=== id_ex_stage ===
Fig. 1: id_ex_stage, placement density heat map
Scale: 2 px per um. 13 x 26 tiles, from black (low) to pale yellow (high), 0 to 100% covered.
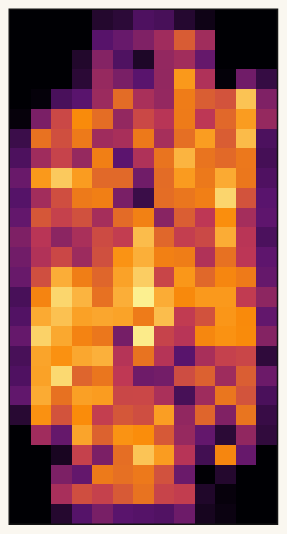

## src/rtl/id_ex_stage.sv

```systemverilog
`default_nettype none
// ============================================================================
// Module   : id_ex_stage
// Purpose  : ID/EX pipeline register directly upstream of the ALU. It captures
//            the decoded operands and resolves register forwarding from EX/MEM
//            and MEM/WB when an instruction is accepted. It also selects the
//            immediate. inA/inB/ALU_control go to the ALU through a
//            valid/ready handshake. A 2-entry skid buffer (output register
//            plus skid register) lets in_ready come straight from a flop.
//            flush empties the stage for branch redirects.
// Ports    : clk, rst_n (async, active low), flush
//            in_*        : ID-side instruction plus in_valid/in_ready handshake
//            ex_fwd_*    : EX/MEM forwarding source (higher priority)
//            wb_fwd_*    : MEM/WB forwarding source
//            out_valid/out_ready, inA, inB, ALU_control, out_rd_addr,
//            out_reg_write : ALU-side handshake and payload
//            stall_cnt   : count of backpressured cycles
//                          (present only with ID_EX_STALL_COUNT_EN)
// Options  : `define ID_EX_STALL_COUNT_EN adds the saturating stall_cnt port.
// Revision : 1.0 - initial release
// ============================================================================
module id_ex_stage #(
    parameter int XLEN   = 32,
    parameter int CTRL_W = 4,
    parameter int RAW    = 5
) (
    input  logic              clk,
    input  logic              rst_n,
    input  logic              flush,
    input  logic              in_valid,
    output logic              in_ready,
    input  logic [XLEN-1:0]   in_rs1_data,
    input  logic [XLEN-1:0]   in_rs2_data,
    input  logic [XLEN-1:0]   in_imm,
    input  logic              in_use_imm,
    input  logic [RAW-1:0]    in_rs1_addr,
    input  logic [RAW-1:0]    in_rs2_addr,
    input  logic [RAW-1:0]    in_rd_addr,
    input  logic              in_reg_write,
    input  logic [CTRL_W-1:0] in_ALU_control,
    input  logic              ex_fwd_valid,
    input  logic [RAW-1:0]    ex_fwd_rd,
    input  logic [XLEN-1:0]   ex_fwd_data,
    input  logic              wb_fwd_valid,
    input  logic [RAW-1:0]    wb_fwd_rd,
    input  logic [XLEN-1:0]   wb_fwd_data,
    output logic              out_valid,
    input  logic              out_ready,
    output logic [XLEN-1:0]   inA,
    output logic [XLEN-1:0]   inB,
    output logic [CTRL_W-1:0] ALU_control,
    output logic [RAW-1:0]    out_rd_addr,
    output logic              out_reg_write
`ifdef ID_EX_STALL_COUNT_EN
    ,
    output logic [31:0]       stall_cnt
`endif
);

    // Payload layout (LSB first): inA | inB | ALU_control | rd | reg_write
    localparam int PW = 2*XLEN + CTRL_W + RAW + 1;
    localparam logic [RAW-1:0] c_X0 = '0;

    typedef enum logic [1:0] {
        ST_EMPTY = 2'd0,
        ST_FULL  = 2'd1,
        ST_SKID  = 2'd2
    } state_t;

    state_t          state_q, state_d;
    logic            in_ready_q, in_ready_d;
    logic [PW-1:0]   out_q, out_d;
    logic [PW-1:0]   skid_q, skid_d;

    logic            w_accept;
    logic [XLEN-1:0] w_fwd_rs1;
    logic [XLEN-1:0] w_fwd_rs2;
    logic [XLEN-1:0] w_op_b;
    logic [PW-1:0]   w_capture;

    // EX/MEM wins over MEM/WB; x0 is hard-wired zero and is never forwarded.
    function automatic logic [XLEN-1:0] fwd_sel(
        input logic [RAW-1:0]  addr,
        input logic [XLEN-1:0] rf_data,
        input logic            ex_v,
        input logic [RAW-1:0]  ex_rd,
        input logic [XLEN-1:0] ex_data,
        input logic            wb_v,
        input logic [RAW-1:0]  wb_rd,
        input logic [XLEN-1:0] wb_data
    );
        if (ex_v && (ex_rd == addr) && (addr != c_X0)) begin
            return ex_data;
        end else if (wb_v && (wb_rd == addr) && (addr != c_X0)) begin
            return wb_data;
        end else begin
            return rf_data;
        end
    endfunction

    assign w_accept  = in_valid && in_ready_q;
    assign w_fwd_rs1 = fwd_sel(in_rs1_addr, in_rs1_data, ex_fwd_valid, ex_fwd_rd,
                               ex_fwd_data, wb_fwd_valid, wb_fwd_rd, wb_fwd_data);
    assign w_fwd_rs2 = fwd_sel(in_rs2_addr, in_rs2_data, ex_fwd_valid, ex_fwd_rd,
                               ex_fwd_data, wb_fwd_valid, wb_fwd_rd, wb_fwd_data);
    assign w_op_b    = in_use_imm ? in_imm : w_fwd_rs2;
    assign w_capture = {in_reg_write, in_rd_addr, in_ALU_control, w_op_b, w_fwd_rs1};

    always_comb begin
        state_d    = state_q;
        in_ready_d = in_ready_q;
        out_d      = out_q;
        skid_d     = skid_q;

        if (flush) begin
            // Payload is left alone; an EMPTY state masks it via out_valid.
            state_d    = ST_EMPTY;
            in_ready_d = 1'b1;
        end else begin
            unique case (state_q)
                ST_EMPTY: begin
                    if (w_accept) begin
                        out_d   = w_capture;
                        state_d = ST_FULL;
                    end
                end
                ST_FULL: begin
                    if (w_accept && out_ready) begin
                        out_d = w_capture;
                    end else if (w_accept) begin
                        // Downstream stalled while ID already pushed: park it.
                        skid_d     = w_capture;
                        in_ready_d = 1'b0;
                        state_d    = ST_SKID;
                    end else if (out_ready) begin
                        state_d = ST_EMPTY;
                    end
                end
                ST_SKID: begin
                    if (out_ready) begin
                        out_d      = skid_q;
                        in_ready_d = 1'b1;
                        state_d    = ST_FULL;
                    end
                end
                default: begin
                    state_d    = ST_EMPTY;
                    in_ready_d = 1'b1;
                end
            endcase
        end
    end

    always_ff @(posedge clk or negedge rst_n) begin
        if (!rst_n) begin
            state_q    <= ST_EMPTY;
            in_ready_q <= 1'b1;
            out_q      <= '0;
            skid_q     <= '0;
        end else begin
            state_q    <= state_d;
            in_ready_q <= in_ready_d;
            out_q      <= out_d;
            skid_q     <= skid_d;
        end
    end

    assign in_ready      = in_ready_q;
    assign out_valid     = (state_q != ST_EMPTY);
    assign inA           = out_q[XLEN-1:0];
    assign inB           = out_q[XLEN +: XLEN];
    assign ALU_control   = out_q[2*XLEN +: CTRL_W];
    assign out_rd_addr   = out_q[2*XLEN+CTRL_W +: RAW];
    assign out_reg_write = out_q[PW-1];

`ifdef ID_EX_STALL_COUNT_EN
    logic [31:0] stall_cnt_q, stall_cnt_d;

    // Saturating; deliberately untouched by flush.
    always_comb begin
        stall_cnt_d = stall_cnt_q;
        if (out_valid && !out_ready && (stall_cnt_q != 32'hFFFF_FFFF)) begin
            stall_cnt_d = stall_cnt_q + 32'd1;
        end
    end

    always_ff @(posedge clk or negedge rst_n) begin
        if (!rst_n) begin
            stall_cnt_q <= '0;
        end else begin
            stall_cnt_q <= stall_cnt_d;
        end
    end

    assign stall_cnt = stall_cnt_q;
`endif

endmodule
`default_nettype wire

```

## config.mk

```make
export PLATFORM = sky130hd
export DESIGN_NAME = id_ex_stage
export DESIGN_NICKNAME = d
export VERILOG_FILES = /design/src/rtl/id_ex_stage.sv
export SDC_FILE = /design/constraint.sdc
export NUM_CORES = 1
export LEC_CHECK = 0
export ABC_AREA = 1
export CAP_MARGIN = 30
export CELL_PAD_IN_SITES_DETAIL_PLACEMENT = 0
export CELL_PAD_IN_SITES_GLOBAL_PLACEMENT = 1
export CORE_ASPECT_RATIO = 2
export CORE_MARGIN = 5
export CORE_UTILIZATION = 30
export CTS_CLUSTER_SIZE = 28
export DETAILED_ROUTE_END_ITERATION = 16
export PLACE_DENSITY = 0.8
export SYNTH_ARGS = -nofsm -noshare
export SYNTH_HDL_FRONTEND = slang
export SYNTH_SLANG_ARGS = --single-unit
```

## constraint.sdc

```tcl
create_clock -name clk -period 1.8 [get_ports clk]
set_clock_uncertainty 0.15 [all_clocks]
set_input_delay 0.54 -clock clk [delete_from_list [all_inputs] [get_ports clk]]
set_output_delay 0.54 -clock clk [all_outputs]
set_load 0.02 [all_outputs]
```

=== alu_sequencer ===
### src/rtl/alu_seq_pkg.sv
// rtl/alu_seq_pkg.sv - shared constants, encodings and decode helper for alu_sequencer
package alu_seq_pkg;

  localparam int DATA_W_DEF = 16;
  localparam int ADDR_W_DEF = 4;
  localparam int NREGS_DEF  = 8;

  localparam int OP_MSB  = 15;
  localparam int OP_LSB  = 12;
  localparam int RD_MSB  = 11;
  localparam int RD_LSB  = 8;
  localparam int RS_MSB  = 7;
  localparam int RS_LSB  = 4;
  localparam int IMM_MSB = 7;
  localparam int IMM_LSB = 0;

  localparam logic [3:0] OP_NOP = 4'd0;
  localparam logic [3:0] OP_ADD = 4'd1;
  localparam logic [3:0] OP_SUB = 4'd2;
  localparam logic [3:0] OP_AND = 4'd3;
  localparam logic [3:0] OP_OR  = 4'd4;
  localparam logic [3:0] OP_XOR = 4'd5;
  localparam logic [3:0] OP_MOV = 4'd6;
  localparam logic [3:0] OP_LDI = 4'd7;
  localparam logic [3:0] OP_SHL = 4'd8;
  localparam logic [3:0] OP_SHR = 4'd9;

  localparam logic [1:0] ST_IDLE  = 2'd0;
  localparam logic [1:0] ST_ISSUE = 2'd1;
  localparam logic [1:0] ST_EXEC  = 2'd2;
  localparam logic [1:0] ST_WRITE = 2'd3;

  typedef struct packed {
    logic [3:0] op;
    logic [3:0] rd;
    logic [3:0] rs;
    logic [3:0] lo;
  } instr_t;

  // LDI reuses the rs field as the immediate high nibble, so it skips the rs check.
  function automatic logic instr_illegal(input logic [3:0] op, input logic [3:0] rd,
                                         input logic [3:0] rs, input int nregs);
    if (op > OP_SHR) return 1'b1;
    if (op == OP_NOP) return 1'b0;
    if (int'(rd) >= nregs) return 1'b1;
    if (op <= OP_MOV && int'(rs) >= nregs) return 1'b1;
    return 1'b0;
  endfunction

endpackage

### src/rtl/alu16.sv
// rtl/alu16.sv - combinational ALU: a is the destination operand, b the source
module alu16
  import alu_seq_pkg::*;
#(
  parameter int W = DATA_W_DEF
) (
  input  logic [3:0]   op,
  input  logic [W-1:0] a,
  input  logic [W-1:0] b,
  input  logic [7:0]   imm,
  output logic [W-1:0] result,
  output logic         carry
);

  logic [W:0] sum;
  logic [W:0] diff;

  assign sum  = {1'b0, a} + {1'b0, b};
  // Bit W of the widened difference is the unsigned borrow.
  assign diff = {1'b0, a} - {1'b0, b};

  always_comb begin
    result = '0;
    carry  = 1'b0;
    case (op)
      OP_ADD: begin result = sum[W-1:0];  carry = sum[W];  end
      OP_SUB: begin result = diff[W-1:0]; carry = diff[W]; end
      OP_AND: result = a & b;
      OP_OR:  result = a | b;
      OP_XOR: result = a ^ b;
      OP_MOV: result = b;
      OP_LDI: result = W'(imm);
      OP_SHL: begin result = {a[W-2:0], 1'b0}; carry = a[W-1]; end
      OP_SHR: begin result = {1'b0, a[W-1:1]}; carry = a[0];   end
      default: ;
    endcase
  end

endmodule

### src/rtl/alu_sequencer.sv
// rtl/alu_sequencer.sv - four-cycle single-issue execute controller for an 8x16 register file
module alu_sequencer
  import alu_seq_pkg::*;
#(
  parameter int DATA_W = DATA_W_DEF,
  parameter int ADDR_W = ADDR_W_DEF,
  parameter int NREGS  = NREGS_DEF
) (
  input  logic              CLK,
  input  logic              RSTn,
  input  logic              instr_valid,
  output logic              instr_ready,
  input  logic [15:0]       instr,
  output logic [ADDR_W-1:0] Addr_A,
  output logic [ADDR_W-1:0] Addr_B,
  output logic              WR,
  output logic [DATA_W-1:0] Data_in,
  input  logic [DATA_W-1:0] Src,
  input  logic [DATA_W-1:0] Dest,
  output logic              done,
  output logic              err,
  output logic              flag_z,
  output logic              flag_c
);

  logic [1:0]        state;
  instr_t            ir;
  logic              illegal;
  logic              writes;
  logic [DATA_W-1:0] alu_result;
  logic              alu_carry;
  logic              carry_q;

  assign instr_ready = (state == ST_IDLE);
  assign illegal     = instr_illegal(ir.op, ir.rd, ir.rs, NREGS);
  assign writes      = !illegal && (ir.op != OP_NOP);

  alu16 #(.W(DATA_W)) u_alu (
    .op     (ir.op),
    .a      (Dest),
    .b      (Src),
    .imm    ({ir.rs, ir.lo}),
    .result (alu_result),
    .carry  (alu_carry)
  );

  always_ff @(posedge CLK or negedge RSTn) begin
    if (!RSTn) begin
      state   <= ST_IDLE;
      ir      <= '0;
      Addr_A  <= '0;
      Addr_B  <= '0;
      WR      <= 1'b0;
      Data_in <= '0;
      carry_q <= 1'b0;
      done    <= 1'b0;
      err     <= 1'b0;
      flag_z  <= 1'b0;
      flag_c  <= 1'b0;
    end else begin
      done <= 1'b0;
      case (state)
        ST_IDLE: begin
          if (instr_valid) begin
            ir     <= instr_t'(instr);
            Addr_A <= ADDR_W'(instr[RS_MSB:RS_LSB]);
            Addr_B <= ADDR_W'(instr[RD_MSB:RD_LSB]);
            state  <= ST_ISSUE;
          end
        end
        ST_ISSUE: state <= ST_EXEC;
        ST_EXEC: begin
          if (writes) begin
            Data_in <= alu_result;
            carry_q <= alu_carry;
          end
          WR    <= writes;
          state <= ST_WRITE;
        end
        ST_WRITE: begin
          // Flags follow the value just written, so illegal ops and NOP leave them alone.
          if (WR) begin
            flag_z <= (Data_in == '0);
            flag_c <= carry_q;
          end
          WR    <= 1'b0;
          done  <= 1'b1;
          err   <= illegal;
          state <= ST_IDLE;
        end
        default: state <= ST_IDLE;
      endcase
    end
  end

endmodule

### config.mk
export PLATFORM = sky130hd
export DESIGN_NAME = alu_sequencer
export DESIGN_NICKNAME = d
export VERILOG_FILES = /design/src/rtl/alu_seq_pkg.sv /design/src/rtl/alu16.sv /design/src/rtl/alu_sequencer.sv
export SDC_FILE = /design/constraint.sdc
export NUM_CORES = 1
export LEC_CHECK = 0
export CAP_MARGIN = 20
export CORE_MARGIN = 10
export CORE_UTILIZATION = 60
export DETAILED_ROUTE_END_ITERATION = 10
export PLACE_DENSITY = 0.89
export SLEW_MARGIN = 20
export SYNTH_ARGS = -nofsm -noshare
export SYNTH_HDL_FRONTEND = slang
export SYNTH_HIERARCHICAL = 1
export SYNTH_SLANG_ARGS = --single-unit
### constraint.sdc
create_clock -name CLK -period 6.1 [get_ports CLK]
set_input_delay 0.915 -clock CLK [delete_from_list [all_inputs] [get_ports CLK]]
set_output_delay 0.915 -clock CLK [all_outputs]
set_load 0.05 [all_outputs]
=== data_transfer_ctrl ===
--- src/rtl/data_transfer_ctrl.sv ---
// ============================================================================
// Module   : data_transfer_ctrl
// Brief    : SD DATA-line transfer sequencer between host side and DATA_PHYSICAL.
//            Optional block retry on data timeout: define DATA_CTRL_RETRY_EN.
// Revision : 1.0 - initial release
// ============================================================================
`default_nettype none

module data_transfer_ctrl #(
    parameter int BLK_W    = 4,
    parameter int TO_W     = 16,
    parameter int ACK_WAIT = 255
) (
    input  logic             SD_CLK,
    input  logic             RESET,
    input  logic             start_Host_DATA,
    input  logic             abort_Host_DATA,
    input  logic             writeRead_Host_DATA,
    input  logic [BLK_W-1:0] blocks_Host_DATA,
    input  logic [TO_W-1:0]  timeout_Host_DATA,
    input  logic             fifo_ready_FIFO_DATA,
    output logic             busy_DATA_Host,
    output logic             done_DATA_Host,
    output logic [1:0]       error_code_DATA_Host,
    output logic [BLK_W-1:0] blocks_done_DATA_Host,
    output logic             retried_DATA_Host,
    output logic             strobe_IN_DATA_Phy,
    output logic             ack_IN_DATA_Phy,
    output logic [TO_W-1:0]  timeout_Reg_DATA_Phy,
    output logic [BLK_W-1:0] blocks_DATA_Phy,
    output logic             writeRead_DATA_Phy,
    output logic             multiple_DATA_Phy,
    output logic             idle_in_DATA_Phy,
    input  logic             serial_Ready_Phy_DATA,
    input  logic             complete_Phy_DATA,
    input  logic             ack_OUT_Phy_DATA,
    input  logic             data_timeout_Phy_DATA
);

    localparam logic [2:0] c_IDLE   = 3'd0;
    localparam logic [2:0] c_SETUP  = 3'd1;
    localparam logic [2:0] c_WAIT   = 3'd2;
    localparam logic [2:0] c_STROBE = 3'd3;
    localparam logic [2:0] c_ACK    = 3'd4;
    localparam logic [2:0] c_FINISH = 3'd5;
    localparam logic [2:0] c_FAIL   = 3'd6;
    localparam logic [2:0] c_RETRY  = 3'd7;

    localparam logic [7:0] c_ACK_LAST = 8'(ACK_WAIT - 1);

    logic [2:0]       r_state;
    logic [7:0]       r_ack_cnt;
    logic [2:0]       w_next;
    logic [1:0]       w_fail_code;
    logic             w_blk_done;
    logic             w_active;
    logic             w_start_ok;
    logic             w_start_zero;
    logic [BLK_W-1:0] w_done_inc;

    // FINISH and FAIL are terminal: an abort there has nothing left to cancel.
    assign w_active     = (r_state != c_IDLE) && (r_state != c_FINISH) && (r_state != c_FAIL);
    assign w_start_ok   = (r_state == c_IDLE) && start_Host_DATA && (blocks_Host_DATA != '0);
    assign w_start_zero = (r_state == c_IDLE) && start_Host_DATA && (blocks_Host_DATA == '0);
    assign w_done_inc   = blocks_done_DATA_Host + 1'b1;

`ifdef DATA_CTRL_RETRY_EN
    logic r_retry_used;
    logic w_retry;
`endif

    always_comb begin
        w_next      = r_state;
        w_fail_code = 2'd0;
        w_blk_done  = 1'b0;
`ifdef DATA_CTRL_RETRY_EN
        w_retry     = 1'b0;
`endif
        if (abort_Host_DATA && w_active) begin
            w_next      = c_FAIL;
            w_fail_code = 2'd3;
        end else begin
            case (r_state)
                c_IDLE:   if (w_start_ok) w_next = c_SETUP;
                c_SETUP:  w_next = c_WAIT;
                c_WAIT:   if (serial_Ready_Phy_DATA && fifo_ready_FIFO_DATA) w_next = c_STROBE;
                c_STROBE: begin
                    if (complete_Phy_DATA) begin
                        w_next = c_ACK;
                    end else if (data_timeout_Phy_DATA) begin
`ifdef DATA_CTRL_RETRY_EN
                        if (!r_retry_used) begin
                            w_next  = c_RETRY;
                            w_retry = 1'b1;
                        end else begin
                            w_next      = c_FAIL;
                            w_fail_code = 2'd1;
                        end
`else
                        w_next      = c_FAIL;
                        w_fail_code = 2'd1;
`endif
                    end
                end
                c_ACK: begin
                    if (ack_OUT_Phy_DATA) begin
                        w_blk_done = 1'b1;
                        w_next     = (w_done_inc == blocks_DATA_Phy) ? c_FINISH : c_WAIT;
                    end else if (r_ack_cnt == c_ACK_LAST) begin
                        w_next      = c_FAIL;
                        w_fail_code = 2'd2;
                    end
                end
                c_RETRY:  w_next = c_WAIT;
                default:  w_next = c_IDLE;
            endcase
        end
    end

    always_ff @(posedge SD_CLK) begin
        if (RESET) begin
            r_state               <= c_IDLE;
            r_ack_cnt             <= 8'd0;
            busy_DATA_Host        <= 1'b0;
            done_DATA_Host        <= 1'b0;
            error_code_DATA_Host  <= 2'd0;
            blocks_done_DATA_Host <= '0;
            strobe_IN_DATA_Phy    <= 1'b0;
            ack_IN_DATA_Phy       <= 1'b0;
            timeout_Reg_DATA_Phy  <= '0;
            blocks_DATA_Phy       <= '0;
            writeRead_DATA_Phy    <= 1'b0;
            multiple_DATA_Phy     <= 1'b0;
            idle_in_DATA_Phy      <= 1'b1;
        end else begin
            r_state            <= w_next;
            done_DATA_Host     <= (w_next == c_FINISH) || (w_next == c_FAIL) || w_start_zero;
            strobe_IN_DATA_Phy <= (w_next == c_STROBE);
            ack_IN_DATA_Phy    <= (w_next == c_ACK);
            busy_DATA_Host     <= (w_next == c_SETUP) || (w_next == c_WAIT) ||
                                  (w_next == c_STROBE) || (w_next == c_ACK) || (w_next == c_RETRY);
            idle_in_DATA_Phy   <= !((w_next == c_SETUP) || (w_next == c_WAIT) ||
                                    (w_next == c_STROBE) || (w_next == c_ACK));

            if (w_start_ok || w_start_zero) error_code_DATA_Host <= 2'd0;
            else if (w_fail_code != 2'd0)   error_code_DATA_Host <= w_fail_code;

            if (w_start_ok) begin
                writeRead_DATA_Phy    <= writeRead_Host_DATA;
                blocks_DATA_Phy       <= blocks_Host_DATA;
                timeout_Reg_DATA_Phy  <= timeout_Host_DATA;
                multiple_DATA_Phy     <= (blocks_Host_DATA > 1);
                blocks_done_DATA_Host <= '0;
            end else if (w_blk_done && (blocks_done_DATA_Host != blocks_DATA_Phy)) begin
                blocks_done_DATA_Host <= w_done_inc;
            end

            if ((w_next == c_ACK) && (r_state != c_ACK)) r_ack_cnt <= 8'd0;
            else if (r_state == c_ACK)                  r_ack_cnt <= r_ack_cnt + 8'd1;
        end
    end

`ifdef DATA_CTRL_RETRY_EN
    // One retry credit per block; refilled when a block completes.
    always_ff @(posedge SD_CLK) begin
        if (RESET) begin
            r_retry_used      <= 1'b0;
            retried_DATA_Host <= 1'b0;
        end else if (w_start_ok) begin
            r_retry_used      <= 1'b0;
            retried_DATA_Host <= 1'b0;
        end else if (w_retry) begin
            r_retry_used      <= 1'b1;
            retried_DATA_Host <= 1'b1;
        end else if (w_blk_done) begin
            r_retry_used      <= 1'b0;
        end
    end
`else
    assign retried_DATA_Host = 1'b0;
`endif

endmodule

`default_nettype wire

--- config.mk ---
export PLATFORM = sky130hd
export DESIGN_NAME = data_transfer_ctrl
export DESIGN_NICKNAME = d
export VERILOG_FILES = /design/src/rtl/data_transfer_ctrl.sv
export SDC_FILE = /design/constraint.sdc
export NUM_CORES = 1
export LEC_CHECK = 0
export ABC_AREA = 0
export CORE_MARGIN = 4
export CORE_UTILIZATION = 49
export DETAILED_ROUTE_END_ITERATION = 10
export PLACE_DENSITY = 0.84
export SYNTH_ARGS = -nofsm -noshare
export SYNTH_HDL_FRONTEND = slang
export SYNTH_SLANG_ARGS = --single-unit
export TNS_END_PERCENT = 1
--- constraint.sdc ---
create_clock -name SD_CLK -period 5 [get_ports SD_CLK]
set_clock_uncertainty 0.05 [all_clocks]
set_input_delay 1 -clock SD_CLK [delete_from_list [all_inputs] [get_ports SD_CLK]]
set_output_delay 1 -clock SD_CLK [all_outputs]
set_load 0.01 [all_outputs]
Fig. 2: id_ex_stage, ports around the boundary
Scale: 2 px per um. Pins as bars across the die edge, other pins in gray.
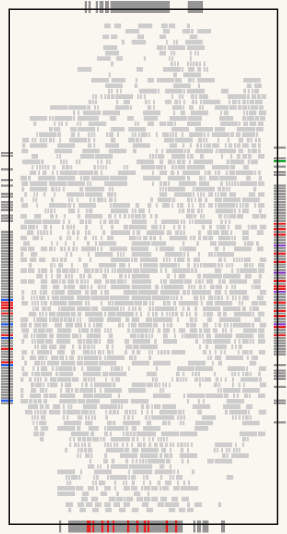
color	port	pins	direction	edge
green	in_reg_write	1	input	right
red	in_rs1_data	32	input	13 right, 12 bottom, 7 left
purple	ALU_control	4	output	right
blue	ex_fwd_rd	5	input	left
all pins by edge	78 right, 78 left, 71 bottom, 47 top
die height: 257 um
Die X: 133 um
Port Buffers: 273

## Picture notes: Fig. 1
nearly empty tiles	13%
emptiest ninth of the die	upper left
fullest tile	97%

==> results.txt, id_ex_stage <==
impl run done, here's what came out: worst reg2reg path depth=11, failing checks=negative setup slack, Seq area share=23.8%, max_slew headroom=71.3%, main area contributors=dfrtp_1, nand2_1, nand3_1, Final Power=around 20 mW, final antenna-violating net count=0, M2 GR Usage=46.8%, final setup margin=-0.168 ns, Final setup violation count=between 100 and 150, reg2reg end=skid_q[1]$_DFFE_PN0P_, status=finished with violations, Post-synth EDFFs=0, grt ovf=0, chip area=~34000 um2, Reg2Reg Setup Slack=-0.17 ns, Top Layer Used=met5
id_ex_stage: power by group through the flow:
stage | sequential [mW] | combinational [mW] | clock (mW)
2_1_floorplan | 6.81 | 3.26 | 0
3_3_place_gp | 6.14 | 8.25 | 0
3_5_place_dp | 6.20 | 8.35 | 0
4_1_cts | 6.14 | 8.88 | 3.76
5_1_grt | 6.34 | 10.4 | 3.88
6_report | 6.16 | 9.67 | 3.71
id_ex_stage: worst max path at each step:
stage | end | depth (start not counted) | start
after floorplan | out_q[21]$_DFFE_PN0P_ | 10 | in_rs1_addr[2]
after global placement | out_q[57]$_DFFE_PN0P_ | 13 | in_rs2_addr[1]
after detailed placement | out_q[57]$_DFFE_PN0P_ | 13 | in_rs2_addr[1]
after CTS | skid_q[23]$_DFFE_PN0P_ | 11 | state_q[1]$_DFFE_PN0P_
after global routing | skid_q[24]$_DFFE_PN0P_ | 11 | state_q[1]$_DFFE_PN0P_
final | skid_q[1]$_DFFE_PN0P_ | 11 | state_q[1]$_DFFE_PN0P_
id_ex_stage: worst max-delay path, delay by kind of cell (launching register included):
kind            cells  cell delay [ns]
flops               1             0.42
compound gates      2             0.28
buf+inv             5             0.65
simple gates        4             0.32
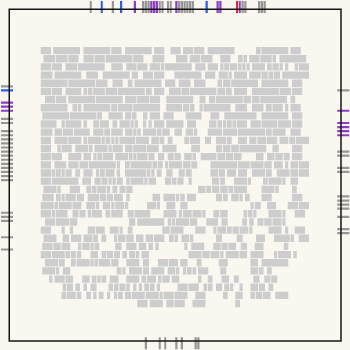
Fig. 3. Ports around the boundary (alu_sequencer).
Scale: 3 px per um. Pins as bars across the die edge, other pins in gray.
color	port	pins	direction	edge
blue	Addr_B	4	output	3 top, 1 left
purple	Data_in	16	output	8 top, 5 right, 3 left
red	WR	1	output	top
Port Buffers: 80
Die X: 110 um
die height: 110 um

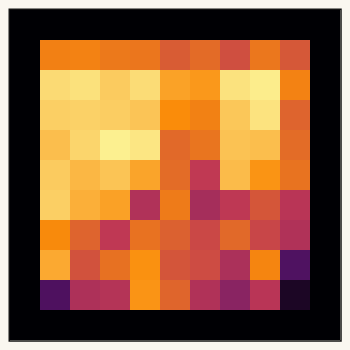
Fig. 4. Placement density heat map (alu_sequencer).
Scale: 3 px per um. 11 x 11 tiles, from black (low) to pale yellow (high), 0 to 100% covered.
densest ninth of the die	center
nearly empty tiles	33%
mean over tiles	46%

==> results.txt, alu_sequencer <==
impl run done, here's what came out: critical setup path kind=primary input to flip-flop, yosys stat area=4870 um2, Fin. Hold Viols=0, tool warnings=61, clkbuf count=6, Seq area share=17.5%, status=finished clean, Yosys top cell by area=dfrtp_1, Placer Congestion=between 0.9 and 1, chip area=12100 um2, CTS max path bufs=2, Top Layer Used=met4, Final nets=roughly 740, initial antenna violation count=0, fp util=62.4%, HP Class=flip-flop to flip-flop
==> alu_sequencer: placed cells by master (no fill, tap or decap), types with 6 or more instances in the layout <==
cell	count
a22oi_1	12
inv_1	54
nor4_1	11
a211oi_1	10
buf_4	7
nand2_1	37
dfrtp_1	40
nor3_1	7
a31oi_1	9
nand3_1	6
o211ai_1	9
mux2_2	27
nand2b_1	13
clkdlybuf4s50_1	79
a21o_1	13
nor2_1	26
mux2_4	10
o21ai_0	31
o31ai_1	6
nand4_1	10
a21oi_1	42
ha_1	52
nor2b_1	12
==> alu_sequencer: where the power goes <==
part	switching [mW]	internal (mW)	leakage, nW
sequential	0.175	0.389	0.492
combinational	1.04	0.646	1.92
clock	0.100	0.122	0.0552
total	1.32	1.16	2.47
==> alu_sequencer: critical path, stage by stage <==
cell and delay, ns:
clkdlybuf4s50_1 0.54, inv_1 0.16, ha_1 0.20, inv_1 0.06, fa_1 0.42, nand2b_1 0.14, a221o_1 0.28, a211oi_2 0.15
o41ai_1 0.60, nor3_1 0.13, o31ai_1 0.42, mux2_4 0.23
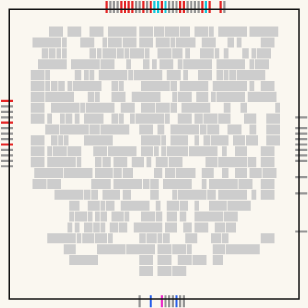
Fig. 5. Ports around the boundary (data_transfer_ctrl).
Scale: 4 px per um. Pins as bars across the die edge, other pins in gray.
color	port	pins	direction	edge
cyan	blocks_Host_DATA	4	input	top
red	timeout_Reg_DATA_Phy	16	output	13 top, 3 left
magenta	done_DATA_Host	1	output	bottom
blue	error_code_DATA_Host	2	output	bottom
all pins by edge	31 top, 13 left, 11 right, 9 bottom
Port Buffers: 62
die height: 72.0 um

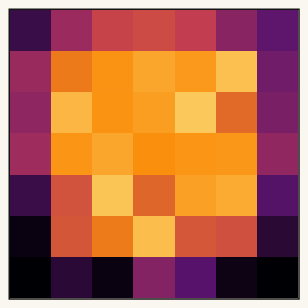
Fig. 6. Placement density heat map (data_transfer_ctrl).
Scale: 4 px per um. 7 x 7 tiles, from black (low) to pale yellow (high), 0 to 100% covered.
tiles over 75% full	35%
mean over tiles	51%
nearly empty tiles	4.1%
fullest tile	88%

==> results.txt, data_transfer_ctrl <==
impl run done, here's what came out: Worst-path clk slew=0.08 ns, Main logic family=simple AND/OR/NAND/NOR gates, GR Util met3=4.16%, ys cells=226, synthesized area=approximately 2000 um2, largest net degree at the start of global routing=31, Fin. Hold Viols=0, dominant class by area=combinational gates, Reg2Reg Setup Slack=2.46 ns, Die X=72.0 um, pre-CTS worst setup slack=about 1.6 ns, first-pass GRT wire length=7860 um, status=finished clean, Seq area share=32.4%, hold worst-path end=timeout_Reg_DATA_Phy[0]$_SDFFE_PP0P_, postcts setup bufs=0, Worst Setup EP=busy_DATA_Host$_SDFF_PP0_, Top Layer Used=met4, seq_cells=44, Avg Cell Area, Syn=8.89 um2, xor+xnor area frac=approximately 7.3%, WHS Path Cells=2, final core utilization=68.5%, highest-count logic cell in the final layout=clkdlybuf4s50_1, Netlist cell types=54
data_transfer_ctrl: per-stage QoR:
step	hold WS (ns)	total power, mW
final	0.407	1.17
after global routing	0.429	1.24
after CTS	0.409	1.18
after detailed placement	0.398	0.964
after global placement	0.391	0.951
after floorplan	0.426	0.788
data_transfer_ctrl: flip-flops by register name (all words and copies together), names as in the netlist:
signal	flops
multiple_DATA_Phy	1
timeout_Reg_DATA_Phy	16
blocks_DATA_Phy	4
blocks_done_DATA_Host	4
error_code_DATA_Host	2
strobe_IN_DATA_Phy	1
idle_in_DATA_Phy	1
ack_IN_DATA_Phy	1
busy_DATA_Host	1
r_state	3
done_DATA_Host	1
r_ack_cnt	8
writeRead_DATA_Phy	1
data_transfer_ctrl: report_power, final:
group	internal (mW)	switching [mW]
clock network	0.0946	0.118
logic	0.228	0.252
registers	0.417	0.0607
total	0.739	0.430
data_transfer_ctrl: critical path, stage by stage:
cell and delay (ns):
clkdlybuf4s50_1 0.45, or4_1 0.60, and2_1 0.46, a211oi_2 0.37
nand2_1 0.15, o2bb2ai_1 0.15

==> notes/layouts.md <==
Pictures saved along the way, in no particular order.

The clock network.
(a)
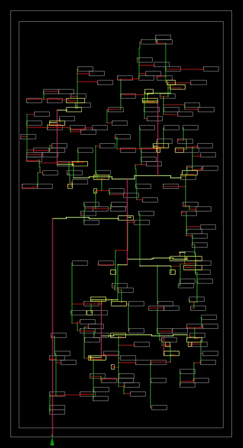
(b)
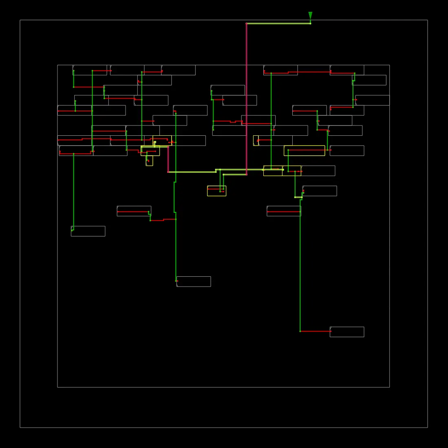
(c)
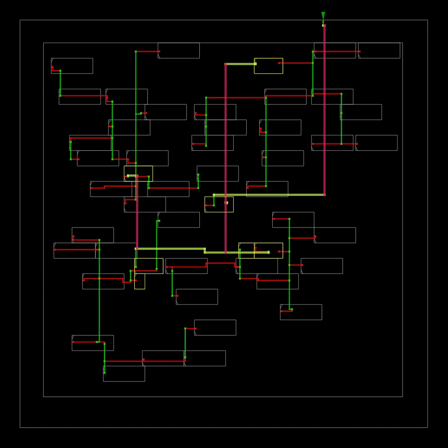
(a) is id_ex_stage.
(c) is data_transfer_ctrl.
(b) is alu_sequencer.
- most sequential cells: (a)
- most clock buffers: (a)


=== piso_shift_tx_flat ===
==> src/rtl/piso_shift_tx_if.sv <==
// Load handshake and serial-side signals of the PISO shift transmitter.
// master = word source / serial observer, slave = transmitter.
interface piso_shift_tx_if #(
    parameter int unsigned WIDTH = 4
);
    logic [WIDTH-1:0] data_in;
    logic             load_valid;
    logic             load_ready;
    logic             ser_out;
    logic             ser_valid;
    logic             frame_start;
    logic             frame_end;
    logic             busy;

    modport master (
        output data_in,
        output load_valid,
        input  load_ready,
        input  ser_out,
        input  ser_valid,
        input  frame_start,
        input  frame_end,
        input  busy
    );

    modport slave (
        input  data_in,
        input  load_valid,
        output load_ready,
        output ser_out,
        output ser_valid,
        output frame_start,
        output frame_end,
        output busy
    );
endinterface

==> src/rtl/piso_shift_tx.sv <==
// Parallel-in/serial-out transmitter: captures a word on valid/ready and shifts it out
// one bit per clock with registered frame strobes and an optional inter-word gap.
module piso_shift_tx #(
    parameter int unsigned WIDTH     = 4,
    parameter bit          MSB_FIRST = 1'b1,
    parameter int unsigned GAP       = 0
) (
    input logic            clock,
    input logic            clear,
    piso_shift_tx_if.slave bus
);
    localparam int unsigned     CntW      = $clog2(WIDTH);
    localparam logic [CntW-1:0] LastIdx   = CntW'(WIDTH - 1);
    localparam logic [CntW-1:0] PenultIdx = CntW'(WIDTH - 2);
    localparam logic [3:0]      GapLast   = (GAP > 0) ? 4'(GAP - 1) : 4'd0;

    typedef enum logic [1:0] {StIdle, StShift, StGap} state_e;

    state_e           state_q, state_d;
    logic [WIDTH-1:0] shift_q, shift_d;
    logic [CntW-1:0]  bit_cnt_q, bit_cnt_d;
    logic [3:0]       gap_cnt_q, gap_cnt_d;
    logic             ser_out_q, ser_out_d;
    logic             ser_valid_q, ser_valid_d;
    logic             frame_start_q, frame_start_d;
    logic             frame_end_q, frame_end_d;
    logic             last_bit;
    logic             load_ready;
    logic             accept;

    // bit_cnt is the index of the bit currently on ser_out
    assign last_bit = (state_q == StShift) && (bit_cnt_q == LastIdx);

    always_ff @(posedge clock) begin
        if (clear) begin
            state_q       <= StIdle;
            shift_q       <= '0;
            bit_cnt_q     <= '0;
            gap_cnt_q     <= '0;
            ser_out_q     <= 1'b0;
            ser_valid_q   <= 1'b0;
            frame_start_q <= 1'b0;
            frame_end_q   <= 1'b0;
        end else begin
            state_q       <= state_d;
            shift_q       <= shift_d;
            bit_cnt_q     <= bit_cnt_d;
            gap_cnt_q     <= gap_cnt_d;
            ser_out_q     <= ser_out_d;
            ser_valid_q   <= ser_valid_d;
            frame_start_q <= frame_start_d;
            frame_end_q   <= frame_end_d;
        end
    end

    always_comb begin
        state_d = state_q;
        unique case (state_q)
            StIdle: begin
                if (accept) state_d = StShift;
            end
            StShift: begin
                if (last_bit && !accept) state_d = (GAP > 0) ? StGap : StIdle;
            end
            StGap: begin
                if (gap_cnt_q == GapLast) state_d = StIdle;
            end
            default: state_d = StIdle;
        endcase
    end

    always_comb begin
        load_ready    = !clear && ((state_q == StIdle) || (last_bit && (GAP == 0)));
        accept        = bus.load_valid && load_ready;
        shift_d       = shift_q;
        bit_cnt_d     = bit_cnt_q;
        gap_cnt_d     = '0;
        ser_out_d     = 1'b0;
        ser_valid_d   = 1'b0;
        frame_start_d = 1'b0;
        frame_end_d   = 1'b0;
        if (accept) begin
            // First bit goes straight to the output register; the rest wait in shift_q
            ser_valid_d   = 1'b1;
            frame_start_d = 1'b1;
            bit_cnt_d     = '0;
            if (MSB_FIRST) begin
                ser_out_d = bus.data_in[WIDTH-1];
                shift_d   = {bus.data_in[WIDTH-2:0], 1'b0};
            end else begin
                ser_out_d = bus.data_in[0];
                shift_d   = {1'b0, bus.data_in[WIDTH-1:1]};
            end
        end else if ((state_q == StShift) && !last_bit) begin
            ser_valid_d = 1'b1;
            frame_end_d = (bit_cnt_q == PenultIdx);
            bit_cnt_d   = bit_cnt_q + CntW'(1);
            if (MSB_FIRST) begin
                ser_out_d = shift_q[WIDTH-1];
                shift_d   = {shift_q[WIDTH-2:0], 1'b0};
            end else begin
                ser_out_d = shift_q[0];
                shift_d   = {1'b0, shift_q[WIDTH-1:1]};
            end
        end else if (state_q == StGap) begin
            gap_cnt_d = gap_cnt_q + 4'd1;
        end
    end

    assign bus.load_ready  = load_ready;
    assign bus.ser_out     = ser_out_q;
    assign bus.ser_valid   = ser_valid_q;
    assign bus.frame_start = frame_start_q;
    assign bus.frame_end   = frame_end_q;
    assign bus.busy        = (state_q != StIdle);
endmodule
==> src/flat_wrapper.sv <==
// flat-port wrapper written by rule: the top's interface ports become plain ports
module piso_shift_tx_flat 
#(
    parameter int unsigned WIDTH     = 4,
    parameter bit          MSB_FIRST = 1'b1,
    parameter int unsigned GAP       = 0
)
  (clock, clear, bus_data_in, bus_load_valid, bus_load_ready, bus_ser_out, bus_ser_valid, bus_frame_start, bus_frame_end, bus_busy);
  piso_shift_tx_if #(.WIDTH(WIDTH)) bus_i ();
  input logic clock;
  input logic clear;
  input wire logic [$bits(bus_i.data_in)-1:0] bus_data_in;
  input wire logic [$bits(bus_i.load_valid)-1:0] bus_load_valid;
  output wire logic [$bits(bus_i.load_ready)-1:0] bus_load_ready;
  output wire logic [$bits(bus_i.ser_out)-1:0] bus_ser_out;
  output wire logic [$bits(bus_i.ser_valid)-1:0] bus_ser_valid;
  output wire logic [$bits(bus_i.frame_start)-1:0] bus_frame_start;
  output wire logic [$bits(bus_i.frame_end)-1:0] bus_frame_end;
  output wire logic [$bits(bus_i.busy)-1:0] bus_busy;
  assign bus_i.data_in = bus_data_in;
  assign bus_i.load_valid = bus_load_valid;
  assign bus_load_ready = bus_i.load_ready;
  assign bus_ser_out = bus_i.ser_out;
  assign bus_ser_valid = bus_i.ser_valid;
  assign bus_frame_start = bus_i.frame_start;
  assign bus_frame_end = bus_i.frame_end;
  assign bus_busy = bus_i.busy;
  piso_shift_tx #(.WIDTH(WIDTH), .MSB_FIRST(MSB_FIRST), .GAP(GAP)) u_core (.clock(clock), .clear(clear), .bus(bus_i));
endmodule
==> config.mk <==
export PLATFORM = sky130hd
export DESIGN_NAME = piso_shift_tx_flat
export DESIGN_NICKNAME = d
export VERILOG_FILES = /design/src/rtl/piso_shift_tx_if.sv /design/src/rtl/piso_shift_tx.sv /design/src/flat_wrapper.sv
export SDC_FILE = /design/constraint.sdc
export NUM_CORES = 1
export LEC_CHECK = 0
export ABC_CLOCK_PERIOD_IN_PS = 1400
export CELL_PAD_IN_SITES_DETAIL_PLACEMENT = 1
export CELL_PAD_IN_SITES_GLOBAL_PLACEMENT = 2
export CORE_MARGIN = 4
export CORE_UTILIZATION = 25
export CTS_CLUSTER_DIAMETER = 30
export DETAILED_ROUTE_END_ITERATION = 8
export GPL_ROUTABILITY_DRIVEN = 0
export GPL_TIMING_DRIVEN = 1
export PLACE_DENSITY = 0.81
export SLEW_MARGIN = 20
export SYNTH_ARGS = -nofsm -noshare
export SYNTH_HDL_FRONTEND = slang
export SYNTH_SLANG_ARGS = --single-unit
==> constraint.sdc <==
create_clock -name clock -period 1.4 [get_ports clock]
set_clock_uncertainty 0.05 [all_clocks]
set_input_delay 0.28 -clock clock [delete_from_list [all_inputs] [get_ports clock]]
set_output_delay 0.28 -clock clock [all_outputs]
set_load 0.005 [all_outputs]
=== morph_program_sequencer ===
**config.mk**
```make
export PLATFORM = sky130hd
export DESIGN_NAME = morph_program_sequencer
export DESIGN_NICKNAME = d
export VERILOG_FILES = /design/src/rtl/morph_program_sequencer.sv
export SDC_FILE = /design/constraint.sdc
export NUM_CORES = 1
export LEC_CHECK = 0
export CORE_UTILIZATION = 45
export CTS_BUF_LIST = sky130_fd_sc_hd__clkbuf_4 sky130_fd_sc_hd__clkbuf_8
export CTS_CLUSTER_DIAMETER = 40
export DETAILED_ROUTE_END_ITERATION = 6
export PLACE_DENSITY_LB_ADDON = 0.1
export SYNTH_ARGS = -nofsm -noshare
export SYNTH_HDL_FRONTEND = slang
export SYNTH_SLANG_ARGS = --single-unit
```
**constraint.sdc**
```tcl
create_clock -name clk -period 5.7 [get_ports clk]
set_input_delay 1.71 -clock clk [delete_from_list [all_inputs] [get_ports clk]]
set_output_delay 1.71 -clock clk [all_outputs]
set_load 0.02 [all_outputs]
```
**src/rtl/morph_program_sequencer.sv**
```systemverilog
// Sequencer that steps a latched instruction program into a morphology processor.
// Optional HALT opcode (morphOp=3'b111 ends the program early) is enabled by defining MORPH_SEQ_HALT_EN.
module morph_program_sequencer #(
  parameter int ImageWidth    = 8,
  parameter int ImageHeight   = 4,
  parameter int ProgramLength = 4,
  parameter int PcWidth       = 2
) (
  input  logic                               clk,
  input  logic                               rst,
  input  logic                               start,
  input  logic [16*ProgramLength-1:0]        prog,
  input  logic [ImageWidth*ImageHeight-1:0]  imageIn,
  input  logic [ImageWidth*ImageHeight-1:0]  imageAcc,
  output logic [ImageWidth*ImageHeight-1:0]  image,
  output logic                               ce,
  output logic                               procRst,
  output logic [8:0]                         el,
  output logic [2:0]                         morphOp,
  output logic                               morphInSelect,
  output logic [2:0]                         logicOp,
  output logic [PcWidth-1:0]                 pc,
  output logic                               busy,
  output logic                               done,
  output logic [ImageWidth*ImageHeight-1:0]  result
);

  localparam int PixBits = ImageWidth * ImageHeight;
  localparam logic [PcWidth-1:0] LastPc = PcWidth'(ProgramLength - 1);
`ifdef MORPH_SEQ_HALT_EN
  localparam bit HaltEn = 1'b1;
`else
  localparam bit HaltEn = 1'b0;
`endif

  typedef enum logic [2:0] {
    IDLE  = 3'd0,
    LOAD  = 3'd1,
    RUN   = 3'd2,
    DRAIN = 3'd3,
    DONE  = 3'd4
  } state_t;

  state_t                      state_r, state_s;
  logic [PcWidth-1:0]          pc_r, pc_s;
  logic [16*ProgramLength-1:0] prog_r;
  logic [PixBits-1:0]          image_r, result_r;
  logic                        ce_r, proc_rst_r, busy_r, done_r;
  logic [15:0]                 instr_r;
  logic                        ce_s, proc_rst_s, busy_s, done_s;
  logic [15:0]                 instr_s;

  function automatic logic [15:0] slot_of(input logic [16*ProgramLength-1:0] p,
                                          input logic [PcWidth-1:0] k);
    slot_of = p[{k, 4'b0000} +: 16];
  endfunction

  function automatic logic is_halt(input logic [15:0] ins);
    is_halt = HaltEn && (ins[6:4] == 3'b111);
  endfunction

  // State register and program counter.
  always_ff @(posedge clk or negedge rst) begin
    if (!rst) begin
      state_r <= IDLE;
      pc_r    <= '0;
    end else begin
      state_r <= state_s;
      pc_r    <= pc_s;
    end
  end

  // Next-state logic; a HALT slot is never issued, the FSM drains in its place.
  always_comb begin
    state_s = state_r;
    pc_s    = pc_r;
    case (state_r)
      IDLE: begin
        state_s = start ? LOAD : IDLE;
        pc_s    = start ? '0 : pc_r;
      end
      LOAD: begin
        state_s = is_halt(slot_of(prog_r, pc_r)) ? DRAIN : RUN;
      end
      RUN: begin
        if (pc_r == LastPc) begin
          state_s = DRAIN;
        end else if (is_halt(slot_of(prog_r, pc_r + PcWidth'(1)))) begin
          state_s = DRAIN;
        end else begin
          state_s = RUN;
          pc_s    = pc_r + PcWidth'(1);
        end
      end
      DRAIN:   state_s = DONE;
      DONE:    state_s = IDLE;
      default: begin
        state_s = IDLE;
        pc_s    = '0;
      end
    endcase
  end

  // Output decode from the upcoming state so every output leaves a flop.
  always_comb begin
    ce_s       = 1'b0;
    proc_rst_s = 1'b0;
    instr_s    = 16'h0000;
    busy_s     = (state_s != IDLE);
    done_s     = (state_s == DONE);
    case (state_s)
      LOAD: proc_rst_s = 1'b1;
      RUN: begin
        ce_s    = 1'b1;
        instr_s = slot_of(prog_r, pc_s);
      end
      default: begin
        ce_s       = 1'b0;
        proc_rst_s = 1'b0;
      end
    endcase
  end

  // Output registers.
  always_ff @(posedge clk or negedge rst) begin
    if (!rst) begin
      ce_r       <= 1'b0;
      proc_rst_r <= 1'b0;
      busy_r     <= 1'b0;
      done_r     <= 1'b0;
      instr_r    <= 16'h0000;
    end else begin
      ce_r       <= ce_s;
      proc_rst_r <= proc_rst_s;
      busy_r     <= busy_s;
      done_r     <= done_s;
      instr_r    <= instr_s;
    end
  end

  // Program/image latch on an accepted start; accumulator capture at the end of DRAIN.
  always_ff @(posedge clk or negedge rst) begin
    if (!rst) begin
      prog_r   <= '0;
      image_r  <= '0;
      result_r <= '0;
    end else begin
      if (state_r == IDLE && start) begin
        prog_r  <= prog;
        image_r <= imageIn;
      end
      if (state_r == DRAIN) begin
        result_r <= imageAcc;
      end
    end
  end

  assign image         = image_r;
  assign ce            = ce_r;
  assign procRst       = proc_rst_r;
  assign el            = instr_r[15:7];
  assign morphOp       = instr_r[6:4];
  assign morphInSelect = instr_r[3];
  assign logicOp       = instr_r[2:0];
  assign pc            = pc_r;
  assign busy          = busy_r;
  assign done          = done_r;
  assign result        = result_r;

endmodule

```
=== if_fetch_queue ===
## config.mk

```make
export PLATFORM = sky130hd
export DESIGN_NAME = if_fetch_queue
export DESIGN_NICKNAME = d
export VERILOG_FILES = /design/src/rtl/if_fetch_queue.sv
export SDC_FILE = /design/constraint.sdc
export NUM_CORES = 1
export LEC_CHECK = 0
export ABC_CLOCK_PERIOD_IN_PS = 6920
export CORE_MARGIN = 2
export CORE_UTILIZATION = 61
export CTS_BUF_LIST = sky130_fd_sc_hd__clkbuf_16
export DETAILED_ROUTE_END_ITERATION = 16
export HOLD_SLACK_MARGIN = 0.08
export PLACE_DENSITY = 0.82
export SETUP_SLACK_MARGIN = 0.3
export SLEW_MARGIN = 40
export SYNTH_ARGS = -nofsm -noshare
export SYNTH_HDL_FRONTEND = slang
export SYNTH_SLANG_ARGS = --single-unit
```

## constraint.sdc

```tcl
create_clock -name clk -period 6.92 [get_ports clk]
set_input_delay 1.038 -clock clk [delete_from_list [all_inputs] [get_ports clk]]
set_output_delay 1.038 -clock clk [all_outputs]
set_load 0.1 [all_outputs]
```

## src/rtl/if_fetch_queue.sv

```systemverilog
// Instruction-fetch queue: issues in-order fetches, buffers {instr, pc+4} in a DEPTH-entry FIFO.
// Optional macro IFQ_BYPASS_EN forwards a response straight to decode when the queue is empty.
module if_fetch_queue #(
  parameter int                DEPTH    = 4,
  parameter int                ADDR_W   = 32,
  parameter logic [ADDR_W-1:0] RESET_PC = '0
) (
  input  logic              clk,
  input  logic              rst,
  output logic              imem_req,
  output logic [ADDR_W-1:0] imem_addr,
  input  logic              imem_ready,
  input  logic              imem_rvalid,
  input  logic [31:0]       imem_rdata,
  output logic              id_valid,
  output logic [31:0]       id_instr,
  output logic [ADDR_W-1:0] id_pc_incr,
  input  logic              id_ready,
  input  logic              redirect,
  input  logic [ADDR_W-1:0] redirect_pc
);
  localparam int PW = $clog2(DEPTH);
  localparam int CW = PW + 1;
  // Stale-response counter is wider: back-to-back redirects can leave more than DEPTH responses to discard.
  localparam int DW = CW + 4;
  localparam logic [CW:0] DEPTH_C = (CW + 1)'(DEPTH);

  logic [ADDR_W-1:0] fetch_pc, resp_pc;
  logic [CW-1:0]     occupancy, inflight;
  logic [DW-1:0]     drop_cnt;
  logic [PW-1:0]     rd_ptr, wr_ptr;
  logic [31:0]       instr_mem [DEPTH];
  logic [ADDR_W-1:0] pc_mem    [DEPTH];

  logic head_valid, accept, resp_drop, resp_live, resp_taken, bypass, push, pop_fifo;
  logic [CW:0] credit_used;

  assign credit_used = {1'b0, occupancy} + {1'b0, inflight};
  assign imem_req    = rst && !redirect && (credit_used < DEPTH_C);
  assign imem_addr   = fetch_pc;
  assign accept      = imem_req && imem_ready;
  assign head_valid  = (occupancy != '0);
  assign resp_drop   = imem_rvalid && (drop_cnt != '0);
  assign resp_live   = imem_rvalid && (drop_cnt == '0) && (inflight != '0) && !redirect;
  assign resp_taken  = imem_rvalid && ((drop_cnt != '0) || (inflight != '0));
  assign pop_fifo    = head_valid && id_ready;
`ifdef IFQ_BYPASS_EN
  assign bypass      = !head_valid && resp_live && id_ready;
`else
  assign bypass      = 1'b0;
`endif
  assign push        = resp_live && !bypass;

  always_comb begin
    id_valid   = head_valid;
    id_instr   = head_valid ? instr_mem[rd_ptr] : '0;
    id_pc_incr = head_valid ? pc_mem[rd_ptr]    : '0;
    if (bypass) begin
      id_valid   = 1'b1;
      id_instr   = imem_rdata;
      id_pc_incr = resp_pc + ADDR_W'(4);
    end
  end

  always_ff @(posedge clk or negedge rst) begin
    if (!rst) begin
      fetch_pc  <= RESET_PC;
      resp_pc   <= RESET_PC;
      occupancy <= '0;
      inflight  <= '0;
      drop_cnt  <= '0;
      rd_ptr    <= '0;
      wr_ptr    <= '0;
    end else if (redirect) begin
      // Flush everything; every outstanding response becomes stale.
      fetch_pc  <= redirect_pc;
      resp_pc   <= redirect_pc;
      occupancy <= '0;
      inflight  <= '0;
      rd_ptr    <= '0;
      wr_ptr    <= '0;
      drop_cnt  <= drop_cnt + DW'(inflight) - DW'(resp_taken);
    end else begin
      if (accept)           fetch_pc <= fetch_pc + ADDR_W'(4);
      if (resp_drop)        drop_cnt <= drop_cnt - DW'(1);
      if (resp_live)        resp_pc  <= resp_pc + ADDR_W'(4);
      if (push)             wr_ptr   <= wr_ptr + 1'b1;
      if (pop_fifo)         rd_ptr   <= rd_ptr + 1'b1;
      inflight  <= inflight + CW'(accept) - CW'(resp_live);
      occupancy <= occupancy + CW'(push) - CW'(pop_fifo);
    end
  end

  always_ff @(posedge clk) begin
    if (push) begin
      instr_mem[wr_ptr] <= imem_rdata;
      pc_mem[wr_ptr]    <= resp_pc + ADDR_W'(4);
    end
  end

`ifndef SYNTHESIS
  a_no_push_full: assert property (@(posedge clk) disable iff (!rst)
    !(push && occupancy == CW'(DEPTH)));
`endif
endmodule
```

=== arith_block_serial ===
## src/rtl/arith_block_serial.sv

```systemverilog
// arith_block_serial -- digit-serial adder/subtractor for the wide ALU datapath.
//
// One operand pair is accepted per in_valid/in_ready handshake. The block then
// adds DIGIT bits per clock, keeping the carry in a register between digits.
// The WIDTH-bit result, carry-out and flags are returned through an
// out_valid/out_ready handshake. The latency is NDIG = WIDTH/DIGIT cycles from
// the accepting edge to out_valid.
//
// Ports:
//   clk, rst_n          clock, asynchronous active-low reset
//   in_valid / in_ready input handshake for A, B, Cin, opsel
//   A, B [WIDTH]        operands
//   Cin                 external carry-in (used by opsel 111 only)
//   opsel [3]           000 ADD, 001 A+~B, 010 PASS A, 011 SUB,
//                       100 INC, 101 DEC, 110 A+B+1, 111 ADC
//   out_valid/out_ready output handshake
//   Result [WIDTH]      sum, held stable while out_valid is high
//   Cout                carry out of the MSB
//   Overflow, Zero      signed overflow, Result==0
//
// Optional flags: define ARITH_SERIAL_FLAGS_EN to build Overflow/Zero.
// Without it, both ports are tied to 0 and no flag registers exist.
module arith_block_serial #(
  parameter int WIDTH = 128,
  parameter int DIGIT = 8
) (
  input  logic             clk,
  input  logic             rst_n,
  input  logic             in_valid,
  output logic             in_ready,
  input  logic [WIDTH-1:0] A,
  input  logic [WIDTH-1:0] B,
  input  logic             Cin,
  input  logic [2:0]       opsel,
  output logic             out_valid,
  input  logic             out_ready,
  output logic [WIDTH-1:0] Result,
  output logic             Cout,
  output logic             Overflow,
  output logic             Zero
);
  localparam int NDIG = WIDTH / DIGIT;
  localparam int CW   = (NDIG > 1) ? $clog2(NDIG) : 1;

  if (WIDTH % DIGIT != 0) begin : g_bad_digit
    $error("arith_block_serial: WIDTH must be a multiple of DIGIT");
  end

  typedef enum logic [1:0] {S_IDLE, S_BUSY, S_DONE} state_e;

  state_e           state_q;
  logic [WIDTH-1:0] a_q, b_q, res_q;
  logic [WIDTH-1:0] a_d, b_d, res_d;
  logic [CW-1:0]    cnt_q;
  logic             carry_q, cout_q;

  // Operand conditioning: everything reduces to A + Beff + Ceff.
  logic [WIDTH-1:0] beff;
  logic             ceff;
  always_comb begin
    beff = B;
    ceff = 1'b0;
    case (opsel)
      3'b000: begin beff = B;        ceff = 1'b0; end
      3'b001: begin beff = ~B;       ceff = 1'b0; end
      3'b010: begin beff = '0;       ceff = 1'b0; end
      3'b011: begin beff = ~B;       ceff = 1'b1; end
      3'b100: begin beff = '0;       ceff = 1'b1; end
      3'b101: begin beff = '1;       ceff = 1'b0; end
      3'b110: begin beff = B;        ceff = 1'b1; end
      default: begin beff = B;       ceff = Cin;  end
    endcase
  end

  // Operands are shifted right one digit per cycle, so the adder always
  // works on the low digit and no wide variable part-select is needed.
  logic [DIGIT-1:0] a_dig, b_dig, s_dig;
  logic             c_dig;
  logic             last_dig;
  assign a_dig = a_q[DIGIT-1:0];
  assign b_dig = b_q[DIGIT-1:0];
  assign {c_dig, s_dig} = {1'b0, a_dig} + {1'b0, b_dig} + {{DIGIT{1'b0}}, carry_q};
  assign last_dig = (cnt_q == CW'(NDIG - 1));

  // Result digits enter at the top and move down; after NDIG shifts digit 0
  // sits at the bottom.
  if (NDIG == 1) begin : g_one_digit
    assign a_d   = '0;
    assign b_d   = '0;
    assign res_d = s_dig;
  end else begin : g_multi_digit
    assign a_d   = {{DIGIT{1'b0}}, a_q[WIDTH-1:DIGIT]};
    assign b_d   = {{DIGIT{1'b0}}, b_q[WIDTH-1:DIGIT]};
    assign res_d = {s_dig, res_q[WIDTH-1:DIGIT]};
  end

  always_ff @(posedge clk or negedge rst_n) begin
    if (!rst_n) begin
      state_q <= S_IDLE;
      a_q     <= '0;
      b_q     <= '0;
      res_q   <= '0;
      cnt_q   <= '0;
      carry_q <= 1'b0;
      cout_q  <= 1'b0;
    end else begin
      case (state_q)
        S_IDLE: if (in_valid) begin
          a_q     <= A;
          b_q     <= beff;
          carry_q <= ceff;
          cnt_q   <= '0;
          state_q <= S_BUSY;
        end
        S_BUSY: begin
          a_q     <= a_d;
          b_q     <= b_d;
          res_q   <= res_d;
          carry_q <= c_dig;
          cnt_q   <= cnt_q + CW'(1);
          if (last_dig) begin
            cout_q  <= c_dig;
            state_q <= S_DONE;
          end
        end
        S_DONE: if (out_ready) state_q <= S_IDLE;
        default: state_q <= S_IDLE;
      endcase
    end
  end

  assign in_ready  = (state_q == S_IDLE);
  assign out_valid = (state_q == S_DONE);
  assign Result    = res_q;
  assign Cout      = cout_q;

`ifdef ARITH_SERIAL_FLAGS_EN
  logic ovf_q, zero_q;
  always_ff @(posedge clk or negedge rst_n) begin
    if (!rst_n) begin
      ovf_q  <= 1'b0;
      zero_q <= 1'b0;
    end else if (state_q == S_IDLE && in_valid) begin
      ovf_q  <= 1'b0;
      zero_q <= 1'b1;
    end else if (state_q == S_BUSY) begin
      zero_q <= zero_q & (s_dig == '0);
      // Carry into the MSB is recovered from the MSB sum bit.
      if (last_dig)
        ovf_q <= (a_dig[DIGIT-1] ^ b_dig[DIGIT-1] ^ s_dig[DIGIT-1]) ^ c_dig;
    end
  end
  assign Overflow = ovf_q;
  assign Zero     = zero_q;
`else
  assign Overflow = 1'b0;
  assign Zero     = 1'b0;
`endif

endmodule

```

## config.mk

```make
export PLATFORM = sky130hd
export DESIGN_NAME = arith_block_serial
export DESIGN_NICKNAME = d
export VERILOG_FILES = /design/src/rtl/arith_block_serial.sv
export SDC_FILE = /design/constraint.sdc
export NUM_CORES = 1
export LEC_CHECK = 0
export CAP_MARGIN = 20
export CORE_MARGIN = 2
export CORE_UTILIZATION = 57
export DETAILED_ROUTE_END_ITERATION = 10
export PLACE_DENSITY = 0.86
export SLEW_MARGIN = 40
export SYNTH_ARGS = -nofsm -noshare
export SYNTH_HDL_FRONTEND = slang
export SYNTH_SLANG_ARGS = --single-unit
```

## constraint.sdc

```tcl
create_clock -name clk -period 4.4 [get_ports clk]
set_clock_uncertainty 0.05 [all_clocks]
set_input_delay 0.44 -clock clk [delete_from_list [all_inputs] [get_ports clk]]
set_output_delay 0.44 -clock clk [all_outputs]
set_load 0.05 [all_outputs]
```

Fig. 7: if_fetch_queue, cell classes on the final placement
Scale: 1.5 px per um.
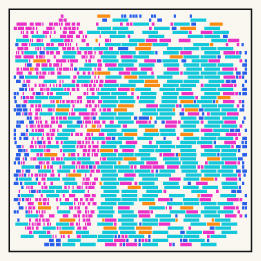
color	class	cells
magenta	combinational and other logic	619
cyan	sequential cells	337
orange	clock drivers and dummy loads	57
blue	remaining buffers and delay cells	181
row cnt: 57
Seq area share: 55.4%
CORE AREA: 24200 um2
final core utilization: 72.5%

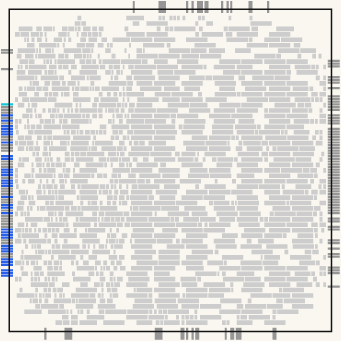
Fig. 8. Ports around the boundary (if_fetch_queue).
Scale: 2 px per um. Pins as bars across the die edge, other pins in gray.
color	port	pins	direction	edge
blue	imem_addr	32	output	left
cyan	imem_ready	1	input	left
Die X: 160 um
Port Buffers: 167
die height: 160 um

==> results.txt, if_fetch_queue <==
impl run done, here's what came out: status=finished clean, initial antenna violation count=0, reg2reg end=inflight[2]$_DFF_PN0_, switching share of total power=44.4%, clk sinks=337, Final TNS setup=0 ns, via count=between 9000 and 10000, IO Count=~170, iteration tally of the first detailed-router pass=6, clock tree from TritonCTS=yes, tool warnings=32, seq_cells=between 300 and 400, design area=17500 um2, CTS max path bufs=3, Placer Congestion=around 0.85, Comb. pwr=3.13 mW, sequential power share=~33%, hold_buf cts=0, Top Registers=instr_mem (128), pc_mem (128), max_slew headroom=47.5%, top cell type's share of synthesized area=51.5%, Reg2Reg Setup Slack=~3.2 ns, most frequent cell after synthesis=edfxtp_1, Root Driver=clkbuf_16, critical setup path kind=flip-flop to primary output, largest net degree at the start of global routing=87, Main logic family=simple AND/OR/NAND/NOR gates, multi-input combinational area share=~28%, pre-CTS worst setup slack=~2.7 ns, final antenna-violating net count=0, yosys stat area=about 15000 um2, Post-synth seq share=65.1%, Simple Share, Synth=11.2%, worst reg2reg startpoint=inflight[2]$_DFF_PN0_
if_fetch_queue: how the worst max path moves through the flow:
stage / start / end / slack, ns / cells after the start
global route: rd_ptr[1]$_DFFE_PN0P_ / id_pc_incr[22] / 2.78 / 4
detailed placement: redirect / inflight[2]$_DFF_PN0_ / 2.65 / 12
CTS: rd_ptr[1]$_DFFE_PN0P_ / id_pc_incr[22] / 2.84 / 4
global placement: imem_rvalid / instr_mem[0][20]$_DFFE_PP_ / 2.57 / 5
floorplan: redirect / instr_mem[3][0]$_DFFE_PP_ / 3.17 / 4
finish: rd_ptr[1]$_DFFE_PN0P_ / id_pc_incr[22] / 2.90 / 4
if_fetch_queue: metal layers:
| layer | wire length (um) | vias up | share of wire [%] | track usage (%) |
|---|---|---|---|---|
| met5 | 0 | - | 0 | 0 |
| met4 | 503 | 0 | 1.6 | 5.41 |
| met3 | 2090 | 45 | 6.9 | 3.43 |
| met2 | 14500 | 345 | 47 | 39.5 |
| met1 | 13500 | 4523 | 44 | 35.7 |
| li1 | - | 4155 | - | - |
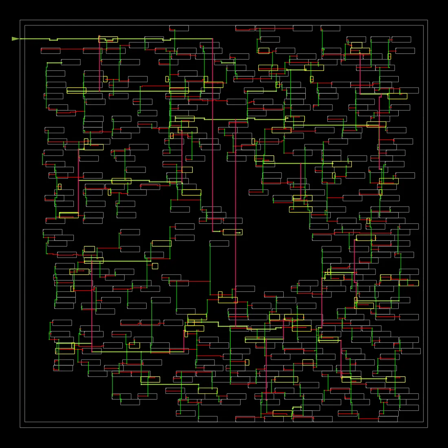
Fig. 9. The clock network (arith_block_serial).
Insertion Delay late pin: 0.54 ns
CTS Buf Count: 42
clk sinks: 392
Clock group: 3.50 mW

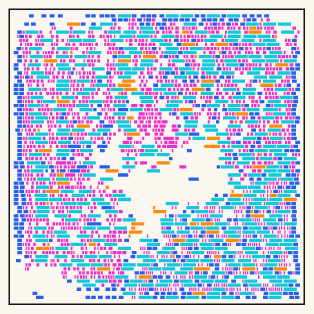
Fig. 10. Cell classes on the final placement (arith_block_serial).
Scale: 1.5 px per um.
color	class	cells
blue	remaining buffers and delay cells	426
magenta	combinational and other logic	1707
orange	clock drivers and dummy loads	76
cyan	sequential cells	392
design area: 25300 um2
row cnt: 70
final core utilization: 69.5%

==> results.txt, arith_block_serial <==
impl run done, here's what came out: final setup margin=1.01 ns, Worst-path clk slew=0.06 ns, HP Class=primary input to asynchronous set/reset pin, Final Power=18.3 mW, CP endpoint kind=primary output, Global Route met1 Usage=40.2%, iteration tally of the first detailed-router pass=5, Worst-Margin Slew=0.866 ns, Root Driver=clkbuf_16, met2 WL post-DR=29600 um, Inverters=4, FF+latch area=9820 um2, Final nets=roughly 2800, vias in the first global route=18014, worst reg2reg path depth=5, met3 wire len=4400 um, Netlist cell types=55, filler instances=2740, highest-count logic cell in the final layout=nand2_1, Synth flops=392, fmax=0.295 GHz, CP cell instances=buf_4 > nor2_1 > clkdlybuf4s50_1, via count=18745, max_slew headroom=a little over two fifths, DRC errors left=0, CTS max path bufs=3, initial antenna violation count=8, Die X=196 um, Fin. Hold Viols=0, Yosys top cell by area=dfrtp_1, status=finished clean, max_cap viols=0
[arith_block_serial: worst reg2reg max path, cell delays in order, from the launching register on]
cell and delay [ns]:
dfrtp_4 0.99, nand2b_4 0.66, buf_12 0.43, buf_4 0.56
nand2_1 0.14, nand2_1 0.10
[arith_block_serial: registers in the layout, summed over array words and instances (netlist names)]
| register | count |
|---|---|
| Result | 128 |
| cnt_q | 4 |
| carry_q | 1 |
| a_q | 128 |
| b_q | 128 |
| state_q | 2 |
| Cout | 1 |
[arith_block_serial: timing repair]
action,CTS,global route
setup buffers,0,0
resized,0,0
endpoints found under the setup margin,0,0
hold endpoints to repair,50,0
hold buffers,1,0
[arith_block_serial: cells by family after synthesis]
kind of cell             count (synthesis)  synth area share, %
adder cells (fa/ha/maj)                 10                0.669
AND/OR/NAND/NOR                        780                 17.3
buffers and inverters                  338                 9.61
multiplexers                             2                0.102
AND-OR/OR-AND                          908                 25.4
XOR/XNOR                                 1               0.0418
other                                    1               0.0179
flip-flops                             392                 46.8
[arith_block_serial: report_power, final]
part / internal (mW) / switching [mW]
logic: 3.05 / 5.10
registers: 5.26 / 1.39
clock network: 2.06 / 1.45
total: 10.4 / 7.94
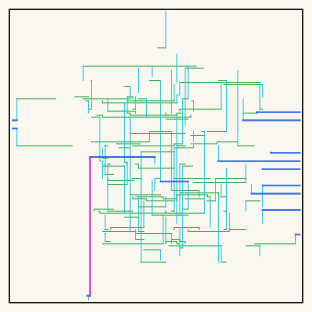
Fig. 11. Routed metal, one color a layer (piso_shift_tx_flat).
Scale: 6 px per um.
color	layer	wire length
magenta	metal 4	23.1 um
green	metal 1	423 um
cyan	metal 2	402 um
blue	metal 3	79.3 um

==> results.txt, piso_shift_tx_flat <==
impl run done, here's what came out: worst reg2reg path depth=5, Final TNS setup=0 ns, met2 WL post-DR=401 um, M1 WL=422 um, leading power group=sequential cells, Plain + repair buffers=17, post-layout min period=1.36 ns, Fin. Hold Viols=0, final setup margin=0.0357 ns, Final Power=approximately 600 uW, tool warnings=28, Post-synth seq share=around half, HP Class=flip-flop to flip-flop, hold path start=u_core.shift_q[3]$_SDFFE_PP0P_, Final setup violation count=0, Static Leak=0.272 nW, maximum vdd drop=0.336 mV, status=finished clean, seq_cells=10, IO Count=13, FF+latch area=204 um2, vias in the first global route=about 360, final core utilization=about 40%, largest net degree at the start of global routing=10, Crit path buffers/inverters=1, main area contributors=dfxtp_1, mux2i_1, ha_1, CP Launch Type=flip-flop, Top Layer Used=met4, mux frac, synth=7.27%, Synth flops=10, grt ovf=0, fmax=0.733 GHz, Reg2Reg Setup Slack=0.16 ns, iteration tally of the first detailed-router pass=2, Inverters=1
[piso_shift_tx_flat: cell usage in the layout (no fill, tap or decap), drive strengths merged]
master         count
a211oi             2
a21oi              3
and2               1
buf                6
clkbuf             3
clkdlybuf4s50      6
dfxtp             10
dlygate4sd2        4
dlymetal6s2s       1
ha                 2
inv                1
mux2i              3
nand2              2
nand2b             2
nand3              1
nand3b             1
nor2               6
nor2b              1
nor3               1
nor3b              1
or3                1
[piso_shift_tx_flat: synth_stat cells]
cell / instances
dfxtp_1: 10
nor2_1: 6
mux2i_1: 3
a211oi_1: 2
a21oi_1: 2
buf_6: 2
ha_1: 2
nand2_1: 2
a21oi_2: 1
and2_2: 1
inv_1: 1
nand2b_1: 1
nand2b_2: 1
nand3_1: 1
nand3b_1: 1
nor2b_4: 1
nor3_1: 1
nor3b_1: 1
or3_1: 1
[piso_shift_tx_flat: kinds of logic (layout without fill, tap and decap cells)]
logic type | after synthesis | after routing
DFF | 10 | 10
AOI/OAI and AO/OA | 5 | 5
muxes | 3 | 3
adders and majority gates | 2 | 2
buffers and inverters | 3 | 21
and+or+nand+nor | 17 | 17
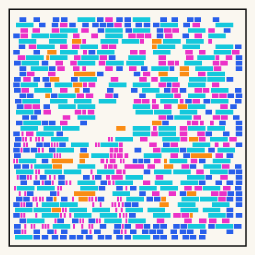
Fig. 12. Cell classes on the final placement (morph_program_sequencer).
Scale: 2 px per um.
color	class	cells
cyan	sequential cells	153
magenta	combinational and other logic	268
orange	clock drivers and dummy loads	32
blue	remaining buffers and delay cells	221
final core utilization: 68.1%
row cnt: 41
Seq area share: 43.8%

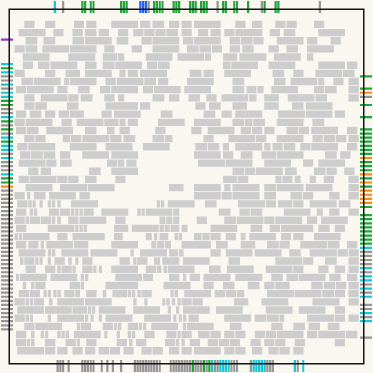
Fig. 13. Ports around the boundary (morph_program_sequencer).
Scale: 3 px per um. Pins as bars across the die edge, other pins in gray.
color	port	pins	direction	edge
blue	logicOp	3	output	top
cyan	imageIn	32	input	12 bottom, 11 left, 8 right, 1 top
purple	clk	1	input	left
green	prog	64	input	28 top, 25 right, 8 left, 3 bottom
orange	el	9	output	8 right, 1 left
Die X: 118 um
die height: 118 um
Port Buffers: 216

==> results.txt, morph_program_sequencer <==
impl run done, here's what came out: status=finished clean, grt ovf=0, Comb power frac=43.0%, highest-count logic cell in the final layout=clkdlybuf4s50_1, slowest cell delay on critical path=between 0.6 and 0.7 ns, Logic area=2030 um2, most used cell along the critical path=buf_4, yosys stat area=6020 um2, Area Overhead vs Synth=45.0%, drt first-iter violations=149, Yosys top cell by area=dfrtp_1, worst reg2reg startpoint=state_r[0]$_DFF_PN0_, Synth Net Count=about 580, CTS Buf Count=17, RSZ-0062 raised after global routing=no, DP Cell Count=814, most frequent cell after synthesis=dfrtp_1, final setup margin=1.90 ns, Worst-path clk slew=0.08 ns, Post-synth seq share=between 60% and 70%, iteration tally of the first detailed-router pass=4, post-layout min period=3.80 ns, worst reg2reg path depth=6, period utilization=66.7%, Reg2Reg Setup Slack=approximately 2.9 ns, CP top delay family=buffers and inverters, tool warnings=26, max_slew headroom=23.9%, ys cells=446, Ys Warns=0, Post-synth EDFFs=0, pre-CTS worst setup slack=1.43 ns, CP endpoint kind=flip-flop, chip area=13800 um2, maximum vdd drop=0.330 mV, reg2reg end=result[23]$_DFFE_PN0N_, main area contributors=dfrtp_1, mux2_2, nand2_1
[morph_program_sequencer: area by class of cell]
type,instances,share of cell area (%)
clock inverters,12,1.96
well taps,172,2.46
inverters,4,0.172
clock buffers,20,3.08
multi-input cells,264,23.3
flip-flops and latches,153,43.8
repair buffers,221,25.2
[morph_program_sequencer: registers in the layout, summed over array words and instances (netlist names)]
signal / count
prog_r: 64
image: 32
result: 32
instr_r: 16
state_r: 3
pc: 2
busy: 1
ce: 1
done: 1
procRst: 1
[morph_program_sequencer: power groups by stage]
stage / clock network [mW] / registers, mW / logic, mW
final: 0.895 / 1.89 / 2.10
after global routing: 0.959 / 1.96 / 2.25
after CTS: 0.915 / 1.89 / 2.13
after detailed placement: 0 / 1.90 / 2.12
after global placement: 0 / 1.88 / 2.08
after floorplan: 0 / 2.17 / 0.993
[morph_program_sequencer: routing by layer]
layer / global-route usage [%] / part of all wire (%)
met3: 6.93 / 8.2
met4: 8.57 / 1.6
met2: 31.8 / 48
met5: 0 / 0
met1: 24.9 / 42
[morph_program_sequencer: cells by family after synthesis]
family | synth area share, %
DFF | 63.6
buffers and inverters | 2.66
muxes | 23.3
AOI/OAI and AO/OA | 2.89
and+or+nand+nor | 7.60

## Gallery

Placement density heat map.
Plate I
Scale: 2 px per um. 20 x 20 tiles, from black (low) to pale yellow (high), 0 to 100% covered.
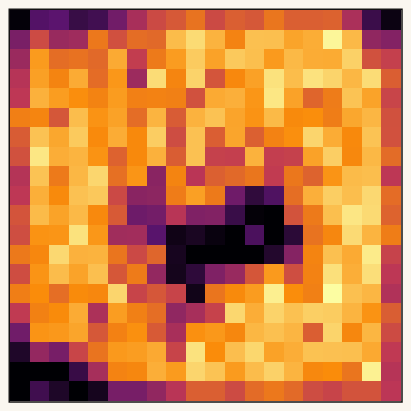
Plate II
Scale: 8 px per um. 10 x 10 tiles, from black (low) to pale yellow (high), 0 to 100% covered.
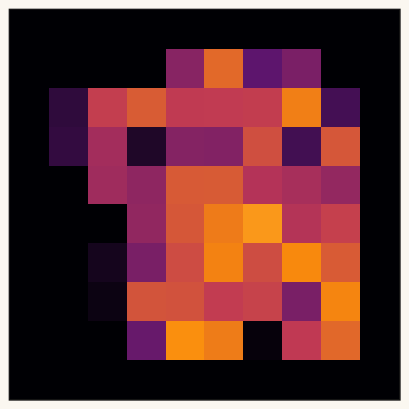
Plate III
Scale: 3 px per um. 12 x 12 tiles, from black (low) to pale yellow (high), 0 to 100% covered.
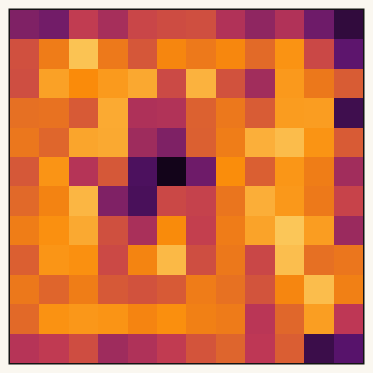
Plate IV
Scale: 2 px per um. 16 x 16 tiles, from black (low) to pale yellow (high), 0 to 100% covered.
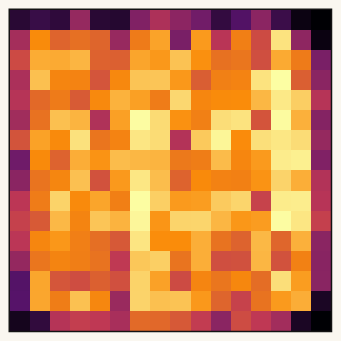
Of these, smallest die: Plate II
if_fetch_queue is Plate IV.
piso_shift_tx_flat is Plate II.
arith_block_serial is Plate I.
morph_program_sequencer is Plate III.



## Gallery

Routed metal, one color a layer.
shot_01.png
Scale: 1.5 px per um.
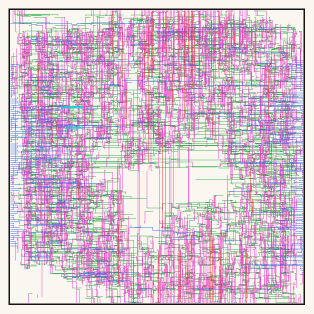
shot_02.png
Scale: 1.5 px per um.
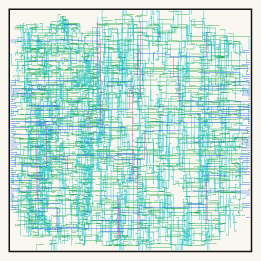
shot_03.png
Scale: 2 px per um.
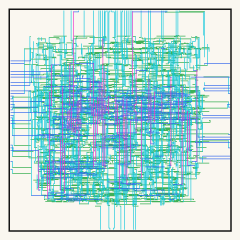
shot_04.png
Scale: 2 px per um.
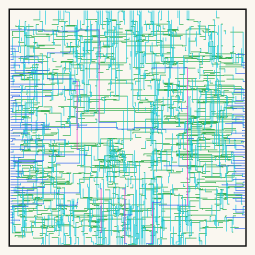
shot_05.png
Scale: 1.5 px per um.
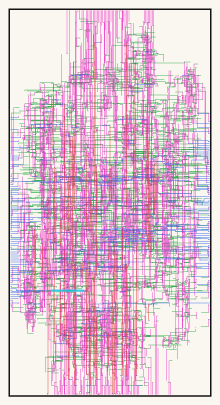
shot_06.png
Scale: 4 px per um.
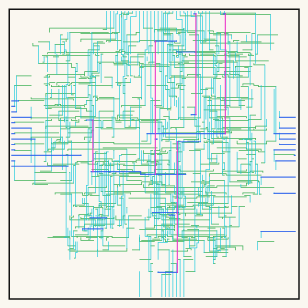
shot_01.png is arith_block_serial.
shot_05.png is id_ex_stage.
shot_06.png is data_transfer_ctrl.
shot_03.png is alu_sequencer.
shot_02.png is if_fetch_queue.
shot_04.png is morph_program_sequencer.
- least wire: shot_06.png
- smallest die: shot_06.png


## Gallery

Cell classes on the final placement.
picture 1
Scale: 6 px per um.
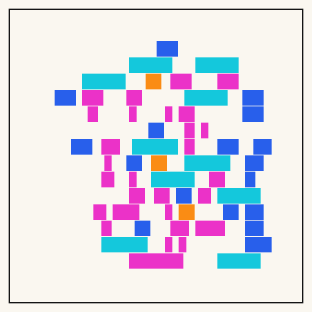
picture 2
Scale: 1.5 px per um.
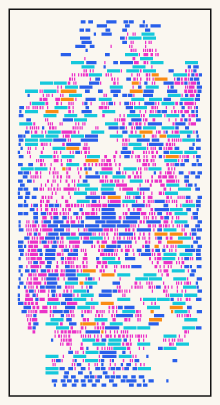
picture 3
Scale: 2 px per um.
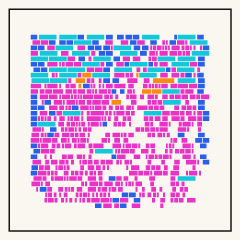
picture 4
Scale: 4 px per um.
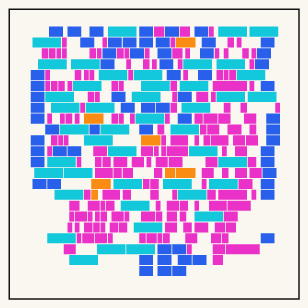
- most cells: picture 2
data_transfer_ctrl is picture 4.
piso_shift_tx_flat is picture 1.
alu_sequencer is picture 3.
id_ex_stage is picture 2.

Power is estimated from default activity; no workload was simulated.
